=== core_arbiter_flat ===
**config.mk**
```make
export PLATFORM = sky130hd
export DESIGN_NAME = core_arbiter_flat
export DESIGN_NICKNAME = d
export VERILOG_FILES = /design/src/rtl/core_arb_pkg.sv /design/src/rtl/core_if.sv /design/src/rtl/core_arb_id_fifo.sv /design/src/rtl/core_arbiter.sv /design/src/flat_wrapper.sv
export SDC_FILE = /design/constraint.sdc
export NUM_CORES = 1
export LEC_CHECK = 0
export CAP_MARGIN = 15
export CORE_AREA = 2 2 122 124
export CTS_CLUSTER_SIZE = 28
export DETAILED_ROUTE_END_ITERATION = 6
export DIE_AREA = 0 0 124 126
export PLACE_DENSITY_LB_ADDON = 0.3
export RECOVER_POWER = 100
export SLEW_MARGIN = 20
export SYNTH_ARGS = -nofsm -noshare
export SYNTH_HDL_FRONTEND = slang
export SYNTH_HIERARCHICAL = 1
export SYNTH_SLANG_ARGS = --single-unit
```
**constraint.sdc**
```tcl
create_clock -name aclk -period 2.5 [get_ports aclk]
set_input_delay 0.625 -clock aclk [delete_from_list [all_inputs] [get_ports aclk]]
set_output_delay 0.625 -clock aclk [all_outputs]
set_load 0.05 [all_outputs]
```
**src/rtl/core_arb_pkg.sv**
```systemverilog
// Shared types and constants for the two-requester core memory port arbiter.
package core_arb_pkg;

  localparam int NUM_REQ = 2;

  // Requester identifier: 0 = instruction port, 1 = data port.
  typedef logic id_t;

  localparam id_t ID_S0 = 1'b0;
  localparam id_t ID_S1 = 1'b1;

  // Arbitration state, grouped so it can be observed as one signal.
  typedef struct packed {
    logic lock;       // a presented request is waiting for m.gnt
    id_t  locked_id;  // owner of the presented request while lock=1
    id_t  last;       // most recently granted requester
  } arb_state_t;

endpackage

```
**src/rtl/core_if.sv**
```systemverilog
// Core memory port bundle: req/gnt request phase, rvalid response phase.
//
// Handshake: a request transfers in the cycle where req && gnt are both high;
// once req is raised, the requester holds req/we/be/addr/wdata stable until
// gnt. Responses return in request order, at the earliest one cycle after gnt,
// as a single-cycle rvalid pulse carrying rdata/err.
interface core_if;
  logic        req;
  logic        gnt;
  logic        we;
  logic [3:0]  be;
  logic [31:0] addr;
  logic [31:0] wdata;
  logic        rvalid;
  logic [31:0] rdata;
  logic        err;

  // Issues requests, receives grants and responses.
  modport master (output req, we, be, addr, wdata, input gnt, rvalid, rdata, err);
  // Accepts requests, returns grants and responses.
  modport slave  (input req, we, be, addr, wdata, output gnt, rvalid, rdata, err);
endinterface

```
**src/rtl/core_arb_id_fifo.sv**
```systemverilog
// In-order FIFO of requester IDs for granted-but-unanswered transactions.
// Pointers wrap modulo DEPTH; push on full and pop on empty are ignored.
module core_arb_id_fifo
  import core_arb_pkg::*;
#(
  parameter int DEPTH = 2
) (
  input  logic                       clk,
  input  logic                       rst,
  input  logic                       push,
  input  logic                       pop,
  input  id_t                        din,
  output id_t                        dout,
  output logic                       full,
  output logic                       empty,
  output logic [$clog2(DEPTH+1)-1:0] count
);

  localparam int CW = $clog2(DEPTH + 1);
  localparam int PW = (DEPTH > 1) ? $clog2(DEPTH) : 1;

  id_t           mem [DEPTH];
  logic [PW-1:0] wr_ptr;
  logic [PW-1:0] rd_ptr;
  logic          wr_en;
  logic          rd_en;

  function automatic logic [PW-1:0] ptr_inc(input logic [PW-1:0] p);
    return (p == PW'(DEPTH - 1)) ? '0 : p + 1'b1;
  endfunction

  assign wr_en = push && !full;
  assign rd_en = pop && !empty;
  assign full  = (count == CW'(DEPTH));
  assign empty = (count == '0);
  assign dout  = mem[rd_ptr];

  // Pointer, occupancy and storage update; reset discards all entries.
  always_ff @(posedge clk) begin
    if (rst) begin
      wr_ptr <= '0;
      rd_ptr <= '0;
      count  <= '0;
    end else begin
      if (wr_en) begin
        mem[wr_ptr] <= din;
        wr_ptr      <= ptr_inc(wr_ptr);
      end
      if (rd_en) begin
        rd_ptr <= ptr_inc(rd_ptr);
      end
      count <= count + CW'(wr_en) - CW'(rd_en);
    end
  end

endmodule

```
**src/rtl/core_arbiter.sv**
```systemverilog
// 2:1 arbiter sharing one core memory port between an instruction requester
// (s0) and a data requester (s1). Granted IDs are queued in order so every
// response is routed back to its originator with no added latency.
// Optional build macro: CORE_ARBITER_FIXED_PRIO_EN makes s1 win every tie
// instead of round-robin; a request already presented without gnt still
// completes first.
module core_arbiter
  import core_arb_pkg::*;
#(
  parameter int MAX_OUTSTANDING = 2
) (
  input  logic   aclk,
  input  logic   areset,
  core_if.slave  s0,
  core_if.slave  s1,
  core_if.master m,
  output logic   protocol_err
);

  localparam int CW = $clog2(MAX_OUTSTANDING + 1);

  arb_state_t    state;
  id_t           sel;
  id_t           head_id;
  logic          sel_req;
  logic          m_req;
  logic          handshake;
  logic          pop;
  logic          fifo_full;
  logic          fifo_empty;
  logic [CW-1:0] count;

  // Pick the requester that owns the downstream port this cycle.
  always_comb begin
    // Idle default: park on the requester that would win the next tie.
    sel = ~state.last;
    if (state.lock) begin
      sel = state.locked_id;
    end else if (s0.req && !s1.req) begin
      sel = ID_S0;
    end else if (s1.req && !s0.req) begin
      sel = ID_S1;
    end else if (s0.req && s1.req) begin
`ifdef CORE_ARBITER_FIXED_PRIO_EN
      sel = ID_S1;
`else
      sel = ~state.last;
`endif
    end
  end

  // Forward the selected request; a full ID FIFO blocks it even if a
  // response pops in the same cycle.
  always_comb begin
    sel_req = (sel == ID_S1) ? s1.req : s0.req;
    m_req   = sel_req && (count < CW'(MAX_OUTSTANDING));
    m.req   = m_req;
    m.we    = (sel == ID_S1) ? s1.we    : s0.we;
    m.be    = (sel == ID_S1) ? s1.be    : s0.be;
    m.addr  = (sel == ID_S1) ? s1.addr  : s0.addr;
    m.wdata = (sel == ID_S1) ? s1.wdata : s0.wdata;
  end

  // Grant back to the selected requester and route responses by FIFO head.
  always_comb begin
    handshake = m_req && m.gnt;
    s0.gnt    = handshake && (sel == ID_S0);
    s1.gnt    = handshake && (sel == ID_S1);
    pop       = m.rvalid && !fifo_empty;
    s0.rvalid = pop && (head_id == ID_S0);
    s1.rvalid = pop && (head_id == ID_S1);
    s0.rdata  = m.rdata;
    s1.rdata  = m.rdata;
    s0.err    = m.err;
    s1.err    = m.err;
  end

  // Lock a presented-but-ungranted request, remember the last winner and
  // flag responses that arrive with nothing outstanding.
  always_ff @(posedge aclk) begin
    if (areset) begin
      state.lock      <= 1'b0;
      state.locked_id <= ID_S0;
      state.last      <= ID_S1;
      protocol_err    <= 1'b0;
    end else begin
      if (handshake) begin
        state.lock <= 1'b0;
        state.last <= sel;
      end else if (m_req) begin
        state.lock      <= 1'b1;
        state.locked_id <= sel;
      end
      if (m.rvalid && fifo_empty) begin
        protocol_err <= 1'b1;
      end
    end
  end

  core_arb_id_fifo #(
    .DEPTH (MAX_OUTSTANDING)
  ) u_id_fifo (
    .clk   (aclk),
    .rst   (areset),
    .push  (handshake),
    .pop   (pop),
    .din   (sel),
    .dout  (head_id),
    .full  (fifo_full),
    .empty (fifo_empty),
    .count (count)
  );

  // The count gate on m.req must keep grants off a full FIFO.
  a_no_push_when_full : assert property (@(posedge aclk) disable iff (areset)
    !(fifo_full && handshake));

endmodule

```
**src/flat_wrapper.sv**
```systemverilog
// flat-port wrapper written by rule: the top's interface ports become plain ports
module core_arbiter_flat import core_arb_pkg::*;
#(
  parameter int MAX_OUTSTANDING = 2
)
  (aclk, areset, protocol_err, s0_req, s0_we, s0_be, s0_addr, s0_wdata, s0_gnt, s0_rvalid, s0_rdata, s0_err, s1_req, s1_we, s1_be, s1_addr, s1_wdata, s1_gnt, s1_rvalid, s1_rdata, s1_err, m_req, m_we, m_be, m_addr, m_wdata, m_gnt, m_rvalid, m_rdata, m_err);
  core_if s0_i ();
  core_if s1_i ();
  core_if m_i ();
  input  logic aclk;
  input  logic areset;
  output logic protocol_err;
  input wire logic [$bits(s0_i.req)-1:0] s0_req;
  input wire logic [$bits(s0_i.we)-1:0] s0_we;
  input wire logic [$bits(s0_i.be)-1:0] s0_be;
  input wire logic [$bits(s0_i.addr)-1:0] s0_addr;
  input wire logic [$bits(s0_i.wdata)-1:0] s0_wdata;
  output wire logic [$bits(s0_i.gnt)-1:0] s0_gnt;
  output wire logic [$bits(s0_i.rvalid)-1:0] s0_rvalid;
  output wire logic [$bits(s0_i.rdata)-1:0] s0_rdata;
  output wire logic [$bits(s0_i.err)-1:0] s0_err;
  input wire logic [$bits(s1_i.req)-1:0] s1_req;
  input wire logic [$bits(s1_i.we)-1:0] s1_we;
  input wire logic [$bits(s1_i.be)-1:0] s1_be;
  input wire logic [$bits(s1_i.addr)-1:0] s1_addr;
  input wire logic [$bits(s1_i.wdata)-1:0] s1_wdata;
  output wire logic [$bits(s1_i.gnt)-1:0] s1_gnt;
  output wire logic [$bits(s1_i.rvalid)-1:0] s1_rvalid;
  output wire logic [$bits(s1_i.rdata)-1:0] s1_rdata;
  output wire logic [$bits(s1_i.err)-1:0] s1_err;
  output wire logic [$bits(m_i.req)-1:0] m_req;
  output wire logic [$bits(m_i.we)-1:0] m_we;
  output wire logic [$bits(m_i.be)-1:0] m_be;
  output wire logic [$bits(m_i.addr)-1:0] m_addr;
  output wire logic [$bits(m_i.wdata)-1:0] m_wdata;
  input wire logic [$bits(m_i.gnt)-1:0] m_gnt;
  input wire logic [$bits(m_i.rvalid)-1:0] m_rvalid;
  input wire logic [$bits(m_i.rdata)-1:0] m_rdata;
  input wire logic [$bits(m_i.err)-1:0] m_err;
  assign s0_i.req = s0_req;
  assign s0_i.we = s0_we;
  assign s0_i.be = s0_be;
  assign s0_i.addr = s0_addr;
  assign s0_i.wdata = s0_wdata;
  assign s0_gnt = s0_i.gnt;
  assign s0_rvalid = s0_i.rvalid;
  assign s0_rdata = s0_i.rdata;
  assign s0_err = s0_i.err;
  assign s1_i.req = s1_req;
  assign s1_i.we = s1_we;
  assign s1_i.be = s1_be;
  assign s1_i.addr = s1_addr;
  assign s1_i.wdata = s1_wdata;
  assign s1_gnt = s1_i.gnt;
  assign s1_rvalid = s1_i.rvalid;
  assign s1_rdata = s1_i.rdata;
  assign s1_err = s1_i.err;
  assign m_req = m_i.req;
  assign m_we = m_i.we;
  assign m_be = m_i.be;
  assign m_addr = m_i.addr;
  assign m_wdata = m_i.wdata;
  assign m_i.gnt = m_gnt;
  assign m_i.rvalid = m_rvalid;
  assign m_i.rdata = m_rdata;
  assign m_i.err = m_err;
  core_arbiter #(.MAX_OUTSTANDING(MAX_OUTSTANDING)) u_core (.aclk(aclk), .areset(areset), .s0(s0_i), .s1(s1_i), .m(m_i), .protocol_err(protocol_err));
endmodule
```
=== keypad_scan_fifo ===
--- src/rtl/keypad_pkg.sv ---
`default_nettype none
// ============================================================================
//  Module      : keypad_pkg
//  Description : Shared constants and the hex seven-segment decoder for the
//                keypad scanner.
//  Revision    : 1.0  initial release
// ============================================================================
package keypad_pkg;

  // Segment pattern that lights nothing (segments are active-low).
  localparam logic [6:0] SEG_BLANK = 7'h7F;

  // Scan results carry one flag bit above the key code. When that bit is set,
  // the word means "no key"; it never equals a real code, and it compares
  // greater than every real code.
  localparam logic NONE_FLAG = 1'b1;

  // Hex digit to active-low gfedcba segments.
  function automatic logic [6:0] hex_to_seg(input logic [3:0] nib);
    logic [6:0] seg_on;
    case (nib)
      4'h0:    seg_on = 7'h3F;
      4'h1:    seg_on = 7'h06;
      4'h2:    seg_on = 7'h5B;
      4'h3:    seg_on = 7'h4F;
      4'h4:    seg_on = 7'h66;
      4'h5:    seg_on = 7'h6D;
      4'h6:    seg_on = 7'h7D;
      4'h7:    seg_on = 7'h07;
      4'h8:    seg_on = 7'h7F;
      4'h9:    seg_on = 7'h6F;
      4'hA:    seg_on = 7'h77;
      4'hB:    seg_on = 7'h7C;
      4'hC:    seg_on = 7'h39;
      4'hD:    seg_on = 7'h5E;
      4'hE:    seg_on = 7'h79;
      default: seg_on = 7'h71;
    endcase
    return ~seg_on;
  endfunction

endpackage
`default_nettype wire

--- src/rtl/key_fifo.sv ---
`default_nettype none
// ============================================================================
//  Module      : key_fifo
//  Description : Small synchronous FIFO for accepted key codes. Simultaneous
//                push and pop are both honoured, including when full. A push
//                that cannot be stored sets a sticky overflow flag.
//  Revision    : 1.0  initial release
// ============================================================================
module key_fifo
  import keypad_pkg::*;
#(
  parameter int WIDTH = 4,
  parameter int DEPTH = 4
) (
  input  logic                     clk,
  input  logic                     res,
  input  logic                     push,
  input  logic [WIDTH-1:0]         din,
  input  logic                     pop,
  output logic [WIDTH-1:0]         dout,
  output logic                     valid,
  output logic [$clog2(DEPTH):0]   count,
  output logic                     overflow
);

  localparam int AW = $clog2(DEPTH);
  localparam logic [AW-1:0] c_ptr_one = {{(AW-1){1'b0}}, 1'b1};
  localparam logic [AW:0]   c_cnt_one = {{AW{1'b0}}, 1'b1};
  localparam logic [AW:0]   c_cnt_full = (AW+1)'(DEPTH);

  logic [WIDTH-1:0] r_mem [DEPTH];
  logic [AW-1:0]    r_wr_ptr;
  logic [AW-1:0]    r_rd_ptr;
  logic [AW:0]      r_count;
  logic             r_overflow;

  logic w_empty;
  logic w_full;
  logic w_do_pop;
  logic w_do_push;

  // Occupancy flags and the qualified push/pop strobes.
  always_comb begin
    w_empty   = (r_count == '0);
    w_full    = (r_count == c_cnt_full);
    w_do_pop  = pop & ~w_empty;
    // A pop in the same cycle frees the slot, so a full FIFO still accepts.
    w_do_push = push & (~w_full | w_do_pop);
  end

  // Storage, pointers, occupancy and sticky overflow.
  always_ff @(posedge clk) begin
    if (!res) begin
      for (int i = 0; i < DEPTH; i++) r_mem[i] <= '0;
      r_wr_ptr   <= '0;
      r_rd_ptr   <= '0;
      r_count    <= '0;
      r_overflow <= 1'b0;
    end else begin
      if (w_do_push) begin
        r_mem[r_wr_ptr] <= din;
        r_wr_ptr        <= r_wr_ptr + c_ptr_one;
      end
      if (w_do_pop) r_rd_ptr <= r_rd_ptr + c_ptr_one;
      if (w_do_push && !w_do_pop)      r_count <= r_count + c_cnt_one;
      else if (w_do_pop && !w_do_push) r_count <= r_count - c_cnt_one;
      if (push && !w_do_push) r_overflow <= 1'b1;
    end
  end

  assign dout     = r_mem[r_rd_ptr];
  assign valid    = ~w_empty;
  assign count    = r_count;
  assign overflow = r_overflow;

endmodule
`default_nettype wire

--- src/rtl/keypad_scan_fifo.sv ---
`default_nettype none
// ============================================================================
//  Module      : keypad_scan_fifo
//  Description : Matrix keypad scanner with whole-scan debouncing and a key
//                code FIFO. The FIFO head is shown on a seven-segment digit.
//  Revision    : 1.0  initial release
// ============================================================================
module keypad_scan_fifo
  import keypad_pkg::*;
#(
  parameter int ROWS       = 4,
  parameter int COLS       = 4,
  parameter int SCAN_DIV   = 4,
  parameter int DEB_SCANS  = 2,
  parameter int FIFO_DEPTH = 4,
  localparam int CW        = $clog2(ROWS*COLS),
  localparam int KCW       = $clog2(FIFO_DEPTH) + 1
) (
  input  logic            clk,
  input  logic            res,
  input  logic [ROWS-1:0] SW_R,
  output logic [COLS-1:0] SW_C,
  input  logic            key_rd,
  output logic [CW-1:0]   key_code,
  output logic            key_valid,
  output logic [KCW-1:0]  key_count,
  output logic            overflow,
  output logic [6:0]      out7,
  output logic            out1
);

  localparam int CWP  = CW + 1;
  localparam int COLW = $clog2(COLS);
  localparam int DIVW = $clog2(SCAN_DIV);
  localparam int RUNW = $clog2(DEB_SCANS + 1);

  localparam logic [CW:0]     c_none     = {NONE_FLAG, {CW{1'b0}}};
  localparam logic [DIVW-1:0] c_div_last = DIVW'(SCAN_DIV - 1);
  localparam logic [DIVW-1:0] c_div_one  = DIVW'(1);
  localparam logic [COLW-1:0] c_col_last = COLW'(COLS - 1);
  localparam logic [COLW-1:0] c_col_one  = COLW'(1);
  localparam logic [RUNW-1:0] c_deb      = RUNW'(DEB_SCANS);
  localparam logic [RUNW-1:0] c_run_one  = RUNW'(1);

  logic [ROWS-1:0] r_sync1, r_sync2;
  logic [DIVW-1:0] r_div;
  logic [COLW-1:0] r_col;
  logic [CW:0]     r_best;
  logic [CW:0]     r_cand;
  logic [RUNW-1:0] r_run;
  logic [CW:0]     r_acc;

  logic            w_last_dwell;
  logic            w_wrap;
  logic [CW:0]     w_col_hit;
  logic [CW:0]     w_scan_min;
  logic [RUNW-1:0] w_next_run;
  logic            w_accept;
  logic            w_push;
  logic [3:0]      w_nib;

  // Two-flop synchroniser for the asynchronous row returns (idle high).
  always_ff @(posedge clk) begin
    if (!res) begin
      r_sync1 <= '1;
      r_sync2 <= '1;
    end else begin
      r_sync1 <= SW_R;
      r_sync2 <= r_sync1;
    end
  end

  // Per-column hit, running scan minimum and debounce next-state terms.
  always_comb begin
    w_last_dwell = (r_div == c_div_last);
    w_wrap       = w_last_dwell && (r_col == c_col_last);
    // Walk rows downward so the lowest pressed row is the one left standing.
    w_col_hit = c_none;
    for (int r = ROWS - 1; r >= 0; r--) begin
      if (!r_sync2[r]) w_col_hit = CWP'(r * COLS + int'(r_col));
    end
    // NONE sorts above every real code, so a plain minimum keeps the lowest.
    w_scan_min = (w_col_hit < r_best) ? w_col_hit : r_best;
    if (w_scan_min != r_cand)  w_next_run = c_run_one;
    else if (r_run == c_deb)   w_next_run = r_run;
    else                       w_next_run = r_run + c_run_one;
    w_accept = w_wrap && (w_next_run == c_deb) && (w_scan_min != r_acc);
    // Only transitions to a real key enqueue; releases do not.
    w_push   = w_accept && !w_scan_min[CW];
  end

  // Column strobe timing and per-scan hit accumulation.
  always_ff @(posedge clk) begin
    if (!res) begin
      r_div  <= '0;
      r_col  <= '0;
      r_best <= c_none;
    end else if (w_last_dwell) begin
      r_div  <= '0;
      r_col  <= (r_col == c_col_last) ? '0 : r_col + c_col_one;
      r_best <= w_wrap ? c_none : w_scan_min;
    end else begin
      r_div  <= r_div + c_div_one;
    end
  end

  // Whole-scan debouncer: candidate, run length and accepted state.
  always_ff @(posedge clk) begin
    if (!res) begin
      r_cand <= c_none;
      r_run  <= '0;
      r_acc  <= c_none;
    end else if (w_wrap) begin
      r_cand <= w_scan_min;
      r_run  <= w_next_run;
      if (w_accept) r_acc <= w_scan_min;
    end
  end

  key_fifo #(
    .WIDTH (CW),
    .DEPTH (FIFO_DEPTH)
  ) u_fifo (
    .clk      (clk),
    .res      (res),
    .push     (w_push),
    .din      (w_scan_min[CW-1:0]),
    .pop      (key_rd),
    .dout     (key_code),
    .valid    (key_valid),
    .count    (key_count),
    .overflow (overflow)
  );

  assign SW_C  = ~(COLS'(1) << r_col);
  assign out1  = (r_acc != c_none);
  assign w_nib = 4'(key_code);
  assign out7  = key_valid ? hex_to_seg(w_nib) : SEG_BLANK;

endmodule
`default_nettype wire

--- config.mk ---
export PLATFORM = sky130hd
export DESIGN_NAME = keypad_scan_fifo
export DESIGN_NICKNAME = d
export VERILOG_FILES = /design/src/rtl/keypad_pkg.sv /design/src/rtl/key_fifo.sv /design/src/rtl/keypad_scan_fifo.sv
export SDC_FILE = /design/constraint.sdc
export NUM_CORES = 1
export LEC_CHECK = 0
export ABC_AREA = 1
export ABC_CLOCK_PERIOD_IN_PS = 4200
export CAP_MARGIN = 30
export CORE_MARGIN = 10
export CORE_UTILIZATION = 45
export DETAILED_ROUTE_END_ITERATION = 6
export HOLD_SLACK_MARGIN = 0.05
export PLACE_DENSITY = 0.76
export SYNTH_ARGS = -nofsm -noshare
export SYNTH_HDL_FRONTEND = slang
export SYNTH_SLANG_ARGS = --single-unit
export TNS_END_PERCENT = 10
--- constraint.sdc ---
create_clock -name clk -period 4.2 [get_ports clk]
set_input_delay 0.63 -clock clk [delete_from_list [all_inputs] [get_ports clk]]
set_output_delay 0.63 -clock clk [all_outputs]
set_load 0.01 [all_outputs]
=== gen_pulse_train_flat ===
File: src/rtl/gen_pulse_train_if.sv
// Start/config/status bundle between a stimulus sequencer and gen_pulse_train.
// The master drives the train request and config; the slave (generator) drives the status outputs.
interface gen_pulse_train_if #(
  parameter int COUNT_WIDTH = 16,
  parameter int NUM_WIDTH   = 16
);
  logic                   i_start;
  logic                   i_abort;
  logic [COUNT_WIDTH-1:0] iv_delay;
  logic [COUNT_WIDTH-1:0] iv_pulse_width;
  logic [COUNT_WIDTH-1:0] iv_gap_width;
  logic [NUM_WIDTH-1:0]   iv_pulse_num;
  logic                   o_pulse;
  logic                   o_busy;
  logic                   o_done;
  logic [NUM_WIDTH-1:0]   ov_pulse_cnt;

  modport master (
    output i_start, i_abort, iv_delay, iv_pulse_width, iv_gap_width, iv_pulse_num,
    input  o_pulse, o_busy, o_done, ov_pulse_cnt
  );

  modport slave (
    input  i_start, i_abort, iv_delay, iv_pulse_width, iv_gap_width, iv_pulse_num,
    output o_pulse, o_busy, o_done, ov_pulse_cnt
  );
endinterface

File: src/rtl/gen_pulse_train.sv
// Programmable pulse-train generator: optional initial delay, then num pulses of
// a fixed width separated by fixed gaps, with abort, busy/done status and a pulse count.
module gen_pulse_train #(
  parameter bit PULSE_POL   = 1'b1,
  parameter int COUNT_WIDTH = 16,
  parameter int NUM_WIDTH   = 16
) (
  input  logic            clk,
  input  logic            reset,
  gen_pulse_train_if.slave bus
);

  typedef enum logic [1:0] {
    S_IDLE,
    S_DELAY,
    S_PULSE,
    S_GAP
  } state_t;

  localparam logic LVL_ACTIVE   = PULSE_POL;
  localparam logic LVL_INACTIVE = ~PULSE_POL;
  localparam logic [COUNT_WIDTH-1:0] ONE = COUNT_WIDTH'(1);

  state_t                 state;
  logic [COUNT_WIDTH-1:0] delay_q;
  logic [COUNT_WIDTH-1:0] width_q;
  logic [COUNT_WIDTH-1:0] gap_q;
  logic [COUNT_WIDTH-1:0] timer;
  logic [NUM_WIDTH-1:0]   num_q;
  logic [NUM_WIDTH-1:0]   pulse_cnt;
  logic [NUM_WIDTH-1:0]   cnt_next;
  logic                   pulse_q;
  logic                   busy_q;
  logic                   done_q;

  assign cnt_next = pulse_cnt + 1'b1;

  // The phase timer starts at 1 on phase entry, so it never exceeds the
  // latched length and cannot wrap even at the all-ones maximum.
  // NOTE: every register here is state, so all updates use non-blocking
  // assignments; a blocking one would let later statements see the new value.
  always_ff @(posedge clk) begin
    if (reset) begin
      state     <= S_IDLE;
      delay_q   <= '0;
      width_q   <= '0;
      gap_q     <= '0;
      timer     <= '0;
      num_q     <= '0;
      pulse_cnt <= '0;
      pulse_q   <= LVL_INACTIVE;
      busy_q    <= 1'b0;
      done_q    <= 1'b0;
    end else begin
      done_q <= 1'b0;
      case (state)
        S_IDLE: begin
          if (bus.i_start) begin
            pulse_cnt <= '0;
            if (bus.iv_pulse_num == '0) begin
              done_q <= 1'b1;
            end else begin
              delay_q <= bus.iv_delay;
              width_q <= (bus.iv_pulse_width == '0) ? ONE : bus.iv_pulse_width;
              gap_q   <= (bus.iv_gap_width == '0) ? ONE : bus.iv_gap_width;
              num_q   <= bus.iv_pulse_num;
              timer   <= ONE;
              busy_q  <= 1'b1;
              if (bus.iv_delay == '0) begin
                state   <= S_PULSE;
                pulse_q <= LVL_ACTIVE;
              end else begin
                state <= S_DELAY;
              end
            end
          end
        end

        default: begin
          if (bus.i_abort) begin
            // A truncated pulse is deliberately left out of pulse_cnt.
            state   <= S_IDLE;
            pulse_q <= LVL_INACTIVE;
            busy_q  <= 1'b0;
            done_q  <= 1'b1;
          end else begin
            case (state)
              S_DELAY: begin
                if (timer == delay_q) begin
                  state   <= S_PULSE;
                  pulse_q <= LVL_ACTIVE;
                  timer   <= ONE;
                end else begin
                  timer <= timer + 1'b1;
                end
              end

              S_PULSE: begin
                if (timer == width_q) begin
                  pulse_q   <= LVL_INACTIVE;
                  pulse_cnt <= cnt_next;
                  timer     <= ONE;
                  if (cnt_next == num_q) begin
                    state  <= S_IDLE;
                    busy_q <= 1'b0;
                    done_q <= 1'b1;
                  end else begin
                    state <= S_GAP;
                  end
                end else begin
                  timer <= timer + 1'b1;
                end
              end

              S_GAP: begin
                if (timer == gap_q) begin
                  state   <= S_PULSE;
                  pulse_q <= LVL_ACTIVE;
                  timer   <= ONE;
                end else begin
                  timer <= timer + 1'b1;
                end
              end

              default: state <= S_IDLE;
            endcase
          end
        end
      endcase
    end
  end

  assign bus.o_pulse      = pulse_q;
  assign bus.o_busy       = busy_q;
  assign bus.o_done       = done_q;
  assign bus.ov_pulse_cnt = pulse_cnt;

endmodule

File: src/flat_wrapper.sv
// flat-port wrapper written by rule: the top's interface ports become plain ports
module gen_pulse_train_flat 
#(
  parameter bit PULSE_POL   = 1'b1,
  parameter int COUNT_WIDTH = 16,
  parameter int NUM_WIDTH   = 16
)
  (clk, reset, bus_i_start, bus_i_abort, bus_iv_delay, bus_iv_pulse_width, bus_iv_gap_width, bus_iv_pulse_num, bus_o_pulse, bus_o_busy, bus_o_done, bus_ov_pulse_cnt);
  gen_pulse_train_if #(.COUNT_WIDTH(COUNT_WIDTH), .NUM_WIDTH(NUM_WIDTH)) bus_i ();
  input  logic clk;
  input  logic reset;
  input wire logic [$bits(bus_i.i_start)-1:0] bus_i_start;
  input wire logic [$bits(bus_i.i_abort)-1:0] bus_i_abort;
  input wire logic [$bits(bus_i.iv_delay)-1:0] bus_iv_delay;
  input wire logic [$bits(bus_i.iv_pulse_width)-1:0] bus_iv_pulse_width;
  input wire logic [$bits(bus_i.iv_gap_width)-1:0] bus_iv_gap_width;
  input wire logic [$bits(bus_i.iv_pulse_num)-1:0] bus_iv_pulse_num;
  output wire logic [$bits(bus_i.o_pulse)-1:0] bus_o_pulse;
  output wire logic [$bits(bus_i.o_busy)-1:0] bus_o_busy;
  output wire logic [$bits(bus_i.o_done)-1:0] bus_o_done;
  output wire logic [$bits(bus_i.ov_pulse_cnt)-1:0] bus_ov_pulse_cnt;
  assign bus_i.i_start = bus_i_start;
  assign bus_i.i_abort = bus_i_abort;
  assign bus_i.iv_delay = bus_iv_delay;
  assign bus_i.iv_pulse_width = bus_iv_pulse_width;
  assign bus_i.iv_gap_width = bus_iv_gap_width;
  assign bus_i.iv_pulse_num = bus_iv_pulse_num;
  assign bus_o_pulse = bus_i.o_pulse;
  assign bus_o_busy = bus_i.o_busy;
  assign bus_o_done = bus_i.o_done;
  assign bus_ov_pulse_cnt = bus_i.ov_pulse_cnt;
  gen_pulse_train #(.PULSE_POL(PULSE_POL), .COUNT_WIDTH(COUNT_WIDTH), .NUM_WIDTH(NUM_WIDTH)) u_core (.clk(clk), .reset(reset), .bus(bus_i));
endmodule
File: config.mk
export PLATFORM = sky130hd
export DESIGN_NAME = gen_pulse_train_flat
export DESIGN_NICKNAME = d
export VERILOG_FILES = /design/src/rtl/gen_pulse_train_if.sv /design/src/rtl/gen_pulse_train.sv /design/src/flat_wrapper.sv
export SDC_FILE = /design/constraint.sdc
export NUM_CORES = 1
export LEC_CHECK = 0
export ABC_CLOCK_PERIOD_IN_PS = 3000
export CAP_MARGIN = 25
export CORE_MARGIN = 2
export CORE_UTILIZATION = 25
export DETAILED_ROUTE_END_ITERATION = 7
export GPL_TIMING_DRIVEN = 1
export PLACE_DENSITY_LB_ADDON = 0.25
export SLEW_MARGIN = 20
export SYNTH_ARGS = -nofsm -noshare
export SYNTH_HDL_FRONTEND = slang
export SYNTH_SLANG_ARGS = --single-unit
File: constraint.sdc
create_clock -name clk -period 3 [get_ports clk]
set_input_delay 0.6 -clock clk [delete_from_list [all_inputs] [get_ports clk]]
set_output_delay 0.6 -clock clk [all_outputs]
set_load 0.005 [all_outputs]
=== bo_datapath ===
### src/rtl/bo_datapath.sv
// Datapath for the polynomial-evaluation unit: X/H/S registers, operand muxes, shared add/mul ALU.
// Optional BO_OVF_DETECT_EN builds a sticky overflow flag for ALU results loaded into H or S.
module bo_datapath #(
  parameter int unsigned W = 8
) (
  input  logic         clk,
  input  logic         rst,
  input  logic [1:0]   m0,
  input  logic [1:0]   m1,
  input  logic [1:0]   m2,
  input  logic         lx,
  input  logic         ls,
  input  logic         lh,
  input  logic         h,
  input  logic [W-1:0] x_in,
  input  logic [W-1:0] coef_a,
  input  logic [W-1:0] coef_b,
  input  logic [W-1:0] coef_c,
  output logic [W-1:0] x_q,
  output logic [W-1:0] h_q,
  output logic [W-1:0] s_q,
  output logic [W-1:0] y_out,
  output logic         y_valid,
  output logic         ovf
);

  logic [W-1:0] op_a, op_b, alu, s_in;
  logic [W-1:0] x_d, h_d, s_d, y_out_d, y_out_q;
  logic         y_valid_d, y_valid_q, dirty_d, dirty_q;

  always_comb begin
    op_a = '0;
    case (m0)
      2'b00: op_a = '0;
      2'b01: op_a = x_q;
      2'b10: op_a = h_q;
      2'b11: op_a = s_q;
    endcase
  end

  always_comb begin
    op_b = s_q;
    case (m1)
      2'b00: op_b = s_q;
      2'b01: op_b = x_q;
      2'b10: op_b = coef_a;
      2'b11: op_b = coef_b;
    endcase
  end

`ifdef BO_OVF_DETECT_EN
  logic [2*W-1:0] prod;
  logic [W:0]     sum;
  logic           alu_wide, ovf_set, ovf_d, ovf_q;

  always_comb begin
    prod     = {{W{1'b0}}, op_a} * {{W{1'b0}}, op_b};
    sum      = {1'b0, op_a} + {1'b0, op_b};
    alu      = h ? prod[W-1:0] : sum[W-1:0];
    alu_wide = h ? (|prod[2*W-1:W]) : sum[W];
    ovf_set  = alu_wide & (lh | (ls & (m2 == 2'b00)));
    // set wins over the lx clear
    ovf_d    = ovf_set | (ovf_q & ~lx);
  end

  always_ff @(posedge clk) begin
    if (rst) ovf_q <= 1'b0;
    else     ovf_q <= ovf_d;
  end

  assign ovf = ovf_q;
`else
  logic [W-1:0] prod, sum;

  always_comb begin
    prod = op_a * op_b;
    sum  = op_a + op_b;
    alu  = h ? prod : sum;
  end

  assign ovf = 1'b0;
`endif

  always_comb begin
    s_in = alu;
    case (m2)
      2'b00: s_in = alu;
      2'b01: s_in = coef_c;
      2'b10: s_in = h_q;
      2'b11: s_in = x_q;
    endcase
  end

  always_comb begin
    x_d       = lx ? x_in : x_q;
    h_d       = lh ? alu  : h_q;
    s_d       = ls ? s_in : s_q;
    dirty_d   = ls | (dirty_q & ~lx);
    y_valid_d = lx & dirty_q;
    y_out_d   = y_valid_d ? s_q : y_out_q;
  end

  always_ff @(posedge clk) begin
    if (rst) begin
      x_q       <= '0;
      h_q       <= '0;
      s_q       <= '0;
      y_out_q   <= '0;
      y_valid_q <= 1'b0;
      dirty_q   <= 1'b0;
    end else begin
      x_q       <= x_d;
      h_q       <= h_d;
      s_q       <= s_d;
      y_out_q   <= y_out_d;
      y_valid_q <= y_valid_d;
      dirty_q   <= dirty_d;
    end
  end

  assign y_out   = y_out_q;
  assign y_valid = y_valid_q;

endmodule

### config.mk
export PLATFORM = sky130hd
export DESIGN_NAME = bo_datapath
export DESIGN_NICKNAME = d
export VERILOG_FILES = /design/src/rtl/bo_datapath.sv
export SDC_FILE = /design/constraint.sdc
export NUM_CORES = 1
export LEC_CHECK = 0
export CORE_MARGIN = 1.5
export CORE_UTILIZATION = 46
export CTS_BUF_LIST = sky130_fd_sc_hd__clkbuf_4
export CTS_CLUSTER_SIZE = 25
export DETAILED_ROUTE_END_ITERATION = 12
export PLACE_DENSITY = 0.79
export SLEW_MARGIN = 10
export SYNTH_ARGS = -nofsm -noshare
export SYNTH_HDL_FRONTEND = slang
export SYNTH_SLANG_ARGS = --single-unit
### constraint.sdc
create_clock -name clk -period 6.1 [get_ports clk]
set_input_delay 1.22 -clock clk [delete_from_list [all_inputs] [get_ports clk]]
set_output_delay 1.22 -clock clk [all_outputs]
set_load 0.005 [all_outputs]
**gen_pulse_train_flat: I/O pins on the die edge**

(2 px per um) Pins as bars across the die edge, other pins in grey.
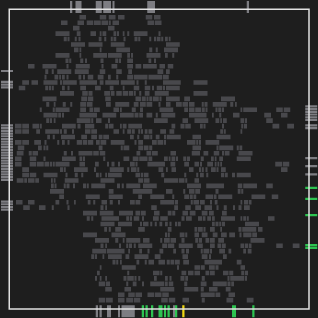
[yellow] `bus_i_start` | pins: 1 | direction: input | edge: south
[green] `bus_ov_pulse_cnt` | pins: 16 | direction: output | edge: 11 south, 5 east
die boundary width: 149 um
number of port buffers: 86
die outline height: 149 um

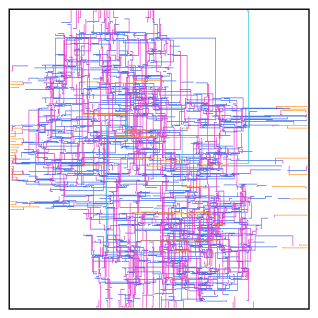
**Above:** gen_pulse_train_flat (signal wires by layer).
(2 px per um)
[blue] M1 | wire length: 8280 um
[magenta] M2 | wire length: 6670 um
[orange] M3 | wire length: 767 um
[cyan] M4 | wire length: 272 um
per-cell routed wire length: 15.4 um
total global routing track utilization: 0.146

==> results.txt, gen_pulse_train_flat <==
Implementation results.

The number of non-clock buffers is 120. The standby leakage power is 2.64 nW. The top-area cell type share of the netlist area is 0.384. Across all hold checks on the routed design, the worst slack comes to 0.470 ns.

The area taken by sequential standard cells is reported as 0.00202 mm2. The run finished with clean final reports. The XOR/XNOR share of the synthesized area is 0.135. The proportion of synthesized flip-flops having asynchronous set or reset is 0. After routing the design area is 0.00680 mm2. For the worst min-delay path, the startpoint reported by OpenROAD is u_core.delay_q[3].

In the floorplan report the effective utilization is 0.253. Traced cell by cell, the critical path runs through ha_1, nand3_1, nor3_1, xnor2_1, a2111oi_0, nand4_1, o2111ai_1, o31ai_1. The clock share of power is 0.285. The timing report shows that the slowest cell on the worst path is sky130_fd_sc_hd__nor3_1. The commonest cells after synthesis are sky130_fd_sc_hd__nand2_1, sky130_fd_sc_hd__dfxtp_1, sky130_fd_sc_hd__a21oi_1, sky130_fd_sc_hd__xor2_1, sky130_fd_sc_hd__nor2_1. In this run, post-CTS hold repair placed 0 buffers. The first element of the critical path is u_core.bus.ov_pulse_cnt[0]. The total of flip-flops plus latches after synthesis is 101. The end of the worst hold path is u_core.delay_q[3].

The worst setup path is captured at a register. The worst IR drop on VDD is 0.364 mV. The power share of the combinational group is 0.310.

The Yosys warning count is 0. The area of the synthesized netlist per yosys stat is 0.00527 mm2. The maximum level of the CTS H-tree is 3. Entering global routing, the biggest net connects 63 pins. Per the layout area report, the sequential fraction of cell area is 0.297.

The worst path setup slack after routing is 0.292 ns. On the reported timing paths, the clock transition at the registers reads 0.08 ns.
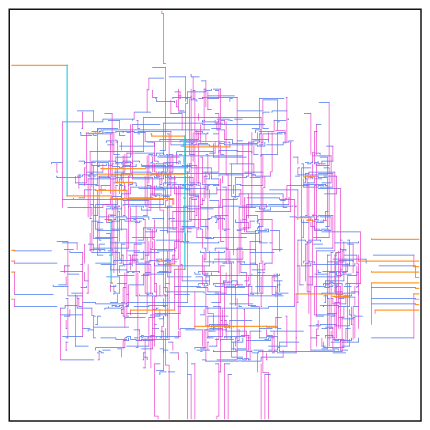
**Above:** keypad_scan_fifo (signal wires by layer).
(4 px per um)
[orange] M3 | wire length: 265 um
[cyan] M4 | wire length: 91.8 um
[blue] M1 | wire length: 2700 um
[magenta] M2 | wire length: 3340 um
total global routing track utilization: 0.124
total via count in the routed design: 2487
final routed wirelength across all metal layers: 6400 um
per-cell routed wire length: 13.0 um

==> results.txt, keypad_scan_fifo <==
Implementation results.

The run finished with clean final reports. The fraction of synthesized area in multiplexers is 0. The wire length on met3 is 264 um. Of the total power, combinational logic draws 0.411. The class of the tightest hold or removal check is reg -> reg. The beginning of the worst register-to-register path is r_sync2[1].

Among all stages on the critical path, the maximum delay recorded is 0.37 ns. The power of the sequential group is 606 uW. For this run, asynchronously set or reset flops after synthesis account for 0. The group drawing the most power is combinational cells. The XOR/XNOR share of the synthesized area is 0.00530.

The OpenROAD report gives the critical path a required time of 4.40 ns. The tally of max-capacitance violations is 0. The area of the die is 0.0105 mm2. In the synthesized netlist, the dominant kind of combinational cell is simple AND/OR/NAND/NOR gates.
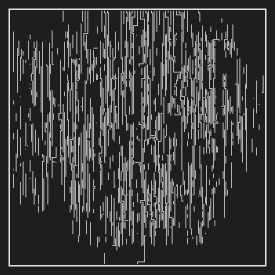
**Above:** bo_datapath (met2 routing).
(3 px per um)
nets with wire on the layer: 456
longest straight run: 36.0 um
main direction: vertical
share of all routed wire: 48%
total via count in the routed design: 2936
final routed wirelength across all metal layers: 9260 um
M2 GR Usage: 0.444

==> results.txt, bo_datapath <==
Implementation results.

The chip occupies 0.00722 mm2. The standby leakage power is 1.91 nW. Walking the critical path from launch to capture passes 18 cell instances.

After clock tree synthesis, the setup repair step added 0 buffers. The final reports fail on DRC. The final core utilization is 0.656. The worst path setup slack after routing is 0.226 ns. Looking at the reg2reg group, the worst path ends at h_q[7].

For reference, the top cells by count after synthesis are sky130_fd_sc_hd__inv_1, sky130_fd_sc_hd__nor2_1, sky130_fd_sc_hd__dfxtp_1, sky130_fd_sc_hd__nand2_1, sky130_fd_sc_hd__mux2i_1. For the worst-skew pair, the clock arrives at the later sink with an insertion delay of 0.35 ns. The leftover overflow at the end of global routing is 0.

The required time at the worst endpoint is listed as 6.37 ns. The family with the most delay on the worst path is adder cells. The number of global-route vias before repair came to 3047. Measured on the final layout, the clock distribution area share stands at 0.0253. The post-CTS hold buffer count recorded in the log is 0.

Setup total negative slack on the finished layout was measured at 0 ns. The worst relative slew slack is 0.413. The final estimated routing congestion in global placement is 0.920.

The run finished, with violations left. Per Yosys stat, the portion of area used by sequential elements is 0.220. The count of nets left with antenna violations once routing finished came out at 0.

The combined global-route utilization of all metal layers is 0.264. The cell with the most instances after synthesis is sky130_fd_sc_hd__inv_1. The tally of max-capacitance violations is 0. After synthesis, the mean cell area works out to 9.01 um2.

The proportion of synthesized flip-flops having asynchronous set or reset is 0. In the routed design, unresolved DRC markers number 3.
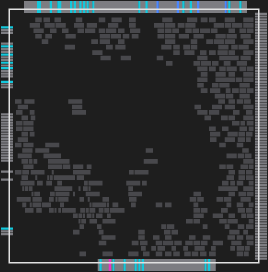
**Above:** core_arbiter_flat (I/O pins on the die edge).
(2 px per um) Pins as bars across the die edge, other pins in grey.
[magenta] `m_gnt` | pins: 1 | direction: input | edge: south
[cyan] `s1_rdata` | pins: 32 | direction: output | edge: 17 north, 8 south, 7 west
[blue] `s1_be` | pins: 4 | direction: input | edge: north
die outline height: 126 um
number of port buffers: 218

==> results.txt, core_arbiter_flat <==
Implementation results.

The worst path setup slack after routing is -0.142 ns. The number of primary I/O pins is 318. Of the total power, registers draw 0.075. In this run, the synthesized area fraction spent on and/or/nand/nor cells is recorded as 0.0756. The power share of the combinational group is 0.846. According to the floorplan log, the row count is 44.

The worst setup timing slack at the placement stage is -0.628 ns. The fraction of cell area in sequential cells is reported as 0.0514. The number of cells on the worst hold path is 2. The number of non-clock buffers is 247.

The register share after synthesis is 0.122. For this run, design rule violations remaining after detail routing come to 0. The run finished, with violations left.

The standby leakage power is 2.05 nW. Per the run summary, max-cap violations total 0. The data arrival time of the critical path is 2.02 ns. The final reports fail on setup timing.

The power per cell area is 768 mW/mm2. The antenna violation net count after detailed routing is 0. The sort of element at the end of the critical path is an output pin. The via-per-instance ratio is 3.79.

The number of fill cells in the layout is 1470. The distinct cell type count of the synthesized netlist is 33. The inverter count is 6. The number of setup violations in the final report is 70. The maximum level of the CTS H-tree is 1.

=== fsm_interface ===
**fsm_interface: where the registers sit**

(4 px per um) Other sequential cells in the stronger grey, the rest of the logic in the fainter grey.
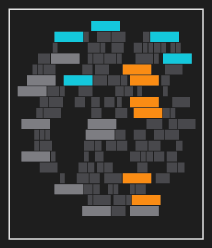

## src/rtl/fsm_interface_pkg.sv

```systemverilog
// Shared types and constants for the AES-128 bus-side control FSM.
package fsm_interface_pkg;

    localparam int unsigned DefaultWords = 16;

    typedef enum logic [5:0] {
        IDLE    = 6'b000001,
        WR_MSG  = 6'b000010,
        WR_KEY  = 6'b000100,
        LOAD    = 6'b001000,
        RD      = 6'b010000,
        RD_DONE = 6'b100000
    } state_t;

    // Counter must be able to hold the value WORDS itself (saturation point).
    function automatic int unsigned cnt_width(input int unsigned words);
        return $clog2(words + 1);
    endfunction

endpackage

```

## src/rtl/sat_counter.sv

```systemverilog
// Up-counter that saturates at Limit, with synchronous clear; only reports saturation.
module sat_counter #(
    parameter int unsigned Width = 5,
    parameter int unsigned Limit = 16
) (
    input  logic clk_i,
    input  logic reset_i,
    input  logic clr_i,
    input  logic inc_i,
    output logic full_o
);

    localparam logic [Width-1:0] LimitW = Width'(Limit);

    logic [Width-1:0] cnt_q, cnt_d;

    always_comb begin
        cnt_d = cnt_q;
        if (clr_i) begin
            cnt_d = '0;
        end else if (inc_i && (cnt_q < LimitW)) begin
            cnt_d = cnt_q + Width'(1);
        end
    end

    always_ff @(posedge clk_i) begin
        if (reset_i) begin
            cnt_q <= '0;
        end else begin
            cnt_q <= cnt_d;
        end
    end

    assign full_o = (cnt_q >= LimitW);

endmodule

```

## src/rtl/fsm_interface.sv

```systemverilog
// Bus-side control FSM of the AES-128 core: decodes CS/RW/adress into one-hot
// Moore strobes for the message/key/result shift registers.
module fsm_interface
    import fsm_interface_pkg::*;
#(
    parameter int unsigned WORDS = DefaultWords
) (
    input  logic clk,
    input  logic reset,
    input  logic CS,
    input  logic RW,
    input  logic adress,
    output logic load,
    output logic shift_in_message,
    output logic shift_in_key,
    output logic shift_out
);

    localparam int unsigned CntW = cnt_width(WORDS);

    state_t state_q, state_d;

    logic msg_inc, key_inc, out_inc, cnt_clr;
    logic msg_full, key_full, out_full;

    always_comb begin
        state_d = state_q;
        msg_inc = 1'b0;
        key_inc = 1'b0;
        out_inc = 1'b0;
        cnt_clr = 1'b0;
        if (!CS) begin
            state_d = IDLE;
        end else if (RW) begin
            if (!adress) begin
                if (!msg_full) begin
                    state_d = WR_MSG;
                    msg_inc = 1'b1;
                end else begin
                    state_d = IDLE;
                end
            end else begin
                if (!key_full) begin
                    state_d = WR_KEY;
                    key_inc = 1'b1;
                end else begin
                    state_d = IDLE;
                end
            end
        end else begin
            unique case (state_q)
                LOAD, RD: begin
                    if (!out_full) begin
                        state_d = RD;
                        out_inc = 1'b1;
                    end else begin
                        state_d = RD_DONE;
                    end
                end
                RD_DONE: state_d = RD_DONE;
                // Any read that does not continue a burst starts a fresh one.
                default: begin
                    state_d = LOAD;
                    cnt_clr = 1'b1;
                end
            endcase
        end
    end

    always_ff @(posedge clk) begin
        if (reset) begin
            state_q <= IDLE;
        end else begin
            state_q <= state_d;
        end
    end

    sat_counter #(
        .Width (CntW),
        .Limit (WORDS)
    ) u_msg_cnt (
        .clk_i   (clk),
        .reset_i (reset),
        .clr_i   (cnt_clr),
        .inc_i   (msg_inc),
        .full_o  (msg_full)
    );

    sat_counter #(
        .Width (CntW),
        .Limit (WORDS)
    ) u_key_cnt (
        .clk_i   (clk),
        .reset_i (reset),
        .clr_i   (cnt_clr),
        .inc_i   (key_inc),
        .full_o  (key_full)
    );

    sat_counter #(
        .Width (CntW),
        .Limit (WORDS)
    ) u_out_cnt (
        .clk_i   (clk),
        .reset_i (reset),
        .clr_i   (cnt_clr),
        .inc_i   (out_inc),
        .full_o  (out_full)
    );

    assign load             = (state_q == LOAD);
    assign shift_in_message = (state_q == WR_MSG);
    assign shift_in_key     = (state_q == WR_KEY);
    assign shift_out        = (state_q == RD);

endmodule

```

## config.mk

```make
export PLATFORM = sky130hd
export DESIGN_NAME = fsm_interface
export DESIGN_NICKNAME = d
export VERILOG_FILES = /design/src/rtl/fsm_interface_pkg.sv /design/src/rtl/sat_counter.sv /design/src/rtl/fsm_interface.sv
export SDC_FILE = /design/constraint.sdc
export NUM_CORES = 1
export LEC_CHECK = 0
export CORE_ASPECT_RATIO = 1.2
export CORE_MARGIN = 1.5
export CORE_UTILIZATION = 40
export DETAILED_ROUTE_END_ITERATION = 10
export HOLD_SLACK_MARGIN = 0.1
export SLEW_MARGIN = 20
export SYNTH_ARGS = -nofsm -noshare
export SYNTH_HDL_FRONTEND = slang
export SYNTH_SLANG_ARGS = --single-unit
```

## constraint.sdc

```tcl
create_clock -name clk -period 2.2 [get_ports clk]
set_clock_uncertainty 0.05 [all_clocks]
set_input_delay 0.44 -clock clk [delete_from_list [all_inputs] [get_ports clk]]
set_output_delay 0.44 -clock clk [all_outputs]
set_load 0.01 [all_outputs]
```

=== tlb_translate ===
[config.mk]
export PLATFORM = sky130hd
export DESIGN_NAME = tlb_translate
export DESIGN_NICKNAME = d
export VERILOG_FILES = /design/src/rtl/tlb_translate_pkg.sv /design/src/rtl/tlb_translate_micro_entry.sv /design/src/rtl/tlb_translate.sv
export SDC_FILE = /design/constraint.sdc
export NUM_CORES = 1
export LEC_CHECK = 0
export ABC_CLOCK_PERIOD_IN_PS = 13930
export CAP_MARGIN = 10
export CORE_MARGIN = 4
export CORE_UTILIZATION = 50
export CTS_CLUSTER_SIZE = 16
export DETAILED_ROUTE_END_ITERATION = 10
export PLACE_DENSITY = 0.91
export SYNTH_ARGS = -nofsm -noshare
export SYNTH_HDL_FRONTEND = slang
export SYNTH_SLANG_ARGS = --single-unit
[constraint.sdc]
create_clock -name clock -period 13.93 [get_ports clock]
set_input_delay 2.786 -clock clock [delete_from_list [all_inputs] [get_ports clock]]
set_output_delay 2.786 -clock clock [all_outputs]
set_load 0.05 [all_outputs]
[src/rtl/tlb_translate_pkg.sv]
// Shared TLB types: search key/result, page-table entry, exception codes.
// Included first so the translate stage and micro-TLB agree on layouts.
package tlb_params;

    localparam int VPN2_WIDTH = 19;
    localparam int ASID_WIDTH = 8;
    localparam int PFN_WIDTH  = 20;

    typedef struct packed {
        logic [VPN2_WIDTH-1:0] vpn2;
        logic                  odd_page;
        logic [ASID_WIDTH-1:0] asid;
    } search_request_t;

    typedef struct packed {
        logic [PFN_WIDTH-1:0] page_frame_number;
        logic [2:0]           is_cached;
        logic                 is_dirty;
        logic                 is_valid;
        logic                 is_global;
    } entry_t;

    typedef struct packed {
        logic   found;
        entry_t entry;
    } search_result_t;

    typedef enum logic [1:0] {
        EXC_NONE     = 2'd0,
        EXC_REFILL   = 2'd1,
        EXC_INVALID  = 2'd2,
        EXC_MODIFIED = 2'd3
    } tlb_exc_e;

    function automatic tlb_exc_e classify(input logic found, input entry_t e, input logic is_store);
        if (!found)                  return EXC_REFILL;
        else if (!e.is_valid)        return EXC_INVALID;
        else if (is_store && !e.is_dirty) return EXC_MODIFIED;
        else                         return EXC_NONE;
    endfunction

endpackage

[src/rtl/tlb_translate_micro_entry.sv]
// One-entry micro-TLB holding the last selected half-entry; hit needs exact vpn+odd match.
// Combinational hit, registered refill; any invalidate source masks the hit in the same cycle.
module tlb_micro_entry
    import tlb_params::*;
(
    input  logic            clock,
    input  logic            reset,
    input  search_request_t key,
    input  logic            tlb_write,
    input  logic            flush,
    input  logic            refill,
    input  entry_t          refill_entry,
    output logic            hit,
    output entry_t          hit_entry
);

    logic                  vld;
    logic [VPN2_WIDTH-1:0] vpn;
    logic                  odd;
    logic [ASID_WIDTH-1:0] asid;
    entry_t                entry;
    logic [ASID_WIDTH-1:0] asid_q;
    logic                  asid_changed;
    logic                  inval;

    assign asid_changed = (key.asid != asid_q);
    assign inval        = tlb_write || flush || asid_changed;

    assign hit = vld && !inval && (vpn == key.vpn2) && (odd == key.odd_page)
                 && (entry.is_global || (asid == key.asid));
    assign hit_entry = entry;

    always_ff @(posedge clock) begin
        asid_q <= key.asid;
        if (reset) begin
            vld <= 1'b0;
        end else if (inval) begin
            vld <= 1'b0;
        end else if (refill) begin
            vld   <= 1'b1;
            vpn   <= key.vpn2;
            odd   <= key.odd_page;
            asid  <= key.asid;
            entry <= refill_entry;
        end
    end

endmodule

[src/rtl/tlb_translate.sv]
// Virtual-to-physical translation: kseg0/1 decode, micro-TLB, else TLB search result.
// Latency 1 cycle; single output register, req_ready = !resp_valid || resp_ready (0 during flush).
module tlb_translate
    import tlb_params::*;
#(
    parameter int PA_WIDTH = 32
) (
    input  logic                clock,
    input  logic                reset,
    input  logic                req_valid,
    output logic                req_ready,
    input  logic [31:0]         req_vaddr,
    input  logic                req_is_store,
    input  logic [7:0]          cp0_asid,
    input  logic                flush,
    input  logic                tlb_write,
    output search_request_t     search_req,
    input  search_result_t      search_res,
    output logic                resp_valid,
    input  logic                resp_ready,
    output logic [PA_WIDTH-1:0] resp_paddr,
    output logic [2:0]          resp_cached,
    output logic [1:0]          resp_exc
);

    logic          accept;
    logic          unmapped;
    logic          micro_hit;
    entry_t        micro_entry;
    entry_t        use_entry;
    logic          found;
    logic          refill;
    tlb_exc_e      nxt_exc;
    logic [PA_WIDTH-1:0] nxt_paddr;
    logic [2:0]    nxt_cached;

    assign search_req.vpn2     = req_vaddr[31:13];
    assign search_req.odd_page = req_vaddr[12];
    assign search_req.asid     = cp0_asid;

    assign req_ready = (!resp_valid || resp_ready) && !flush;
    assign accept    = req_valid && req_ready;
    assign unmapped  = (req_vaddr[31:30] == 2'b10);

    // Only misses that produced a usable mapping are worth caching.
    assign refill = accept && !unmapped && !micro_hit
                    && search_res.found && search_res.entry.is_valid;

    tlb_micro_entry u_micro (
        .clock        (clock),
        .reset        (reset),
        .key          (search_req),
        .tlb_write    (tlb_write),
        .flush        (flush),
        .refill       (refill),
        .refill_entry (search_res.entry),
        .hit          (micro_hit),
        .hit_entry    (micro_entry)
    );

    always_comb begin
        use_entry  = micro_hit ? micro_entry : search_res.entry;
        found      = micro_hit || search_res.found;
        nxt_exc    = EXC_NONE;
        nxt_paddr  = PA_WIDTH'(req_vaddr[28:0]);
        nxt_cached = req_vaddr[29] ? 3'd2 : 3'd3;
        if (!unmapped) begin
            nxt_exc = classify(found, use_entry, req_is_store);
            if (nxt_exc == EXC_NONE) begin
                nxt_paddr  = PA_WIDTH'({use_entry.page_frame_number, req_vaddr[11:0]});
                nxt_cached = use_entry.is_cached;
            end else begin
                nxt_paddr  = PA_WIDTH'(req_vaddr);
                nxt_cached = 3'd0;
            end
        end
    end

    always_ff @(posedge clock) begin
        if (reset) begin
            resp_valid  <= 1'b0;
            resp_paddr  <= '0;
            resp_cached <= '0;
            resp_exc    <= '0;
        end else if (flush) begin
            resp_valid <= 1'b0;
        end else if (accept) begin
            resp_valid  <= 1'b1;
            resp_paddr  <= nxt_paddr;
            resp_cached <= nxt_cached;
            resp_exc    <= nxt_exc;
        end else if (resp_ready) begin
            resp_valid <= 1'b0;
        end
    end

endmodule

=== a429_tx_sched ===
File: config.mk
export PLATFORM = sky130hd
export DESIGN_NAME = a429_tx_sched
export DESIGN_NICKNAME = d
export VERILOG_FILES = /design/src/rtl/a429_tx_sched.sv
export SDC_FILE = /design/constraint.sdc
export NUM_CORES = 1
export LEC_CHECK = 0
export ABC_AREA = 0
export CAP_MARGIN = 20
export CORE_UTILIZATION = 54
export DETAILED_ROUTE_END_ITERATION = 16
export GPL_TIMING_DRIVEN = 0
export PLACE_DENSITY = 0.77
export SETUP_SLACK_MARGIN = 0.05
export SLEW_MARGIN = 20
export SYNTH_ARGS = -nofsm -noshare
export SYNTH_HDL_FRONTEND = slang
export SYNTH_SLANG_ARGS = --single-unit
File: constraint.sdc
create_clock -name clk_i -period 4 [get_ports clk_i]
set_clock_uncertainty 0.2 [all_clocks]
set_input_delay 0.4 -clock clk_i [delete_from_list [all_inputs] [get_ports clk_i]]
set_output_delay 0.4 -clock clk_i [all_outputs]
set_load 0.005 [all_outputs]
File: src/rtl/a429_tx_sched.sv
// ARINC429 periodic transmit scheduler: per-slot ms timers, round-robin
// arbitration, single-entry FIFO-style read port toward the transmitter.
module a429_tx_sched #(
    parameter int CLOCK_KHZ = 100000,
    parameter int SLOTS     = 4,
    parameter int PW        = 16
) (
    input  logic             clk_i,
    input  logic             rst_i,
    input  logic             cfg_we,
    input  logic [2:0]       cfg_slot,
    input  logic             cfg_fld,
    input  logic [31:0]      cfg_dat,
    input  logic             sched_ena,
    input  logic [SLOTS-1:0] ovr_clr,
    input  logic             tf_rd,
    output logic [31:0]      tf_do,
    output logic             tf_et,
    output logic [2:0]       cur_slot,
    output logic [SLOTS-1:0] ovr_flg,
    output logic [SLOTS-1:0] pend_o
);

    localparam int PSW = (CLOCK_KHZ > 1) ? $clog2(CLOCK_KHZ) : 1;
    localparam logic [PSW-1:0] PS_LOAD = PSW'(CLOCK_KHZ - 1);

    typedef enum logic {IDLE, OFFER} state_t;

    state_t         state;
    logic [31:0]    word   [SLOTS];
    logic [PW-1:0]  period [SLOTS];
    logic [PW-1:0]  cnt    [SLOTS];
    logic [PSW-1:0] presc;
    logic [SLOTS-1:0] pend;
    logic [2:0]     last;

    logic             tick;
    logic [SLOTS-1:0] due;
    logic [SLOTS-1:0] wr_per;
    logic [SLOTS-1:0] wr_word;
    logic [SLOTS-1:0] rd_clr;
    logic             found;
    logic [2:0]       win;
    logic [31:0]      win_word;

    assign tick   = sched_ena && (presc == '0);
    assign pend_o = pend;

    // Out-of-range slot indices match no slot, so those writes drop out here.
    always_comb begin
        for (int s = 0; s < SLOTS; s++) begin
            wr_per[s]  = cfg_we && cfg_fld && (cfg_slot == 3'(s));
            wr_word[s] = cfg_we && !cfg_fld && (cfg_slot == 3'(s));
            due[s]     = tick && (period[s] != '0) && (cnt[s] == '0);
            rd_clr[s]  = (state == OFFER) && sched_ena && tf_rd
                         && (cur_slot == 3'(s));
        end
    end

    // Round-robin: scan last+1, last+2, ... modulo SLOTS.
    always_comb begin
        found    = 1'b0;
        win      = '0;
        win_word = '0;
        for (int i = 1; i <= SLOTS; i++) begin
            for (int s = 0; s < SLOTS; s++) begin
                if (!found && pend[s]
                    && (((int'(last) + i) % SLOTS) == s)) begin
                    found = 1'b1;
                    win   = 3'(s);
                end
            end
        end
        for (int s = 0; s < SLOTS; s++) begin
            if (win == 3'(s)) win_word = word[s];
        end
    end

    always_ff @(posedge clk_i or negedge rst_i) begin
        if (!rst_i) begin
            presc    <= PS_LOAD;
            pend     <= '0;
            ovr_flg  <= '0;
            last     <= 3'(SLOTS - 1);
            state    <= IDLE;
            tf_do    <= '0;
            tf_et    <= 1'b1;
            cur_slot <= '0;
            for (int s = 0; s < SLOTS; s++) begin
                word[s]   <= '0;
                period[s] <= '0;
                cnt[s]    <= '0;
            end
        end else begin
            if (!sched_ena || presc == '0) presc <= PS_LOAD;
            else                           presc <= presc - 1'b1;

            for (int s = 0; s < SLOTS; s++) begin
                if (wr_word[s]) word[s] <= cfg_dat;
                if (ovr_clr[s]) ovr_flg[s] <= 1'b0;
                if (wr_per[s]) begin
                    period[s] <= cfg_dat[PW-1:0];
                    cnt[s]    <= '0;
                    pend[s]   <= 1'b0;
                end else if (!sched_ena) begin
                    pend[s] <= 1'b0;
                end else begin
                    if (tick && period[s] != '0) begin
                        if (cnt[s] == '0) cnt[s] <= period[s] - 1'b1;
                        else              cnt[s] <= cnt[s] - 1'b1;
                    end
                    // A new due event outranks both the read clear and ovr_clr.
                    if (due[s]) begin
                        pend[s] <= 1'b1;
                        if (pend[s] && !rd_clr[s]) ovr_flg[s] <= 1'b1;
                    end else if (rd_clr[s]) begin
                        pend[s] <= 1'b0;
                    end
                end
            end

            unique case (state)
                IDLE: begin
                    if (sched_ena && found) begin
                        tf_do    <= win_word;
                        cur_slot <= win;
                        tf_et    <= 1'b0;
                        state    <= OFFER;
                    end
                end
                OFFER: begin
                    if (!sched_ena) begin
                        tf_et <= 1'b1;
                        state <= IDLE;
                    end else if (tf_rd) begin
                        last  <= cur_slot;
                        tf_et <= 1'b1;
                        state <= IDLE;
                    end
                end
                default: state <= IDLE;
            endcase
        end
    end

endmodule

=== kuart_rx_deserializer ===
==> config.mk <==
export PLATFORM = sky130hd
export DESIGN_NAME = kuart_rx_deserializer
export DESIGN_NICKNAME = d
export VERILOG_FILES = /design/src/rtl/sim_uart_pkg.sv /design/src/rtl/sim_sync_ff.sv /design/src/rtl/kuart_rx_deserializer.sv
export SDC_FILE = /design/constraint.sdc
export NUM_CORES = 1
export LEC_CHECK = 0
export CAP_MARGIN = 20
export CORE_ASPECT_RATIO = 1.1
export CORE_MARGIN = 10
export CORE_UTILIZATION = 40
export DETAILED_ROUTE_END_ITERATION = 8
export PLACE_DENSITY_LB_ADDON = 0.05
export SYNTH_ARGS = -nofsm -noshare
export SYNTH_HDL_FRONTEND = slang
export SYNTH_HIERARCHICAL = 1
export SYNTH_SLANG_ARGS = --single-unit
==> constraint.sdc <==
create_clock -name clk -period 2.1 [get_ports clk]
set_input_delay 0.42 -clock clk [delete_from_list [all_inputs] [get_ports clk]]
set_output_delay 0.42 -clock clk [all_outputs]
set_load 0.01 [all_outputs]
==> src/rtl/sim_uart_pkg.sv <==
// Shared definitions for the simulation-side UART helpers (receive FSM states,
// frame geometry and line idle level).
package sim_uart_pkg;

   localparam int   DATA_BITS  = 8;
   localparam logic IDLE_LEVEL = 1'b1;

   typedef enum logic [2:0] {
      IDLE,
      START,
      DATA,
      STOP,
      BREAK
   } rx_state_e;

endpackage

==> src/rtl/sim_sync_ff.sv <==
// Multi-flop synchronizer for a single asynchronous level; the reset value
// lets the serial line come out of reset at its idle level.
module sim_sync_ff
   import sim_uart_pkg::*;
#(
   parameter int   STAGES    = 2,
   parameter logic RESET_VAL = IDLE_LEVEL
) (
   input  logic clk,
   input  logic reset,
   input  logic d,
   output logic q
);

   logic [STAGES-1:0] sync;

   always_ff @(posedge clk) begin
      if (reset) sync <= {STAGES{RESET_VAL}};
      else       sync <= {sync[STAGES-2:0], d};
   end

   assign q = sync[STAGES-1];

endmodule

==> src/rtl/kuart_rx_deserializer.sv <==
// 8N1 UART receiver for the kernel UART TX pin: mid-bit sampling with a fixed
// divisor, forwards correctly framed bytes and flags bad stop bits.
module kuart_rx_deserializer
   import sim_uart_pkg::*;
#(
   parameter int CLKS_PER_BIT = 16,
   parameter int SYNC_STAGES  = 2
) (
   input  logic                 clk,
   input  logic                 reset,
   input  logic                 rx,
   output logic [DATA_BITS-1:0] rx_data,
   output logic                 rx_valid,
   output logic                 frame_err,
   output logic                 busy
);

   localparam int                CNT_W    = $clog2(CLKS_PER_BIT);
   localparam logic [CNT_W-1:0]  HALF_M1  = CNT_W'(CLKS_PER_BIT / 2 - 1);
   localparam logic [CNT_W-1:0]  FULL_M1  = CNT_W'(CLKS_PER_BIT - 1);
   localparam logic [2:0]        LAST_IDX = 3'(DATA_BITS - 1);

   rx_state_e            state, state_next;
   logic                 rs, rs_prev;
   logic [CNT_W-1:0]     cnt;
   logic [2:0]           idx;
   logic [DATA_BITS-1:0] shreg;
   logic                 start_det, tick, shift_en, valid_set, err_set, busy_next;

   sim_sync_ff #(
      .STAGES    (SYNC_STAGES),
      .RESET_VAL (IDLE_LEVEL)
   ) u_sync (
      .clk   (clk),
      .reset (reset),
      .d     (rx),
      .q     (rs)
   );

   assign start_det = (rs == ~IDLE_LEVEL) && (rs_prev == IDLE_LEVEL);

   always_ff @(posedge clk) begin
      if (reset) begin
         state   <= IDLE;
         rs_prev <= IDLE_LEVEL;
      end else begin
         state   <= state_next;
         rs_prev <= rs;
      end
   end

   always_comb begin
      state_next = state;
      case (state)
         IDLE:    if (start_det) state_next = START;
         START:   if (tick) state_next = (rs == IDLE_LEVEL) ? IDLE : DATA;
         DATA:    if (tick && idx == LAST_IDX) state_next = STOP;
         STOP:    if (tick) state_next = (rs == IDLE_LEVEL) ? IDLE : BREAK;
         BREAK:   if (rs == IDLE_LEVEL) state_next = IDLE;
         default: state_next = IDLE;
      endcase
   end

   // START waits half a bit to land mid-bit; later states wait a full bit.
   always_comb begin
      tick      = 1'b0;
      shift_en  = 1'b0;
      valid_set = 1'b0;
      err_set   = 1'b0;
      case (state)
         START:      tick = (cnt == HALF_M1);
         DATA, STOP: tick = (cnt == FULL_M1);
         default:    tick = 1'b0;
      endcase
      shift_en  = (state == DATA) && tick;
      valid_set = (state == STOP) && tick && (rs == IDLE_LEVEL);
      err_set   = (state == STOP) && tick && (rs != IDLE_LEVEL);
      busy_next = (state != IDLE) || (state_next != IDLE);
   end

   always_ff @(posedge clk) begin
      if (reset) begin
         cnt <= '0;
         idx <= '0;
      end else begin
         if (state == IDLE || state == BREAK || tick) cnt <= '0;
         else                                         cnt <= cnt + 1'b1;
         if (state == START)  idx <= '0;
         else if (shift_en)   idx <= idx + 3'd1;
      end
   end

   always_ff @(posedge clk) begin
      if (shift_en) shreg <= {rs, shreg[DATA_BITS-1:1]};
   end

   always_ff @(posedge clk) begin
      if (reset) begin
         rx_data   <= '0;
         rx_valid  <= 1'b0;
         frame_err <= 1'b0;
         busy      <= 1'b0;
      end else begin
         if (valid_set) rx_data <= shreg;
         rx_valid  <= valid_set;
         frame_err <= err_set;
         busy      <= busy_next;
      end
   end

endmodule
**fsm_interface: signal wires by layer**

(6 px per um)
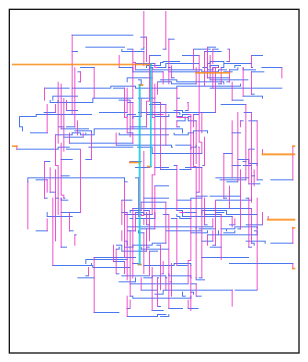
[blue] M1 | wire length: 832 um
[orange] M3 | wire length: 41.9 um
[cyan] M4 | wire length: 46.9 um
[magenta] M2 | wire length: 849 um
total via count in the routed design: 780
per-cell routed wire length: 11.4 um

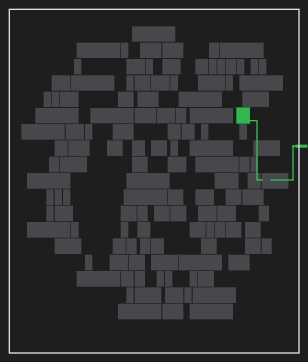
**Above:** fsm_interface (nets reached from selected ports).
(6 px per um)
[green] `shift_in_key` | bits: 1 | direction: output | end cells: 1 | buffers: 1 | wire: 21.7 um
number of port buffers: 8
number of placed I/O pins: 9

Notes on 'where the registers sit' of fsm_interface above:
[orange] `state_q` | flops: 6
[cyan] `u_key_cnt.cnt_q` | flops: 5
not coloured: 10
FF+latch area: 420 um2
post-route core utilization: 0.501

==> results.txt, fsm_interface <==
Implementation results.

In this run, power in combinational logic comes to 48.1 uW. The distinct cell type count of the synthesized netlist is 31. For this design the total switching power over the nets is 149 uW.

From the final report, the count of setup violators was given as 0. The share of synthesized cell area in and-or and or-and compound cells is 0.0771. The cell area reported after detailed placement is 0.00113 mm2.

Per the repair_timing log after CTS, setup buffers inserted total 0. Per the timing report, the most critical flop-to-flop path finishes at u_out_cnt.cnt_q[3]. The power dissipated in the clock network is 188 uW. Ranked by instance count, the synthesized netlist is headed by sky130_fd_sc_hd__dfxtp_1, sky130_fd_sc_hd__nor2_1, sky130_fd_sc_hd__inv_1, sky130_fd_sc_hd__ha_1, sky130_fd_sc_hd__nand2_1. The horizontal die size is 48.0 um. The run finished with clean final reports.

The proportion of synthesized flip-flops having asynchronous set or reset is 0. The number of antenna cells inserted is 0. The floorplan net count is 120. The final hold violation count recorded for this run is 0. STA lists the maximum fanout along the critical path as 4.

At the end of routability-driven placement, the weighted congestion stood at 0.746. The XOR/XNOR share of the synthesized area is 0.0810. The wire length on met3 is 41 um.

The termination of the worst setup path is shift_out. In the final layout, the share of cells above drive strength 1 is 0.129. The number of hold buffers added after CTS was 0.

Overall routing resource usage recorded by global route was 0.151. The total of flip-flops plus latches after synthesis is 21. The share of the clock period used by the worst path after layout is 0.953.

Yosys printed 0 warnings.
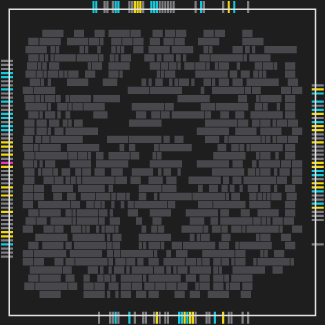
**Above:** tlb_translate (I/O pins on the die edge).
(3 px per um) Pins as bars across the die edge, other pins in grey.
[yellow] `search_req` | pins: 28 | direction: output | edge: 10 east, 9 west, 5 south, 4 north
[magenta] `tlb_write` | pins: 1 | direction: input | edge: west
[cyan] `req_vaddr` | pins: 32 | direction: input | edge: 9 west, 9 north, 8 east, 6 south
die outline height: 102 um
number of port buffers: 140
die boundary width: 102 um

==> results.txt, tlb_translate <==
Implementation results.

The run finished with clean final reports. The top flip-flop cell by instance count after synthesis is sky130_fd_sc_hd__edfxtp_1. The global routing stage identified its most utilized layer as met2. In the final timing run, aggregate negative setup slack is 0 ns.

The worst setup path is launched from an input port. The largest clock skew in the final design is 0.0113 ns. In the placement report, post-DP HPWL is listed as 7680 um.

The number of cells on the worst hold path is 2. The total DRC errors in the routed layout is 0. The routed length on met1 is 4480 um.

Entering global routing, the biggest net connects 39 pins. The number of antenna violations at the first check in global routing is 0. OpenSTA lists the critical path startpoint as resp_ready. The cell area that synthesis handed to floorplanning was 0.00438 mm2. Of the combinational cells, the family taking the most area is simple AND/OR/NAND/NOR gates. Max-cap violations in this run came to 0. The share of synthesized cell area in and-or and or-and compound cells is 0.0828.

After layout, the worst setup slack is 6.82 ns. The final antenna diode tally reported by the flow is 0. STA lists the startpoint of the worst register-to-register path as u_micro.asid[0]. The met1 usage is 0.267. Detailed routing placed a total of 864 um of wire on met3. Together, buffers and inverters on the worst path number 2.
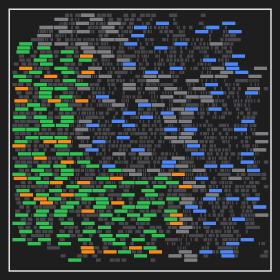
**Above:** a429_tx_sched (where the registers sit).
(1.5 px per um) Other sequential cells in the stronger grey, the rest of the logic in the fainter grey.
[green] `word` | flops: 128
[orange] `tf_do` | flops: 32
[blue] `cnt` | flops: 64
not coloured: 95
sequential-cell power consumption: 4.05 mW
post-route core utilization: 0.642
Seq/total area: 0.432
FF+latch area: 0.00800 mm2

==> results.txt, a429_tx_sched <==
Implementation results.

The run finished with clean final reports. The number of global-route vias before repair is 13470. The inverter count is 15.

Per the detail_route log, met3 wirelength is 3140 um. The number of nets in the synthesized netlist is 1622. The shortest period the worst path allows is 3.81 ns. The fraction of the core area occupied by cells at floorplan is 0.550. The XOR/XNOR share of the synthesized area is 0.00882. The maximum number of pins on one net before global-route repair is 103. The leakage component of the power was reported as 8.47 nW.

The kind of start point of the critical path is a register. The register share after synthesis is 0.504. On met3, the global router reports a usage of 0.0533. Of the combinational cells, the family taking the most area is simple AND/OR/NAND/NOR gates. The met2 track utilization from global routing is 0.492. The class of the most critical setup path is reg -> reg.

The number of clock buffers in the layout is 51. The number of primary I/O pins is 89. The count of vias placed by the detailed router is 13430. The switching component of the power was reported as 2.58 mW. The final estimated routing congestion in global placement is 0.954. For the worst-skew pair, the clock arrives at the later sink with an insertion delay of 0.52 ns.
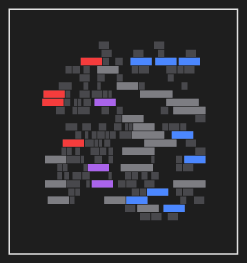
**Above:** kuart_rx_deserializer (where the registers sit).
(3 px per um) Other sequential cells in the stronger grey, the rest of the logic in the fainter grey.
[red] `cnt` | flops: 4
[blue] `rx_data` | flops: 8
[purple] `state` | flops: 3
sequential-cell power consumption: 638 uW
FF+latch area: 721 um2
post-route core utilization: 0.466
Seq/total area: 0.469

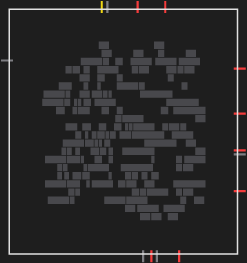
**Above:** kuart_rx_deserializer (I/O pins on the die edge).
(3 px per um) Pins as bars across the die edge, other pins in grey.
[red] `rx_data` | pins: 8 | direction: output | edge: 4 east, 2 north, 2 south
[yellow] `rx` | pins: 1 | direction: input | edge: north
all pins by edge: 5 east, 4 south, 4 north, 1 west
die outline height: 81.1 um
number of port buffers: 13
die boundary width: 75.5 um

==> results.txt, kuart_rx_deserializer <==
Implementation results.

The critical path required time is 1.68 ns. The floorplan has 22 rows. The run finished with clean final reports. Per the detail_route report, vias per standard cell equal 5.11. The number of antenna cells inserted is 0. The synthesis log from Yosys contains 6 warnings. The final standard cell count with taps included and fillers excluded is 176. Buffers inserted during clock tree synthesis total 5.

The worst setup path is of the reg -> out kind. Logged for this run, the post-placement worst setup slack is 0.490 ns. The final number of hold-violating endpoints is 0. Leaving out the clock tree, the finished layout contains a buffer count of 16. The largest clock skew in the final design is 0.00979 ns. The layout has 6 clock buffers.

The worst path setup slack after routing is 0.462 ns.

==> notes/layouts.md <==
Pictures saved along the way, in no particular order.

Congestion heat map.
picture 1
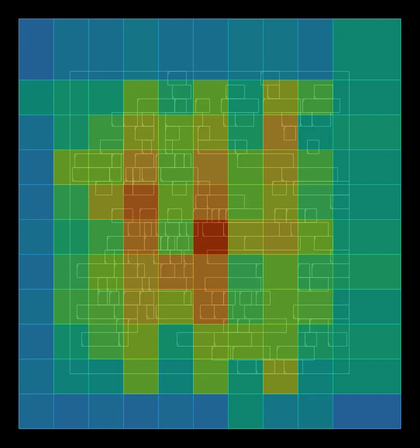
picture 2
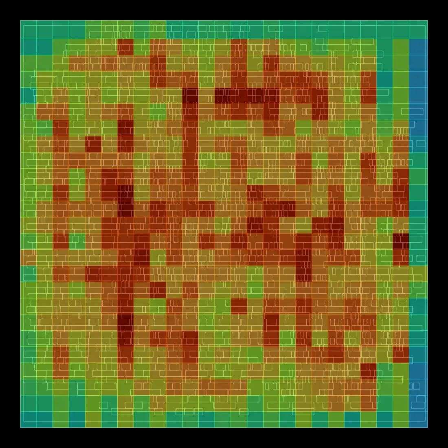
picture 3
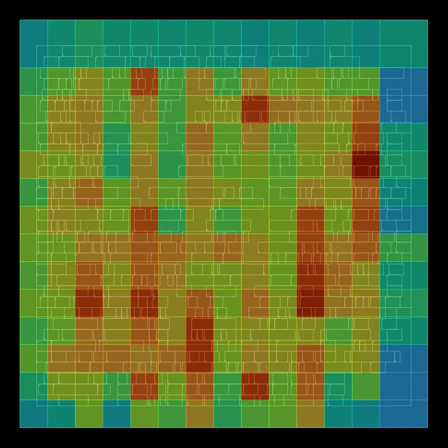
The one with the highest track usage is picture 2.
The one with the most wire per cell is picture 2.
- picture 2 = a429_tx_sched
- picture 3 = tlb_translate
- picture 1 = kuart_rx_deserializer


=== ysyx_23060240_csr_unit ===
**ysyx_23060240_csr_unit: congestion heat map**

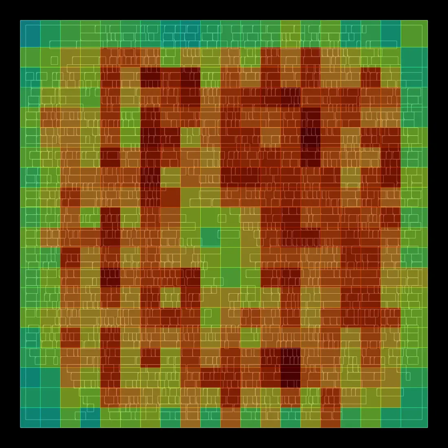

$ cat src/rtl/ysyx_23060240_csr_pkg.sv
// ysyx_23060240_csr_pkg: CSR addresses, access-op encoding, bit indices and cause codes
// Revision: 1.0
`default_nettype none

package ysyx_23060240_csr_pkg;

    localparam logic [11:0] CSR_MSTATUS  = 12'h300;
    localparam logic [11:0] CSR_MISA     = 12'h301;
    localparam logic [11:0] CSR_MIE      = 12'h304;
    localparam logic [11:0] CSR_MTVEC    = 12'h305;
    localparam logic [11:0] CSR_MSCRATCH = 12'h340;
    localparam logic [11:0] CSR_MEPC     = 12'h341;
    localparam logic [11:0] CSR_MCAUSE   = 12'h342;
    localparam logic [11:0] CSR_MTVAL    = 12'h343;
    localparam logic [11:0] CSR_MIP      = 12'h344;
    localparam logic [11:0] CSR_MCYCLE   = 12'hB00;
    localparam logic [11:0] CSR_MCYCLEH  = 12'hB80;
    localparam logic [11:0] CSR_MHARTID  = 12'hF14;

    typedef enum logic [1:0] {
        CSR_OP_NONE  = 2'b00,
        CSR_OP_WRITE = 2'b01,
        CSR_OP_SET   = 2'b10,
        CSR_OP_CLEAR = 2'b11
    } csr_op_e;

    localparam int MSTATUS_MIE  = 3;
    localparam int MSTATUS_MPIE = 7;
    localparam int IRQ_MSI      = 3;
    localparam int IRQ_MTI      = 7;
    localparam int IRQ_MEI      = 11;

    localparam logic [31:0] CAUSE_MSI = 32'h8000_0003;
    localparam logic [31:0] CAUSE_MTI = 32'h8000_0007;
    localparam logic [31:0] CAUSE_MEI = 32'h8000_000B;

    // MXL=1 (32-bit), extension I only
    localparam logic [31:0] MISA_VALUE = 32'h4000_0100;

    function automatic logic [31:0] csr_apply(input csr_op_e op, input logic [31:0] old,
                                              input logic [31:0] wdata);
        case (op)
            CSR_OP_WRITE: return wdata;
            CSR_OP_SET:   return old | wdata;
            CSR_OP_CLEAR: return old & ~wdata;
            default:      return old;
        endcase
    endfunction

endpackage

`default_nettype wire

$ cat src/rtl/ysyx_23060240_irq_sync.sv
// ysyx_23060240_irq_sync: 3-bit two-flop synchroniser for the interrupt lines
// Revision: 1.0
`default_nettype none

module ysyx_23060240_irq_sync (
    input  logic       clk,
    input  logic       rst_n,
    input  logic [2:0] async_in,
    output logic [2:0] sync_out
);

    logic [2:0] meta;

    always_ff @(posedge clk or negedge rst_n) begin
        if (!rst_n) begin
            meta     <= '0;
            sync_out <= '0;
        end else begin
            meta     <= async_in;
            sync_out <= meta;
        end
    end

endmodule

`default_nettype wire

$ cat src/rtl/ysyx_23060240_csr_unit.sv
// ysyx_23060240_csr_unit: M-mode CSR file, trap/mret redirect, irq state.
// Optional mcycle/mcycleh counter enabled by YSYX_CSR_MCYCLE_EN. Revision: 1.0
`default_nettype none

module ysyx_23060240_csr_unit
    import ysyx_23060240_csr_pkg::*;
#(
    parameter int          XLEN        = 32,
    parameter logic [31:0] MTVEC_RESET = 32'h0,
    parameter int          HART_ID     = 0,
    parameter int          VECTORED_EN = 1
) (
    input  logic            clk,
    input  logic            rst_n,
    input  logic [11:0]     csr_addr,
    input  logic [1:0]      csr_op,
    input  logic [XLEN-1:0] csr_wdata,
    input  logic            csr_we,
    input  logic            csr_re,
    output logic [XLEN-1:0] csr_rdata,
    output logic            csr_illegal,
    input  logic            trap_valid,
    input  logic [XLEN-1:0] trap_cause,
    input  logic [XLEN-1:0] trap_pc,
    input  logic [XLEN-1:0] trap_tval,
    input  logic            mret_valid,
    output logic            redirect_valid,
    output logic [XLEN-1:0] redirect_pc,
    input  logic            irq_ext,
    input  logic            irq_timer,
    input  logic            irq_soft,
    output logic            irq_req
);

    csr_op_e     op;
    logic        mstatus_mie, mstatus_mpie;
    logic [2:0]  mie_en;      // {MEIE, MTIE, MSIE}
    logic [2:0]  irq_pend;    // {MEIP, MTIP, MSIP}
    logic [31:0] mtvec, mscratch, mepc, mcause, mtval;
    logic [31:0] mstatus_val, mie_val, mip_val, rdata_raw, wval, trap_base;
    logic        implemented, read_only, illegal_raw, write_en, vec_mode;

    assign op = csr_op_e'(csr_op);

    ysyx_23060240_irq_sync u_irq_sync (
        .clk      (clk),
        .rst_n    (rst_n),
        .async_in ({irq_ext, irq_timer, irq_soft}),
        .sync_out (irq_pend)
    );

`ifdef YSYX_CSR_MCYCLE_EN
    logic [63:0] mcycle;
`endif

    always_comb begin
        mstatus_val                = '0;
        mstatus_val[12:11]         = 2'b11;
        mstatus_val[MSTATUS_MPIE]  = mstatus_mpie;
        mstatus_val[MSTATUS_MIE]   = mstatus_mie;
        mie_val                    = '0;
        mie_val[IRQ_MEI]           = mie_en[2];
        mie_val[IRQ_MTI]           = mie_en[1];
        mie_val[IRQ_MSI]           = mie_en[0];
        mip_val                    = '0;
        mip_val[IRQ_MEI]           = irq_pend[2];
        mip_val[IRQ_MTI]           = irq_pend[1];
        mip_val[IRQ_MSI]           = irq_pend[0];
    end

    always_comb begin
        rdata_raw   = '0;
        implemented = 1'b1;
        read_only   = (csr_addr[11:10] == 2'b11);
        case (csr_addr)
            CSR_MSTATUS:  rdata_raw = mstatus_val;
            CSR_MISA:     begin rdata_raw = MISA_VALUE; read_only = 1'b1; end
            CSR_MIE:      rdata_raw = mie_val;
            CSR_MTVEC:    rdata_raw = mtvec;
            CSR_MSCRATCH: rdata_raw = mscratch;
            CSR_MEPC:     rdata_raw = mepc;
            CSR_MCAUSE:   rdata_raw = mcause;
            CSR_MTVAL:    rdata_raw = mtval;
            CSR_MIP:      begin rdata_raw = mip_val; read_only = 1'b1; end
            CSR_MHARTID:  rdata_raw = 32'(HART_ID);
`ifdef YSYX_CSR_MCYCLE_EN
            CSR_MCYCLE:   rdata_raw = mcycle[31:0];
            CSR_MCYCLEH:  rdata_raw = mcycle[63:32];
`endif
            default:      implemented = 1'b0;
        endcase
    end

    assign illegal_raw = (csr_re | csr_we) &
                         (!implemented | (csr_we & (op != CSR_OP_NONE) & read_only));
    // Trap and mret outrank a CSR write; the write is dropped, not merged.
    assign write_en    = csr_we & (op != CSR_OP_NONE) & !illegal_raw & !trap_valid & !mret_valid;
    assign wval        = csr_apply(op, rdata_raw, csr_wdata);
    assign csr_rdata   = rdata_raw;
    assign csr_illegal = rst_n & illegal_raw;

    assign vec_mode       = (VECTORED_EN != 0) & mtvec[0];
    assign trap_base      = {mtvec[31:2], 2'b00};
    assign redirect_valid = rst_n & (trap_valid | mret_valid);
    assign irq_req        = rst_n & mstatus_mie & (|(mip_val & mie_val));

    always_comb begin
        redirect_pc = '0;
        if (trap_valid) begin
            if (vec_mode && trap_cause[31])
                redirect_pc = trap_base + (32'(trap_cause[30:0]) << 2);
            else
                redirect_pc = trap_base;
        end else if (mret_valid) begin
            redirect_pc = mepc;
        end
    end

    always_ff @(posedge clk or negedge rst_n) begin
        if (!rst_n) begin
            mstatus_mie  <= 1'b0;
            mstatus_mpie <= 1'b0;
            mie_en       <= '0;
            mtvec        <= {MTVEC_RESET[31:1], (VECTORED_EN != 0) & MTVEC_RESET[0]};
            mscratch     <= '0;
            mepc         <= '0;
            mcause       <= '0;
            mtval        <= '0;
        end else if (trap_valid) begin
            mepc         <= trap_pc & ~32'h3;
            mcause       <= trap_cause;
            mtval        <= trap_tval;
            mstatus_mpie <= mstatus_mie;
            mstatus_mie  <= 1'b0;
        end else if (mret_valid) begin
            mstatus_mie  <= mstatus_mpie;
            mstatus_mpie <= 1'b1;
        end else if (write_en) begin
            case (csr_addr)
                CSR_MSTATUS: begin
                    mstatus_mie  <= wval[MSTATUS_MIE];
                    mstatus_mpie <= wval[MSTATUS_MPIE];
                end
                CSR_MIE:      mie_en   <= {wval[IRQ_MEI], wval[IRQ_MTI], wval[IRQ_MSI]};
                CSR_MTVEC:    mtvec    <= {wval[31:1], (VECTORED_EN != 0) & wval[0]};
                CSR_MSCRATCH: mscratch <= wval;
                CSR_MEPC:     mepc     <= {wval[31:2], 2'b00};
                CSR_MCAUSE:   mcause   <= wval;
                CSR_MTVAL:    mtval    <= wval;
                default:      ;
            endcase
        end
    end

`ifdef YSYX_CSR_MCYCLE_EN
    // A write to either half replaces the increment for that cycle; no carry from a low write.
    always_ff @(posedge clk or negedge rst_n) begin
        if (!rst_n)
            mcycle <= '0;
        else if (write_en && csr_addr == CSR_MCYCLE)
            mcycle[31:0] <= wval;
        else if (write_en && csr_addr == CSR_MCYCLEH)
            mcycle[63:32] <= wval;
        else
            mcycle <= mcycle + 64'd1;
    end
`endif

endmodule

`default_nettype wire

$ cat config.mk
export PLATFORM = sky130hd
export DESIGN_NAME = ysyx_23060240_csr_unit
export DESIGN_NICKNAME = d
export VERILOG_FILES = /design/src/rtl/ysyx_23060240_csr_pkg.sv /design/src/rtl/ysyx_23060240_irq_sync.sv /design/src/rtl/ysyx_23060240_csr_unit.sv
export SDC_FILE = /design/constraint.sdc
export NUM_CORES = 1
export LEC_CHECK = 0
export CORE_MARGIN = 1.5
export CORE_UTILIZATION = 58
export CTS_BUF_LIST = sky130_fd_sc_hd__clkbuf_8
export DETAILED_ROUTE_END_ITERATION = 8
export HOLD_SLACK_MARGIN = 0.1
export PLACE_DENSITY = 0.88
export RECOVER_POWER = 50
export REMOVE_ABC_BUFFERS = 1
export SLEW_MARGIN = 0
export SYNTH_ARGS = -nofsm -noshare
export SYNTH_HDL_FRONTEND = slang
export SYNTH_SLANG_ARGS = --single-unit
$ cat constraint.sdc
create_clock -name clk -period 5.44 [get_ports clk]
set_input_delay 1.088 -clock clk [delete_from_list [all_inputs] [get_ports clk]]
set_output_delay 1.088 -clock clk [all_outputs]
set_load 0.01 [all_outputs]
=== regfile_scoreboard ===
==> config.mk <==
export PLATFORM = sky130hd
export DESIGN_NAME = regfile_scoreboard
export DESIGN_NICKNAME = d
export VERILOG_FILES = /design/src/rtl/regfile_pkg.sv /design/src/rtl/regfile_read_port.sv /design/src/rtl/regfile_scoreboard.sv
export SDC_FILE = /design/constraint.sdc
export NUM_CORES = 2
export LEC_CHECK = 0
export ABC_CLOCK_PERIOD_IN_PS = 4200
export CORE_UTILIZATION = 63
export DETAILED_ROUTE_END_ITERATION = 10
export PLACE_DENSITY_LB_ADDON = 0.05
export REMOVE_ABC_BUFFERS = 1
export SLEW_MARGIN = 25
export SYNTH_ARGS = -nofsm -noshare
export SYNTH_HDL_FRONTEND = slang
export SYNTH_SLANG_ARGS = --single-unit
==> constraint.sdc <==
create_clock -name clk -period 4.2 [get_ports clk]
set_clock_uncertainty 0.2 [all_clocks]
set_input_delay 0.84 -clock clk [delete_from_list [all_inputs] [get_ports clk]]
set_output_delay 0.84 -clock clk [all_outputs]
set_load 0.01 [all_outputs]
==> src/rtl/regfile_pkg.sv <==
// rtl/regfile_pkg.sv - shared defaults and byte-merge helper for the register file
package regfile_pkg;

  localparam int DATA_W_DEF = 32;
  localparam int ADDR_W_DEF = 5;
  localparam int NUM_REGS   = 2 ** ADDR_W_DEF;
  localparam int BE_W       = DATA_W_DEF / 8;

  // Widest datapath the merge helper handles; callers zero-extend into it and truncate back.
  localparam int MAX_DATA_W = 256;
  localparam int MAX_BE_W   = MAX_DATA_W / 8;

  // Per-byte select: bytes with their enable set come from new_data, the rest keep old_data.
  function automatic logic [MAX_DATA_W-1:0] byte_merge(
    input logic [MAX_DATA_W-1:0] old_data,
    input logic [MAX_DATA_W-1:0] new_data,
    input logic [MAX_BE_W-1:0]   be
  );
    logic [MAX_DATA_W-1:0] res;
    for (int i = 0; i < MAX_BE_W; i++) begin
      res[8*i +: 8] = be[i] ? new_data[8*i +: 8] : old_data[8*i +: 8];
    end
    return res;
  endfunction

endpackage

==> src/rtl/regfile_read_port.sv <==
// rtl/regfile_read_port.sv - one combinational read port with bypass, busy lookup and zero masking
module regfile_read_port
  import regfile_pkg::*;
#(
  parameter int DATA_W   = DATA_W_DEF,
  parameter int ADDR_W   = ADDR_W_DEF,
  parameter bit ZERO_REG = 1'b1,
  parameter bit BYPASS   = 1'b1
) (
  input  logic                reset,
  input  logic [DATA_W-1:0]   regs [2**ADDR_W],
  input  logic [2**ADDR_W-1:0] busy_vec,
  input  logic                wen,
  input  logic [ADDR_W-1:0]   wsel,
  input  logic [DATA_W-1:0]   wdata,
  input  logic [DATA_W/8-1:0] wbe,
  input  logic                lock_en,
  input  logic [ADDR_W-1:0]   lock_sel,
  input  logic [ADDR_W-1:0]   sel,
  output logic [DATA_W-1:0]   data,
  output logic                busy
);

  logic [DATA_W-1:0] stored;
  logic [DATA_W-1:0] merged;
  logic              hit;
  logic              lock_hit;
  logic              is_zero;

  assign stored   = regs[sel];
  assign hit      = BYPASS && wen && (wsel == sel);
  assign lock_hit = lock_en && (lock_sel == sel);
  assign is_zero  = ZERO_REG && (sel == '0);
  assign merged   = DATA_W'(byte_merge(MAX_DATA_W'(stored), MAX_DATA_W'(wdata), MAX_BE_W'(wbe)));

  // Pick stored or forwarded data; a forwarded result is no longer pending unless re-locked now.
  always_comb begin
    data = stored;
    busy = busy_vec[sel];
    if (hit) begin
      data = merged;
      if (!lock_hit) begin
        busy = 1'b0;
      end
    end
    if (is_zero) begin
      data = '0;
      busy = 1'b0;
    end
    if (!reset) begin
      data = '0;
      busy = 1'b0;
    end
  end

endmodule

==> src/rtl/regfile_scoreboard.sv <==
// rtl/regfile_scoreboard.sv - register file storage, byte-enable write port and busy scoreboard
module regfile_scoreboard
  import regfile_pkg::*;
#(
  parameter int DATA_W   = DATA_W_DEF,
  parameter int ADDR_W   = ADDR_W_DEF,
  parameter bit ZERO_REG = 1'b1,
  parameter bit BYPASS   = 1'b1
) (
  input  logic                 clk,
  input  logic                 reset,
  input  logic                 wen,
  input  logic [ADDR_W-1:0]    wsel,
  input  logic [DATA_W-1:0]    wdata,
  input  logic [DATA_W/8-1:0]  wbe,
  input  logic [ADDR_W-1:0]    asel,
  input  logic [ADDR_W-1:0]    bsel,
  output logic [DATA_W-1:0]    aout,
  output logic [DATA_W-1:0]    bout,
  output logic                 a_busy,
  output logic                 b_busy,
  input  logic                 lock_en,
  input  logic [ADDR_W-1:0]    lock_sel,
  output logic [2**ADDR_W-1:0] busy_vec
);

  localparam int N_REGS = 2 ** ADDR_W;

  logic [DATA_W-1:0] regs [N_REGS];
  logic [N_REGS-1:0] busy_q;
  logic [N_REGS-1:0] busy_nxt;
  logic              wr_ok;
  logic [DATA_W-1:0] wr_merged;

  // Register 0 is never stored when it is hardwired, so it stays at its reset value of 0.
  assign wr_ok     = wen && !(ZERO_REG && (wsel == '0));
  assign wr_merged = DATA_W'(byte_merge(MAX_DATA_W'(regs[wsel]), MAX_DATA_W'(wdata), MAX_BE_W'(wbe)));

  // Storage array: async clear, byte-enable write on the rising edge.
  always_ff @(posedge clk or negedge reset) begin
    if (!reset) begin
      for (int i = 0; i < N_REGS; i++) begin
        regs[i] <= '0;
      end
    end else if (wr_ok) begin
      regs[wsel] <= wr_merged;
    end
  end

  // Scoreboard next state: retire clears, issue sets, so a same-cycle lock overrides the retire.
  always_comb begin
    busy_nxt = busy_q;
    if (wen) begin
      busy_nxt[wsel] = 1'b0;
    end
    if (lock_en) begin
      busy_nxt[lock_sel] = 1'b1;
    end
    if (ZERO_REG) begin
      busy_nxt[0] = 1'b0;
    end
  end

  // Scoreboard state register.
  always_ff @(posedge clk or negedge reset) begin
    if (!reset) begin
      busy_q <= '0;
    end else begin
      busy_q <= busy_nxt;
    end
  end

  assign busy_vec = busy_q;

  regfile_read_port #(
    .DATA_W   (DATA_W),
    .ADDR_W   (ADDR_W),
    .ZERO_REG (ZERO_REG),
    .BYPASS   (BYPASS)
  ) u_port_a (
    .reset    (reset),
    .regs     (regs),
    .busy_vec (busy_q),
    .wen      (wen),
    .wsel     (wsel),
    .wdata    (wdata),
    .wbe      (wbe),
    .lock_en  (lock_en),
    .lock_sel (lock_sel),
    .sel      (asel),
    .data     (aout),
    .busy     (a_busy)
  );

  regfile_read_port #(
    .DATA_W   (DATA_W),
    .ADDR_W   (ADDR_W),
    .ZERO_REG (ZERO_REG),
    .BYPASS   (BYPASS)
  ) u_port_b (
    .reset    (reset),
    .regs     (regs),
    .busy_vec (busy_q),
    .wen      (wen),
    .wsel     (wsel),
    .wdata    (wdata),
    .wbe      (wbe),
    .lock_en  (lock_en),
    .lock_sel (lock_sel),
    .sel      (bsel),
    .data     (bout),
    .busy     (b_busy)
  );

endmodule

=== multicycle_main_control ===
--- src/rtl/multicycle_main_control.sv ---
// Main control FSM for the multicycle MIPS datapath; jump support is built only with JUMP_EN defined.
// Outputs decode from the current state, and FETCH/MEM_READ/MEM_WRITE hold until mem_ready is seen.
module multicycle_main_control #(
    parameter logic [5:0] OP_RTYPE = 6'b000000,
    parameter logic [5:0] OP_LW    = 6'b100011,
    parameter logic [5:0] OP_SW    = 6'b101011,
    parameter logic [5:0] OP_BEQ   = 6'b000100,
    parameter logic [5:0] OP_J     = 6'b000010
) (
    input  logic       clk,
    input  logic       rst_n,
    input  logic [5:0] opcode,
    input  logic       mem_ready,
    output logic       pc_write,
    output logic       pc_write_cond,
    output logic [1:0] pc_source,
    output logic       iord,
    output logic       mem_read,
    output logic       mem_write,
    output logic       ir_write,
    output logic       mem_to_reg,
    output logic       reg_dst,
    output logic       reg_write,
    output logic       alu_src_a,
    output logic [1:0] alu_src_b,
    output logic [1:0] alu_op,
    output logic [3:0] state,
    output logic       instr_done,
    output logic       illegal_op
);

    typedef enum logic [3:0] {
        S_IDLE      = 4'd0,
        S_FETCH     = 4'd1,
        S_DECODE    = 4'd2,
        S_MEM_ADDR  = 4'd3,
        S_MEM_READ  = 4'd4,
        S_MEM_WB    = 4'd5,
        S_MEM_WRITE = 4'd6,
        S_EXECUTE   = 4'd7,
        S_R_WB      = 4'd8,
        S_BRANCH    = 4'd9,
        S_JUMP      = 4'd10
    } state_t;

    state_t r_state;

    logic w_is_r;
    logic w_is_lw;
    logic w_is_sw;
    logic w_is_beq;
    logic w_is_j;
    logic w_illegal;

    assign w_is_r   = (opcode == OP_RTYPE);
    assign w_is_lw  = (opcode == OP_LW);
    assign w_is_sw  = (opcode == OP_SW);
    assign w_is_beq = (opcode == OP_BEQ);

`ifdef JUMP_EN
    assign w_is_j    = (opcode == OP_J);
    assign w_illegal = !(w_is_r || w_is_lw || w_is_sw || w_is_beq || w_is_j);
`else
    // Without jump support the J opcode is explicitly one of the illegal encodings.
    assign w_is_j    = 1'b0;
    assign w_illegal = !(w_is_r || w_is_lw || w_is_sw || w_is_beq) || (opcode == OP_J);
`endif

    always_ff @(posedge clk or negedge rst_n) begin
        if (!rst_n) begin
            r_state <= S_IDLE;
        end else begin
            case (r_state)
                S_IDLE:      r_state <= S_FETCH;
                S_FETCH:     r_state <= mem_ready ? S_DECODE : S_FETCH;
                S_DECODE: begin
                    if (w_is_lw || w_is_sw) r_state <= S_MEM_ADDR;
                    else if (w_is_r)        r_state <= S_EXECUTE;
                    else if (w_is_beq)      r_state <= S_BRANCH;
                    else if (w_is_j)        r_state <= S_JUMP;
                    else                    r_state <= S_FETCH;
                end
                // IR is stable here, so the load/store split re-reads the opcode.
                S_MEM_ADDR:  r_state <= w_is_sw ? S_MEM_WRITE : S_MEM_READ;
                S_MEM_READ:  r_state <= mem_ready ? S_MEM_WB : S_MEM_READ;
                S_MEM_WB:    r_state <= S_FETCH;
                S_MEM_WRITE: r_state <= mem_ready ? S_FETCH : S_MEM_WRITE;
                S_EXECUTE:   r_state <= S_R_WB;
                S_R_WB:      r_state <= S_FETCH;
                S_BRANCH:    r_state <= S_FETCH;
`ifdef JUMP_EN
                S_JUMP:      r_state <= S_FETCH;
`endif
                default:     r_state <= S_IDLE;
            endcase
        end
    end

    assign state = r_state;

    always_comb begin
        pc_write      = 1'b0;
        pc_write_cond = 1'b0;
        pc_source     = 2'b00;
        iord          = 1'b0;
        mem_read      = 1'b0;
        mem_write     = 1'b0;
        ir_write      = 1'b0;
        mem_to_reg    = 1'b0;
        reg_dst       = 1'b0;
        reg_write     = 1'b0;
        alu_src_a     = 1'b0;
        alu_src_b     = 2'b00;
        alu_op        = 2'b00;
        instr_done    = 1'b0;
        illegal_op    = 1'b0;
        case (r_state)
            S_FETCH: begin
                mem_read  = 1'b1;
                alu_src_b = 2'b01;
                ir_write  = mem_ready;
                pc_write  = mem_ready;
            end
            S_DECODE: begin
                alu_src_b  = 2'b11;
                illegal_op = w_illegal;
                instr_done = w_illegal;
            end
            S_MEM_ADDR: begin
                alu_src_a = 1'b1;
                alu_src_b = 2'b10;
            end
            S_MEM_READ: begin
                mem_read = 1'b1;
                iord     = 1'b1;
            end
            S_MEM_WB: begin
                reg_write  = 1'b1;
                mem_to_reg = 1'b1;
                instr_done = 1'b1;
            end
            S_MEM_WRITE: begin
                mem_write  = 1'b1;
                iord       = 1'b1;
                instr_done = mem_ready;
            end
            S_EXECUTE: begin
                alu_src_a = 1'b1;
                alu_op    = 2'b10;
            end
            S_R_WB: begin
                reg_write  = 1'b1;
                reg_dst    = 1'b1;
                instr_done = 1'b1;
            end
            S_BRANCH: begin
                alu_src_a     = 1'b1;
                alu_op        = 2'b01;
                pc_write_cond = 1'b1;
                pc_source     = 2'b01;
                instr_done    = 1'b1;
            end
`ifdef JUMP_EN
            S_JUMP: begin
                pc_write   = 1'b1;
                pc_source  = 2'b10;
                instr_done = 1'b1;
            end
`endif
            default: begin
                pc_write = 1'b0;
            end
        endcase
    end

endmodule

--- config.mk ---
export PLATFORM = sky130hd
export DESIGN_NAME = multicycle_main_control
export DESIGN_NICKNAME = d
export VERILOG_FILES = /design/src/rtl/multicycle_main_control.sv
export SDC_FILE = /design/constraint.sdc
export NUM_CORES = 1
export LEC_CHECK = 0
export ABC_AREA = 1
export CORE_MARGIN = 2
export CORE_UTILIZATION = 25
export CTS_BUF_LIST = sky130_fd_sc_hd__clkbuf_4
export DETAILED_ROUTE_END_ITERATION = 12
export GPL_TIMING_DRIVEN = 0
export HOLD_SLACK_MARGIN = 0.05
export PLACE_DENSITY = 0.71
export SLEW_MARGIN = 20
export SYNTH_ARGS = -nofsm -noshare
export SYNTH_HDL_FRONTEND = slang
export SYNTH_SLANG_ARGS = --single-unit
--- constraint.sdc ---
create_clock -name clk -period 1.25 [get_ports clk]
set_input_delay 0.25 -clock clk [delete_from_list [all_inputs] [get_ports clk]]
set_output_delay 0.25 -clock clk [all_outputs]
set_load 0.01 [all_outputs]
**multicycle_main_control: signal wires by layer**

(8 px per um)
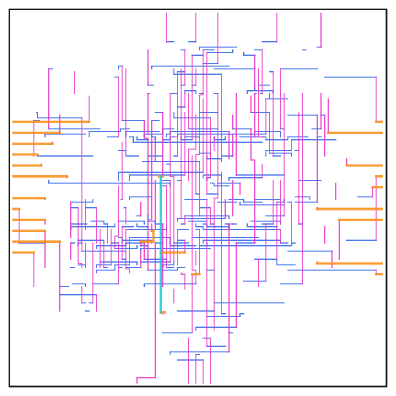
[orange] M3 | wire length: 97.0 um
[blue] M1 | wire length: 618 um
[cyan] M4 | wire length: 17.0 um
[magenta] M2 | wire length: 864 um
total global routing track utilization: 0.146
final routed wirelength across all metal layers: 1600 um

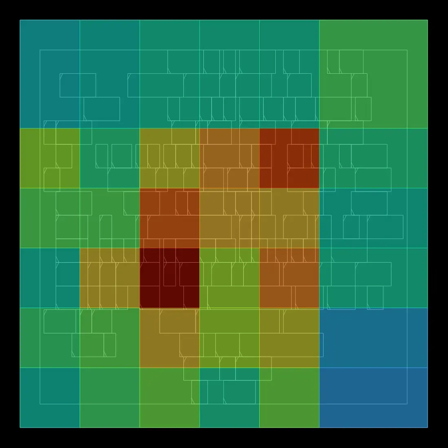
**Above:** multicycle_main_control (congestion heat map).
M2 GR Usage: 0.274
post-route core utilization: 0.585

==> results.txt, multicycle_main_control <==
Implementation results.

On the final layout, the worst clock skew is 0.00398 ns. Per the gpl log, the routability congestion estimate is 0.796. Sequential power for this build is 264 uW. Of the total power, registers draw 0.140. The count of vias placed by the detailed router is 671. The beginning of the worst register-to-register path is state[1]. The number of setup violations in the final report is 17. The via-per-instance ratio is 4.30. The final standard cell count with taps included and fillers excluded is 156. The number of hold buffers added after CTS was 0. The worst setup path is captured at an output pin. The run finished, with violations left. The power dissipated in the clock network is 206 uW. The final timing report gives a worst setup slack of -0.361 ns.

The number of non-clock buffers is 47. The final timing summary puts the cycle share of the worst path at 1.29. The cell area reported after detailed placement is 792 um2. The slack of the worst reg-to-reg path is 0.03 ns. The final max-slew violation count recorded for this run is 0. The checks that failed: setup timing. The power share of the combinational group is 0.751. The power per cell area is 1870 mW/mm2. For the combinational group, total power comes out at 1.42 mW. TritonCTS built the clock tree.
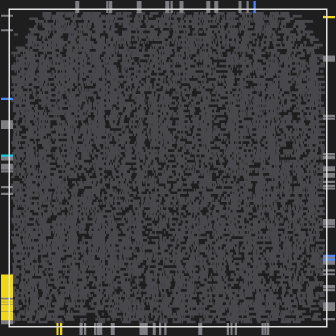
**Above:** regfile_scoreboard (I/O pins on the die edge).
Pins as bars across the die edge, other pins in grey.
[cyan] `wen` | pins: 1 | direction: input | edge: west
[blue] `wbe` | pins: 4 | direction: input | edge: 2 east, 1 north, 1 west
[yellow] `busy_vec` | pins: 32 | direction: output | edge: 29 west, 2 south, 1 east
all pins by edge: 57 west, 43 east, 33 south, 25 north
die boundary width: 326 um
die outline height: 326 um
number of port buffers: 156

==> results.txt, regfile_scoreboard <==
Implementation results.

In the Yosys report the total cell count is 6061. In this run, synthesis produced a sequential element count of 1055. The number of flops mapped to enable cells by yosys is 0. The critical path required time is 3.16 ns.

The final number of hold-violating endpoints is 0. Counting stages on the worst path, the most repeated cell is sky130_fd_sc_hd__buf_4. The layout multi-input combinational cell count is 4262. The finished layout cell area is 0.0784 mm2. The finished layout reports a core utilization of 0.755. Counting cells, the worst reg-to-reg path comes to 6. The final timing report counts setup violations totalling 6. The number of cell rows is 118. The worst path setup slack after routing is -0.0473 ns. The first-pass GRT wire length is 402000 um. The flow ran to the end, but the final reports show violations. The register with the most flip-flops in the layout has 1024 of them.

The register share after synthesis is 0.400. In this run the remaining antenna-violating nets after routing total 0. After clock tree synthesis, the setup repair step added 36 buffers. The final reports fail on setup timing. The power report attributes to the combinational group a share of 0.270. The synthesis report lists the most area-consuming cells as sky130_fd_sc_hd__dfrtp_1, sky130_fd_sc_hd__mux4_2, sky130_fd_sc_hd__mux2i_1. The total clock buffers created by CTS is 112.
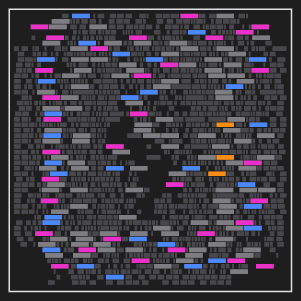
**Above:** ysyx_23060240_csr_unit (where the registers sit).
(2 px per um) Other sequential cells in the stronger grey, the rest of the logic in the fainter grey.
[magenta] `mtval` | flops: 32 | where: widely spread
[orange] `mie_en` | flops: 3
[blue] `mepc` | flops: 30 | where: widely spread
FF+latch area: 0.00423 mm2
post-route core utilization: 0.745
Seq/total area: 0.305
sequential-cell power consumption: 1.39 mW

## Picture notes: 'congestion heat map' of ysyx_23060240_csr_unit
total global routing track utilization: 0.360
GR peak layer: met2

==> results.txt, ysyx_23060240_csr_unit <==
Implementation results.

The flow ran to the end, but the final reports show violations. The checks that failed: capacitance limit, slew limit. The worst setup timing slack at the placement stage is -0.308 ns. Routing resource usage on met3 recorded by global route was 0.0810. The buffers inserted during post-CTS setup optimization is 0. Per the detail_route report, the via count comes to 11599. The number of nets at the end of the flow is 1718. For reference, the final report shows the hold violation count at 0.

The cell resize tally after clock tree synthesis is 25. The number of fill cells in the layout is 1323. The final tally of max-slew violations is 149. The layout multi-input combinational cell count is 1066. In this run, distinct cell masters in the synthesized netlist total 73. The clock H-tree reported by CTS has 4 levels. The area of the die is 0.0197 mm2. STA classifies the critical path endpoint as an output pin. The count of tool warnings is 27. Of the total synthesized cell area, the portion taken by XOR and XNOR cells is 0.0416.

The part of the power in registers is 0.480. The tally of max-capacitance violations is 2.

=== calc_sequencer_flat ===
**calc_sequencer_flat: where the registers sit**

(3 px per um) Other sequential cells in the stronger grey, the rest of the logic in the fainter grey.
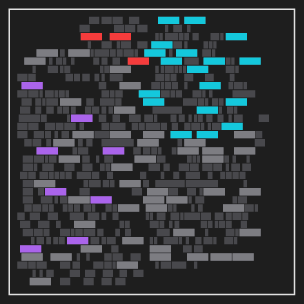

### config.mk
export PLATFORM = sky130hd
export DESIGN_NAME = calc_sequencer_flat
export DESIGN_NICKNAME = d
export VERILOG_FILES = /design/src/rtl/calc_sequencer_if.sv /design/src/rtl/calc_sequencer.sv /design/src/flat_wrapper.sv
export SDC_FILE = /design/constraint.sdc
export NUM_CORES = 1
export LEC_CHECK = 0
export ABC_CLOCK_PERIOD_IN_PS = 3650
export CELL_PAD_IN_SITES_DETAIL_PLACEMENT = 0
export CELL_PAD_IN_SITES_GLOBAL_PLACEMENT = 1
export CORE_MARGIN = 2
export CORE_UTILIZATION = 42
export CTS_CLUSTER_DIAMETER = 150
export CTS_CLUSTER_SIZE = 40
export DETAILED_ROUTE_END_ITERATION = 8
export PLACE_DENSITY = 0.86
export SLEW_MARGIN = 0
export SYNTH_ARGS = -nofsm -noshare
export SYNTH_HDL_FRONTEND = slang
export SYNTH_SLANG_ARGS = --single-unit
### constraint.sdc
create_clock -name clk -period 3.65 [get_ports clk]
set_clock_uncertainty 0.05 [all_clocks]
set_input_delay 0.9125 -clock clk [delete_from_list [all_inputs] [get_ports clk]]
set_output_delay 0.9125 -clock clk [all_outputs]
set_load 0.05 [all_outputs]
### src/rtl/calc_sequencer_if.sv
// Operand/opcode bus between the calculator sequencer and the downstream ALU.
interface calc_sequencer_if;
    logic [7:0] num1;
    logic [7:0] num2;
    logic [2:0] selector;
    logic [7:0] alu_y;

    modport master (output num1, output num2, output selector, input alu_y);
    modport slave  (input num1, input num2, input selector, output alu_y);
endinterface

### src/rtl/calc_sequencer.sv
// Button-driven calculator sequencer: debounced enter/clear presses step operands
// and an opcode into an external ALU, then capture and display its result.

module calc_sequencer_debounce #(
    parameter int DEBOUNCE = 250000
) (
    input  logic clk,
    input  logic reset,
    input  logic btn,
    output logic press
);
    localparam int CW = $clog2(DEBOUNCE + 1);

    logic          sync1, sync2;
    logic          level, level_q;
    logic [CW-1:0] cnt;

    always_ff @(posedge clk) begin
        if (reset) begin
            sync1   <= 1'b0;
            sync2   <= 1'b0;
            level   <= 1'b0;
            level_q <= 1'b0;
            cnt     <= '0;
        end else begin
            sync1   <= btn;
            sync2   <= sync1;
            level_q <= level;
            if (sync2 == level) begin
                cnt <= '0;
            end else if (cnt == CW'(DEBOUNCE - 1)) begin
                level <= sync2;
                cnt   <= '0;
            end else begin
                cnt <= cnt + CW'(1);
            end
        end
    end

    assign press = level & ~level_q;
endmodule

// state  | meaning
// S_A    | await operand A
// S_B    | await operand B
// S_OP   | await operator
// S_EVAL | capture ALU result
// S_SHOW | show result, enter chains it into operand A
module calc_sequencer #(
    parameter int DEBOUNCE = 250000
) (
    input  logic                     clk,
    input  logic                     reset,
    input  logic [7:0]               switches,
    input  logic [2:0]               op_sel,
    input  logic                     enter_btn,
    input  logic                     clear_btn,
    calc_sequencer_if.master         alu,
    output logic [7:0]               result,
    output logic                     result_valid,
    output logic [7:0]               display_value,
    output logic [2:0]               state
);
    localparam logic [2:0] S_A    = 3'd0;
    localparam logic [2:0] S_B    = 3'd1;
    localparam logic [2:0] S_OP   = 3'd2;
    localparam logic [2:0] S_EVAL = 3'd3;
    localparam logic [2:0] S_SHOW = 3'd4;

    logic       enter_press, clear_press;
    logic [2:0] state_q;
    logic [7:0] num1_q, num2_q, result_q;
    logic [2:0] sel_q;
    logic       valid_q;

    calc_sequencer_debounce #(.DEBOUNCE(DEBOUNCE)) u_enter_db (
        .clk(clk), .reset(reset), .btn(enter_btn), .press(enter_press)
    );
    calc_sequencer_debounce #(.DEBOUNCE(DEBOUNCE)) u_clear_db (
        .clk(clk), .reset(reset), .btn(clear_btn), .press(clear_press)
    );

    always_ff @(posedge clk) begin
        if (reset || clear_press) begin
            state_q  <= S_A;
            num1_q   <= '0;
            num2_q   <= '0;
            sel_q    <= '0;
            result_q <= '0;
            valid_q  <= 1'b0;
        end else begin
            case (state_q)
                S_A: if (enter_press) begin
                    num1_q  <= switches;
                    state_q <= S_B;
                end
                S_B: if (enter_press) begin
                    num2_q  <= switches;
                    state_q <= S_OP;
                end
                S_OP: if (enter_press) begin
                    sel_q   <= op_sel;
                    state_q <= S_EVAL;
                end
                // ALU is combinational, so its output is settled one cycle after selector moves
                S_EVAL: begin
                    result_q <= alu.alu_y;
                    valid_q  <= 1'b1;
                    state_q  <= S_SHOW;
                end
                S_SHOW: if (enter_press) begin
                    num1_q  <= result_q;
                    valid_q <= 1'b0;
                    state_q <= S_B;
                end
                default: begin
                    state_q  <= S_A;
                    num1_q   <= '0;
                    num2_q   <= '0;
                    sel_q    <= '0;
                    result_q <= '0;
                    valid_q  <= 1'b0;
                end
            endcase
        end
    end

    always_comb begin
        display_value = 8'h00;
        case (state_q)
            S_A, S_B:       display_value = switches;
            S_OP:           display_value = num2_q;
            S_EVAL, S_SHOW: display_value = result_q;
            default:        display_value = 8'h00;
        endcase
    end

    assign alu.num1     = num1_q;
    assign alu.num2     = num2_q;
    assign alu.selector = sel_q;
    assign result       = result_q;
    assign result_valid = valid_q;
    assign state        = state_q;
endmodule

### src/flat_wrapper.sv
// flat-port wrapper written by rule: the top's interface ports become plain ports
module calc_sequencer_flat 
#(
    parameter int DEBOUNCE = 250000
)
  (clk, reset, switches, op_sel, enter_btn, clear_btn, result, result_valid, display_value, state, alu_num1, alu_num2, alu_selector, alu_alu_y);
  calc_sequencer_if alu_i ();
  input  logic clk;
  input  logic reset;
  input  logic [7:0] switches;
  input  logic [2:0] op_sel;
  input  logic enter_btn;
  input  logic clear_btn;
  output logic [7:0] result;
  output logic result_valid;
  output logic [7:0] display_value;
  output logic [2:0] state;
  output wire logic [$bits(alu_i.num1)-1:0] alu_num1;
  output wire logic [$bits(alu_i.num2)-1:0] alu_num2;
  output wire logic [$bits(alu_i.selector)-1:0] alu_selector;
  input wire logic [$bits(alu_i.alu_y)-1:0] alu_alu_y;
  assign alu_num1 = alu_i.num1;
  assign alu_num2 = alu_i.num2;
  assign alu_selector = alu_i.selector;
  assign alu_i.alu_y = alu_alu_y;
  calc_sequencer #(.DEBOUNCE(DEBOUNCE)) u_core (.clk(clk), .reset(reset), .switches(switches), .op_sel(op_sel), .enter_btn(enter_btn), .clear_btn(clear_btn), .alu(alu_i), .result(result), .result_valid(result_valid), .display_value(display_value), .state(state));
endmodule
=== tff_bank_ctrl_flat ===
===== src/rtl/tff_bank_ctrl_if.sv =====
// Command channel for tff_bank_ctrl: valid/ready handshake carrying an opcode and a data word.
interface tff_bank_ctrl_if #(
  parameter int unsigned WIDTH = 4
);
  logic             cmd_valid;
  logic             cmd_ready;
  logic [1:0]       cmd_op;
  logic [WIDTH-1:0] cmd_data;

  modport master (
    output cmd_valid,
    output cmd_op,
    output cmd_data,
    input  cmd_ready
  );

  modport slave (
    input  cmd_valid,
    input  cmd_op,
    input  cmd_data,
    output cmd_ready
  );
endinterface


===== src/rtl/tff_bank_ctrl.sv =====
// Sequencer for a bank of T flip-flops: executes clear/load/up/down commands and checks
// every step of the bank against a tracked expected value.
module tff_bank_ctrl #(
  parameter int unsigned WIDTH = 4
) (
  input  logic             clk,
  input  logic             reset,
  tff_bank_ctrl_if.slave   cmd,
  input  logic [WIDTH-1:0] q,
  output logic [WIDTH-1:0] t,
  output logic             tff_reset,
  output logic             busy,
  output logic             done,
  output logic             err
);

  typedef enum logic [2:0] {StInit, StIdle, StClr, StApply, StSettle} state_e;

  localparam logic [1:0] OpClear = 2'b00;
  localparam logic [1:0] OpLoad  = 2'b01;

  state_e           state_q, state_d;
  logic [WIDTH-1:0] t_q, t_d;
  logic             tff_reset_q, tff_reset_d;
  logic             cmd_ready_q, cmd_ready_d;
  logic             done_q, done_d;
  logic             err_q, err_d;
  logic [1:0]       op_q, op_d;
  logic [WIDTH-1:0] exp_q, exp_d;
  logic [WIDTH-1:0] rem_q, rem_d;

  // Bit i toggles when all lower bits are 1 (count up) or all 0 (count down).
  function automatic logic [WIDTH-1:0] step_mask(input logic [WIDTH-1:0] v, input logic down);
    logic carry;
    step_mask = '0;
    carry     = 1'b1;
    for (int i = 0; i < WIDTH; i++) begin
      step_mask[i] = carry;
      carry        = carry & (v[i] ^ down);
    end
  endfunction

  function automatic logic [WIDTH-1:0] step_val(input logic [WIDTH-1:0] v, input logic down);
    step_val = down ? (v - WIDTH'(1)) : (v + WIDTH'(1));
  endfunction

  always_ff @(posedge clk or negedge reset) begin
    if (!reset) begin
      state_q     <= StInit;
      t_q         <= '0;
      tff_reset_q <= 1'b1;
      cmd_ready_q <= 1'b0;
      done_q      <= 1'b0;
      err_q       <= 1'b0;
      op_q        <= 2'b00;
      exp_q       <= '0;
      rem_q       <= '0;
    end else begin
      state_q     <= state_d;
      t_q         <= t_d;
      tff_reset_q <= tff_reset_d;
      cmd_ready_q <= cmd_ready_d;
      done_q      <= done_d;
      err_q       <= err_d;
      op_q        <= op_d;
      exp_q       <= exp_d;
      rem_q       <= rem_d;
    end
  end

  always_comb begin
    state_d     = state_q;
    t_d         = t_q;
    tff_reset_d = tff_reset_q;
    cmd_ready_d = cmd_ready_q;
    done_d      = 1'b0;
    err_d       = err_q;
    op_d        = op_q;
    exp_d       = exp_q;
    rem_d       = rem_q;
    case (state_q)
      StInit: begin
        state_d     = StIdle;
        tff_reset_d = 1'b0;
        cmd_ready_d = 1'b1;
      end
      StIdle: begin
        t_d = '0;
        if (cmd.cmd_valid && cmd_ready_q) begin
          op_d  = cmd.cmd_op;
          rem_d = cmd.cmd_data;
          err_d = 1'b0;
          if (cmd.cmd_op == OpClear) begin
            state_d     = StClr;
            tff_reset_d = 1'b1;
            exp_d       = '0;
            cmd_ready_d = 1'b0;
          end else if (cmd.cmd_op == OpLoad) begin
            state_d     = StApply;
            t_d         = q ^ cmd.cmd_data;
            exp_d       = cmd.cmd_data;
            cmd_ready_d = 1'b0;
          end else if (cmd.cmd_data == '0) begin
            // Zero-length count completes without leaving IDLE.
            done_d = 1'b1;
          end else begin
            state_d     = StApply;
            t_d         = step_mask(q, cmd.cmd_op[0]);
            exp_d       = step_val(q, cmd.cmd_op[0]);
            cmd_ready_d = 1'b0;
          end
        end
      end
      StClr, StApply: begin
        state_d     = StSettle;
        t_d         = '0;
        tff_reset_d = 1'b0;
      end
      StSettle: begin
        if (q != exp_q) begin
          err_d       = 1'b1;
          state_d     = StIdle;
          done_d      = 1'b1;
          cmd_ready_d = 1'b1;
        end else if (op_q[1] && (rem_q > WIDTH'(1))) begin
          rem_d   = rem_q - WIDTH'(1);
          exp_d   = step_val(exp_q, op_q[0]);
          t_d     = step_mask(q, op_q[0]);
          state_d = StApply;
        end else begin
          state_d     = StIdle;
          done_d      = 1'b1;
          cmd_ready_d = 1'b1;
        end
      end
      default: begin
        state_d     = StInit;
        t_d         = '0;
        tff_reset_d = 1'b1;
        cmd_ready_d = 1'b0;
      end
    endcase
  end

  always_comb begin
    t             = t_q;
    tff_reset     = tff_reset_q;
    cmd.cmd_ready = cmd_ready_q;
    busy          = ~cmd_ready_q;
    done          = done_q;
    err           = err_q;
  end

endmodule


===== src/flat_wrapper.sv =====
// flat-port wrapper written by rule: the top's interface ports become plain ports
module tff_bank_ctrl_flat 
#(
  parameter int unsigned WIDTH = 4
)
  (clk, reset, q, t, tff_reset, busy, done, err, cmd_cmd_valid, cmd_cmd_op, cmd_cmd_data, cmd_cmd_ready);
  tff_bank_ctrl_if #(.WIDTH(WIDTH)) cmd_i ();
  input  logic clk;
  input  logic reset;
  input  logic [WIDTH-1:0] q;
  output logic [WIDTH-1:0] t;
  output logic tff_reset;
  output logic busy;
  output logic done;
  output logic err;
  input wire logic [$bits(cmd_i.cmd_valid)-1:0] cmd_cmd_valid;
  input wire logic [$bits(cmd_i.cmd_op)-1:0] cmd_cmd_op;
  input wire logic [$bits(cmd_i.cmd_data)-1:0] cmd_cmd_data;
  output wire logic [$bits(cmd_i.cmd_ready)-1:0] cmd_cmd_ready;
  assign cmd_i.cmd_valid = cmd_cmd_valid;
  assign cmd_i.cmd_op = cmd_cmd_op;
  assign cmd_i.cmd_data = cmd_cmd_data;
  assign cmd_cmd_ready = cmd_i.cmd_ready;
  tff_bank_ctrl #(.WIDTH(WIDTH)) u_core (.clk(clk), .reset(reset), .cmd(cmd_i), .q(q), .t(t), .tff_reset(tff_reset), .busy(busy), .done(done), .err(err));
endmodule

===== config.mk =====
export PLATFORM = sky130hd
export DESIGN_NAME = tff_bank_ctrl_flat
export DESIGN_NICKNAME = d
export VERILOG_FILES = /design/src/rtl/tff_bank_ctrl_if.sv /design/src/rtl/tff_bank_ctrl.sv /design/src/flat_wrapper.sv
export SDC_FILE = /design/constraint.sdc
export NUM_CORES = 1
export LEC_CHECK = 0
export CAP_MARGIN = 20
export CORE_ASPECT_RATIO = 1.2
export CORE_MARGIN = 2
export CORE_UTILIZATION = 40
export DETAILED_ROUTE_END_ITERATION = 8
export PLACE_DENSITY_LB_ADDON = 0.2
export SLEW_MARGIN = 20
export SYNTH_ARGS = -nofsm -noshare
export SYNTH_HDL_FRONTEND = slang
export SYNTH_SLANG_ARGS = --single-unit

===== constraint.sdc =====
create_clock -name clk -period 1.9 [get_ports clk]
set_input_delay 0.19 -clock clk [delete_from_list [all_inputs] [get_ports clk]]
set_output_delay 0.19 -clock clk [all_outputs]
set_load 0.005 [all_outputs]

**tff_bank_ctrl_flat: I/O pins on the die edge**

(4 px per um) Pins as bars across the die edge, other pins in grey.
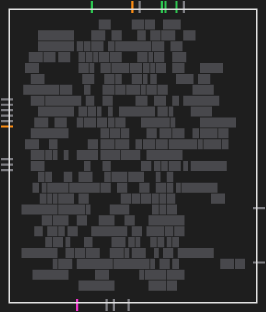
[magenta] `busy` | pins: 1 | direction: output | edge: south
[orange] `cmd_cmd_op` | pins: 2 | direction: input | edge: 1 north, 1 west
[green] `q` | pins: 4 | direction: input | edge: north
all pins by edge: 9 west, 7 north, 4 south, 2 east
die outline height: 73.0 um
number of port buffers: 21
die boundary width: 61.5 um

==> results.txt, tff_bank_ctrl_flat <==
Implementation results.

In the floorplan report the effective utilization is 0.409. The floorplan net count is 189. The fraction of final cell area spent on non-clock buffers in this run is 0.215.

The run finished with clean final reports. Counting I/O delays and the setup requirement, the final critical path takes 1.86 ns. The number of flops mapped to enable cells by yosys is 0.

The number of fill cells in the layout is 381. Tracing the worst setup path back leads to its startpoint at u_core.rem_q[0]. The sequential cell count is 21. Once the clock tree was built, the setup fixing pass inserted 0 buffers. The total placed cells including tap cells is 267.

The worst IR drop on VDD is 0.725 mV. The area of the core region is 0.00388 mm2. The detailed placement HPWL is 3270 um. The XOR/XNOR share of the synthesized area is 0.0765.

The maximum buffer depth of the clock tree is 2. The sort of element at the end of the critical path is a register.
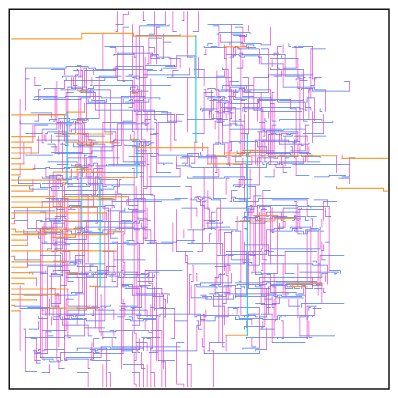
**Above:** calc_sequencer_flat (signal wires by layer).
(4 px per um)
[cyan] M4 | wire length: 147 um
[blue] M1 | wire length: 3510 um
[magenta] M2 | wire length: 3650 um
[orange] M3 | wire length: 607 um
total via count in the routed design: 2961
total global routing track utilization: 0.187

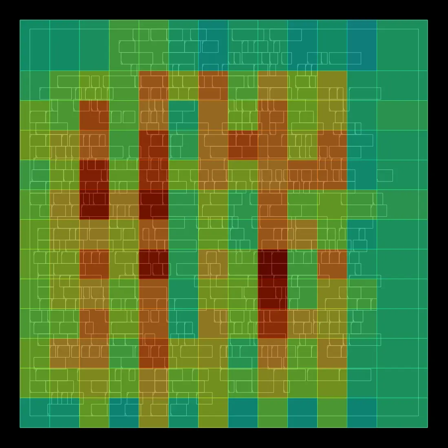
**Above:** calc_sequencer_flat (congestion heat map).
global routing met3 resource utilization: 0.0607
per-cell routed wire length: 14.3 um
GR Layer Usage met1: 0.232

## Picture notes: 'where the registers sit' of calc_sequencer_flat
[purple] `u_core.alu.num1` | flops: 8
[cyan] `u_core.u_enter_db.cnt` | flops: 18
[red] `u_core.alu.selector` | flops: 3
not coloured: 46
Seq/total area: 0.345
post-route core utilization: 0.538
FF+latch area: 0.00150 mm2
sequential-cell power consumption: 824 uW

==> results.txt, calc_sequencer_flat <==
Implementation results.

The flow ran to the end, and the final reports show no timing, DRC or antenna violations. 62 I/O pins were placed. In the post-synthesis netlist, the biggest area contributors are sky130_fd_sc_hd__dfxtp_1, sky130_fd_sc_hd__nor2_1, sky130_fd_sc_hd__xnor2_1. The flow inserted 105 tap cells. The floorplan step set the die height to 94.6 um. The sequential cell count is 75.

Per the hold report, the tightest min-delay path originates at u_core.u_clear_db.sync1. The wire length on met3 is 607 um. The number of antenna diodes in the final layout is 0. The total of flip-flops plus latches after synthesis is 75.

The script extracted a total leakage power of 1.45 nW. The clock latency at the later pin of the worst-skew pair is 0.34 ns. The antenna violation net count after detailed routing is 0. The final standard cell count with taps included and fillers excluded is 554.

The number of nets at the end of the flow is 469.


==> screenshots <==
Congestion heat map.
shot_01.png
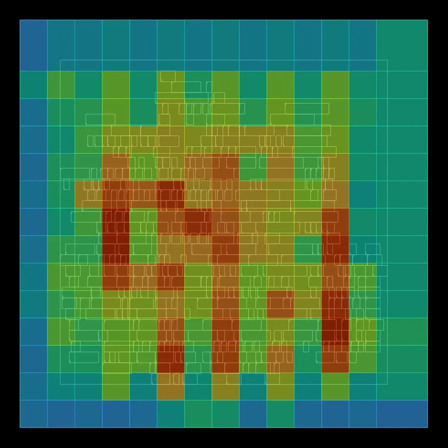
shot_02.png
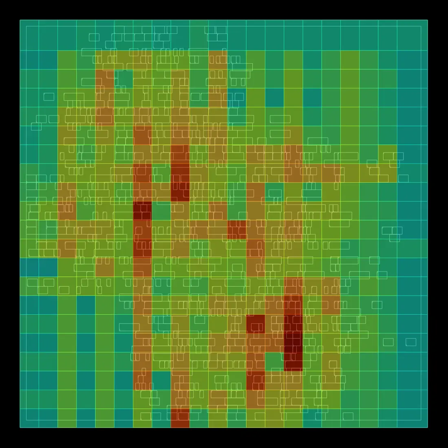
shot_03.png
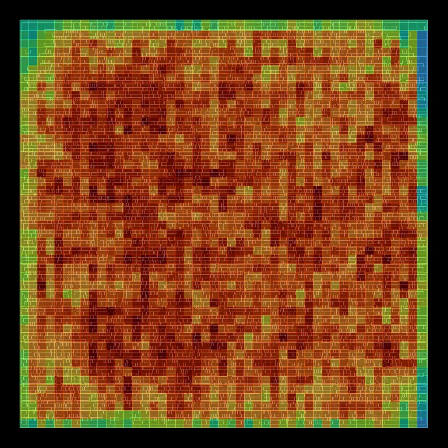
shot_04.png
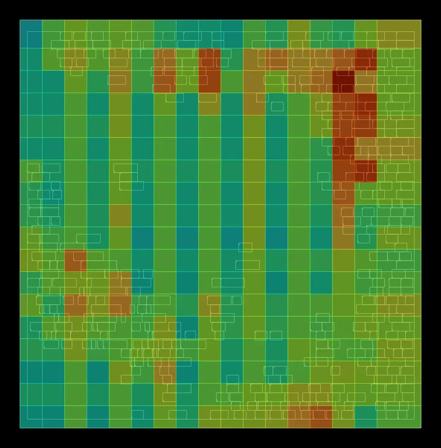
shot_05.png
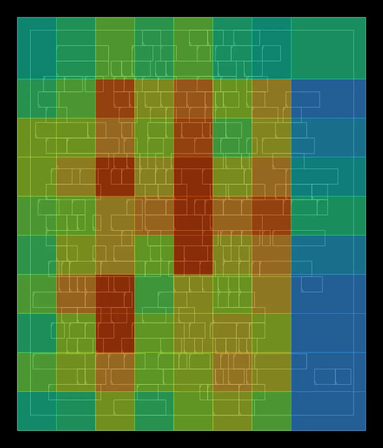
shot_06.png
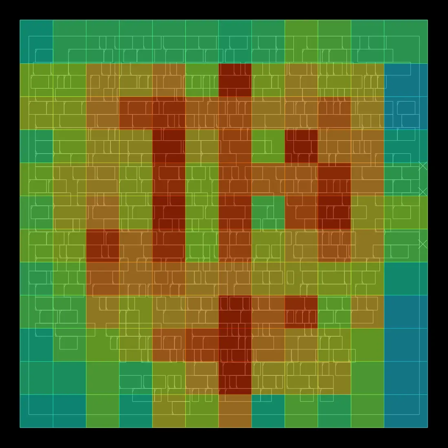
- highest utilization: shot_03.png
shot_01.png -> keypad_scan_fifo
shot_05.png -> tff_bank_ctrl_flat
shot_03.png -> regfile_scoreboard
shot_02.png -> gen_pulse_train_flat
shot_04.png -> core_arbiter_flat
shot_06.png -> bo_datapath


==> gallery <==
Signal wires by layer.
image #1
(4 px per um)
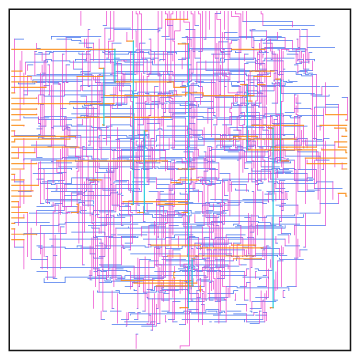
image #2
(4 px per um)
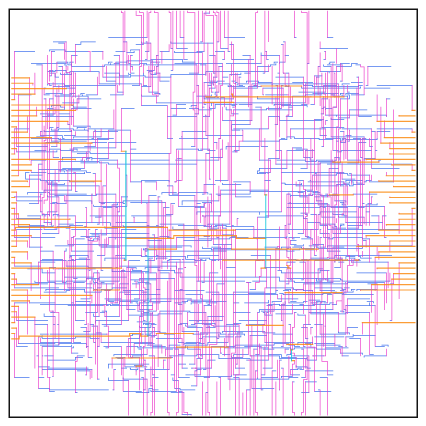
image #3
(3 px per um)
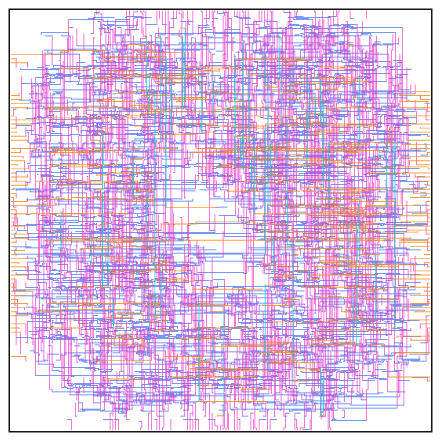
image #4
(4 px per um)
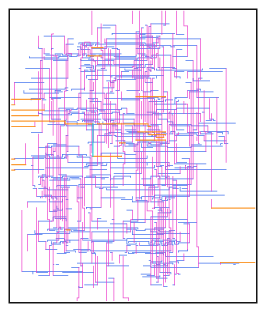
image #5
(3 px per um)
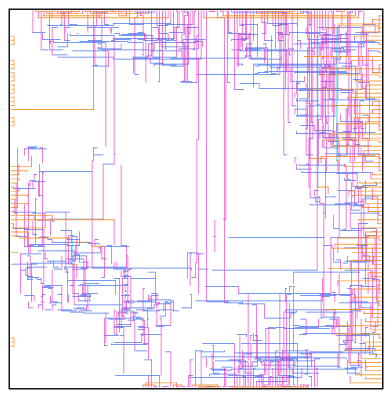
image #6
(4 px per um)
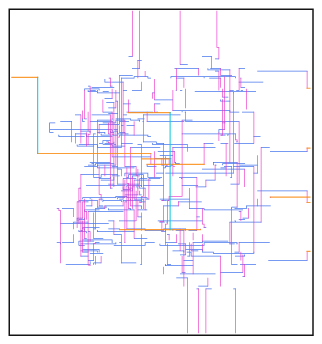
| from | picture |
|---|---|
| core_arbiter_flat | image #5 |
| bo_datapath | image #1 |
| kuart_rx_deserializer | image #6 |
| ysyx_23060240_csr_unit | image #3 |
| tff_bank_ctrl_flat | image #4 |
| tlb_translate | image #2 |
- most wire: image #3
- least wire: image #6

Power is estimated from default activity; no workload was simulated.
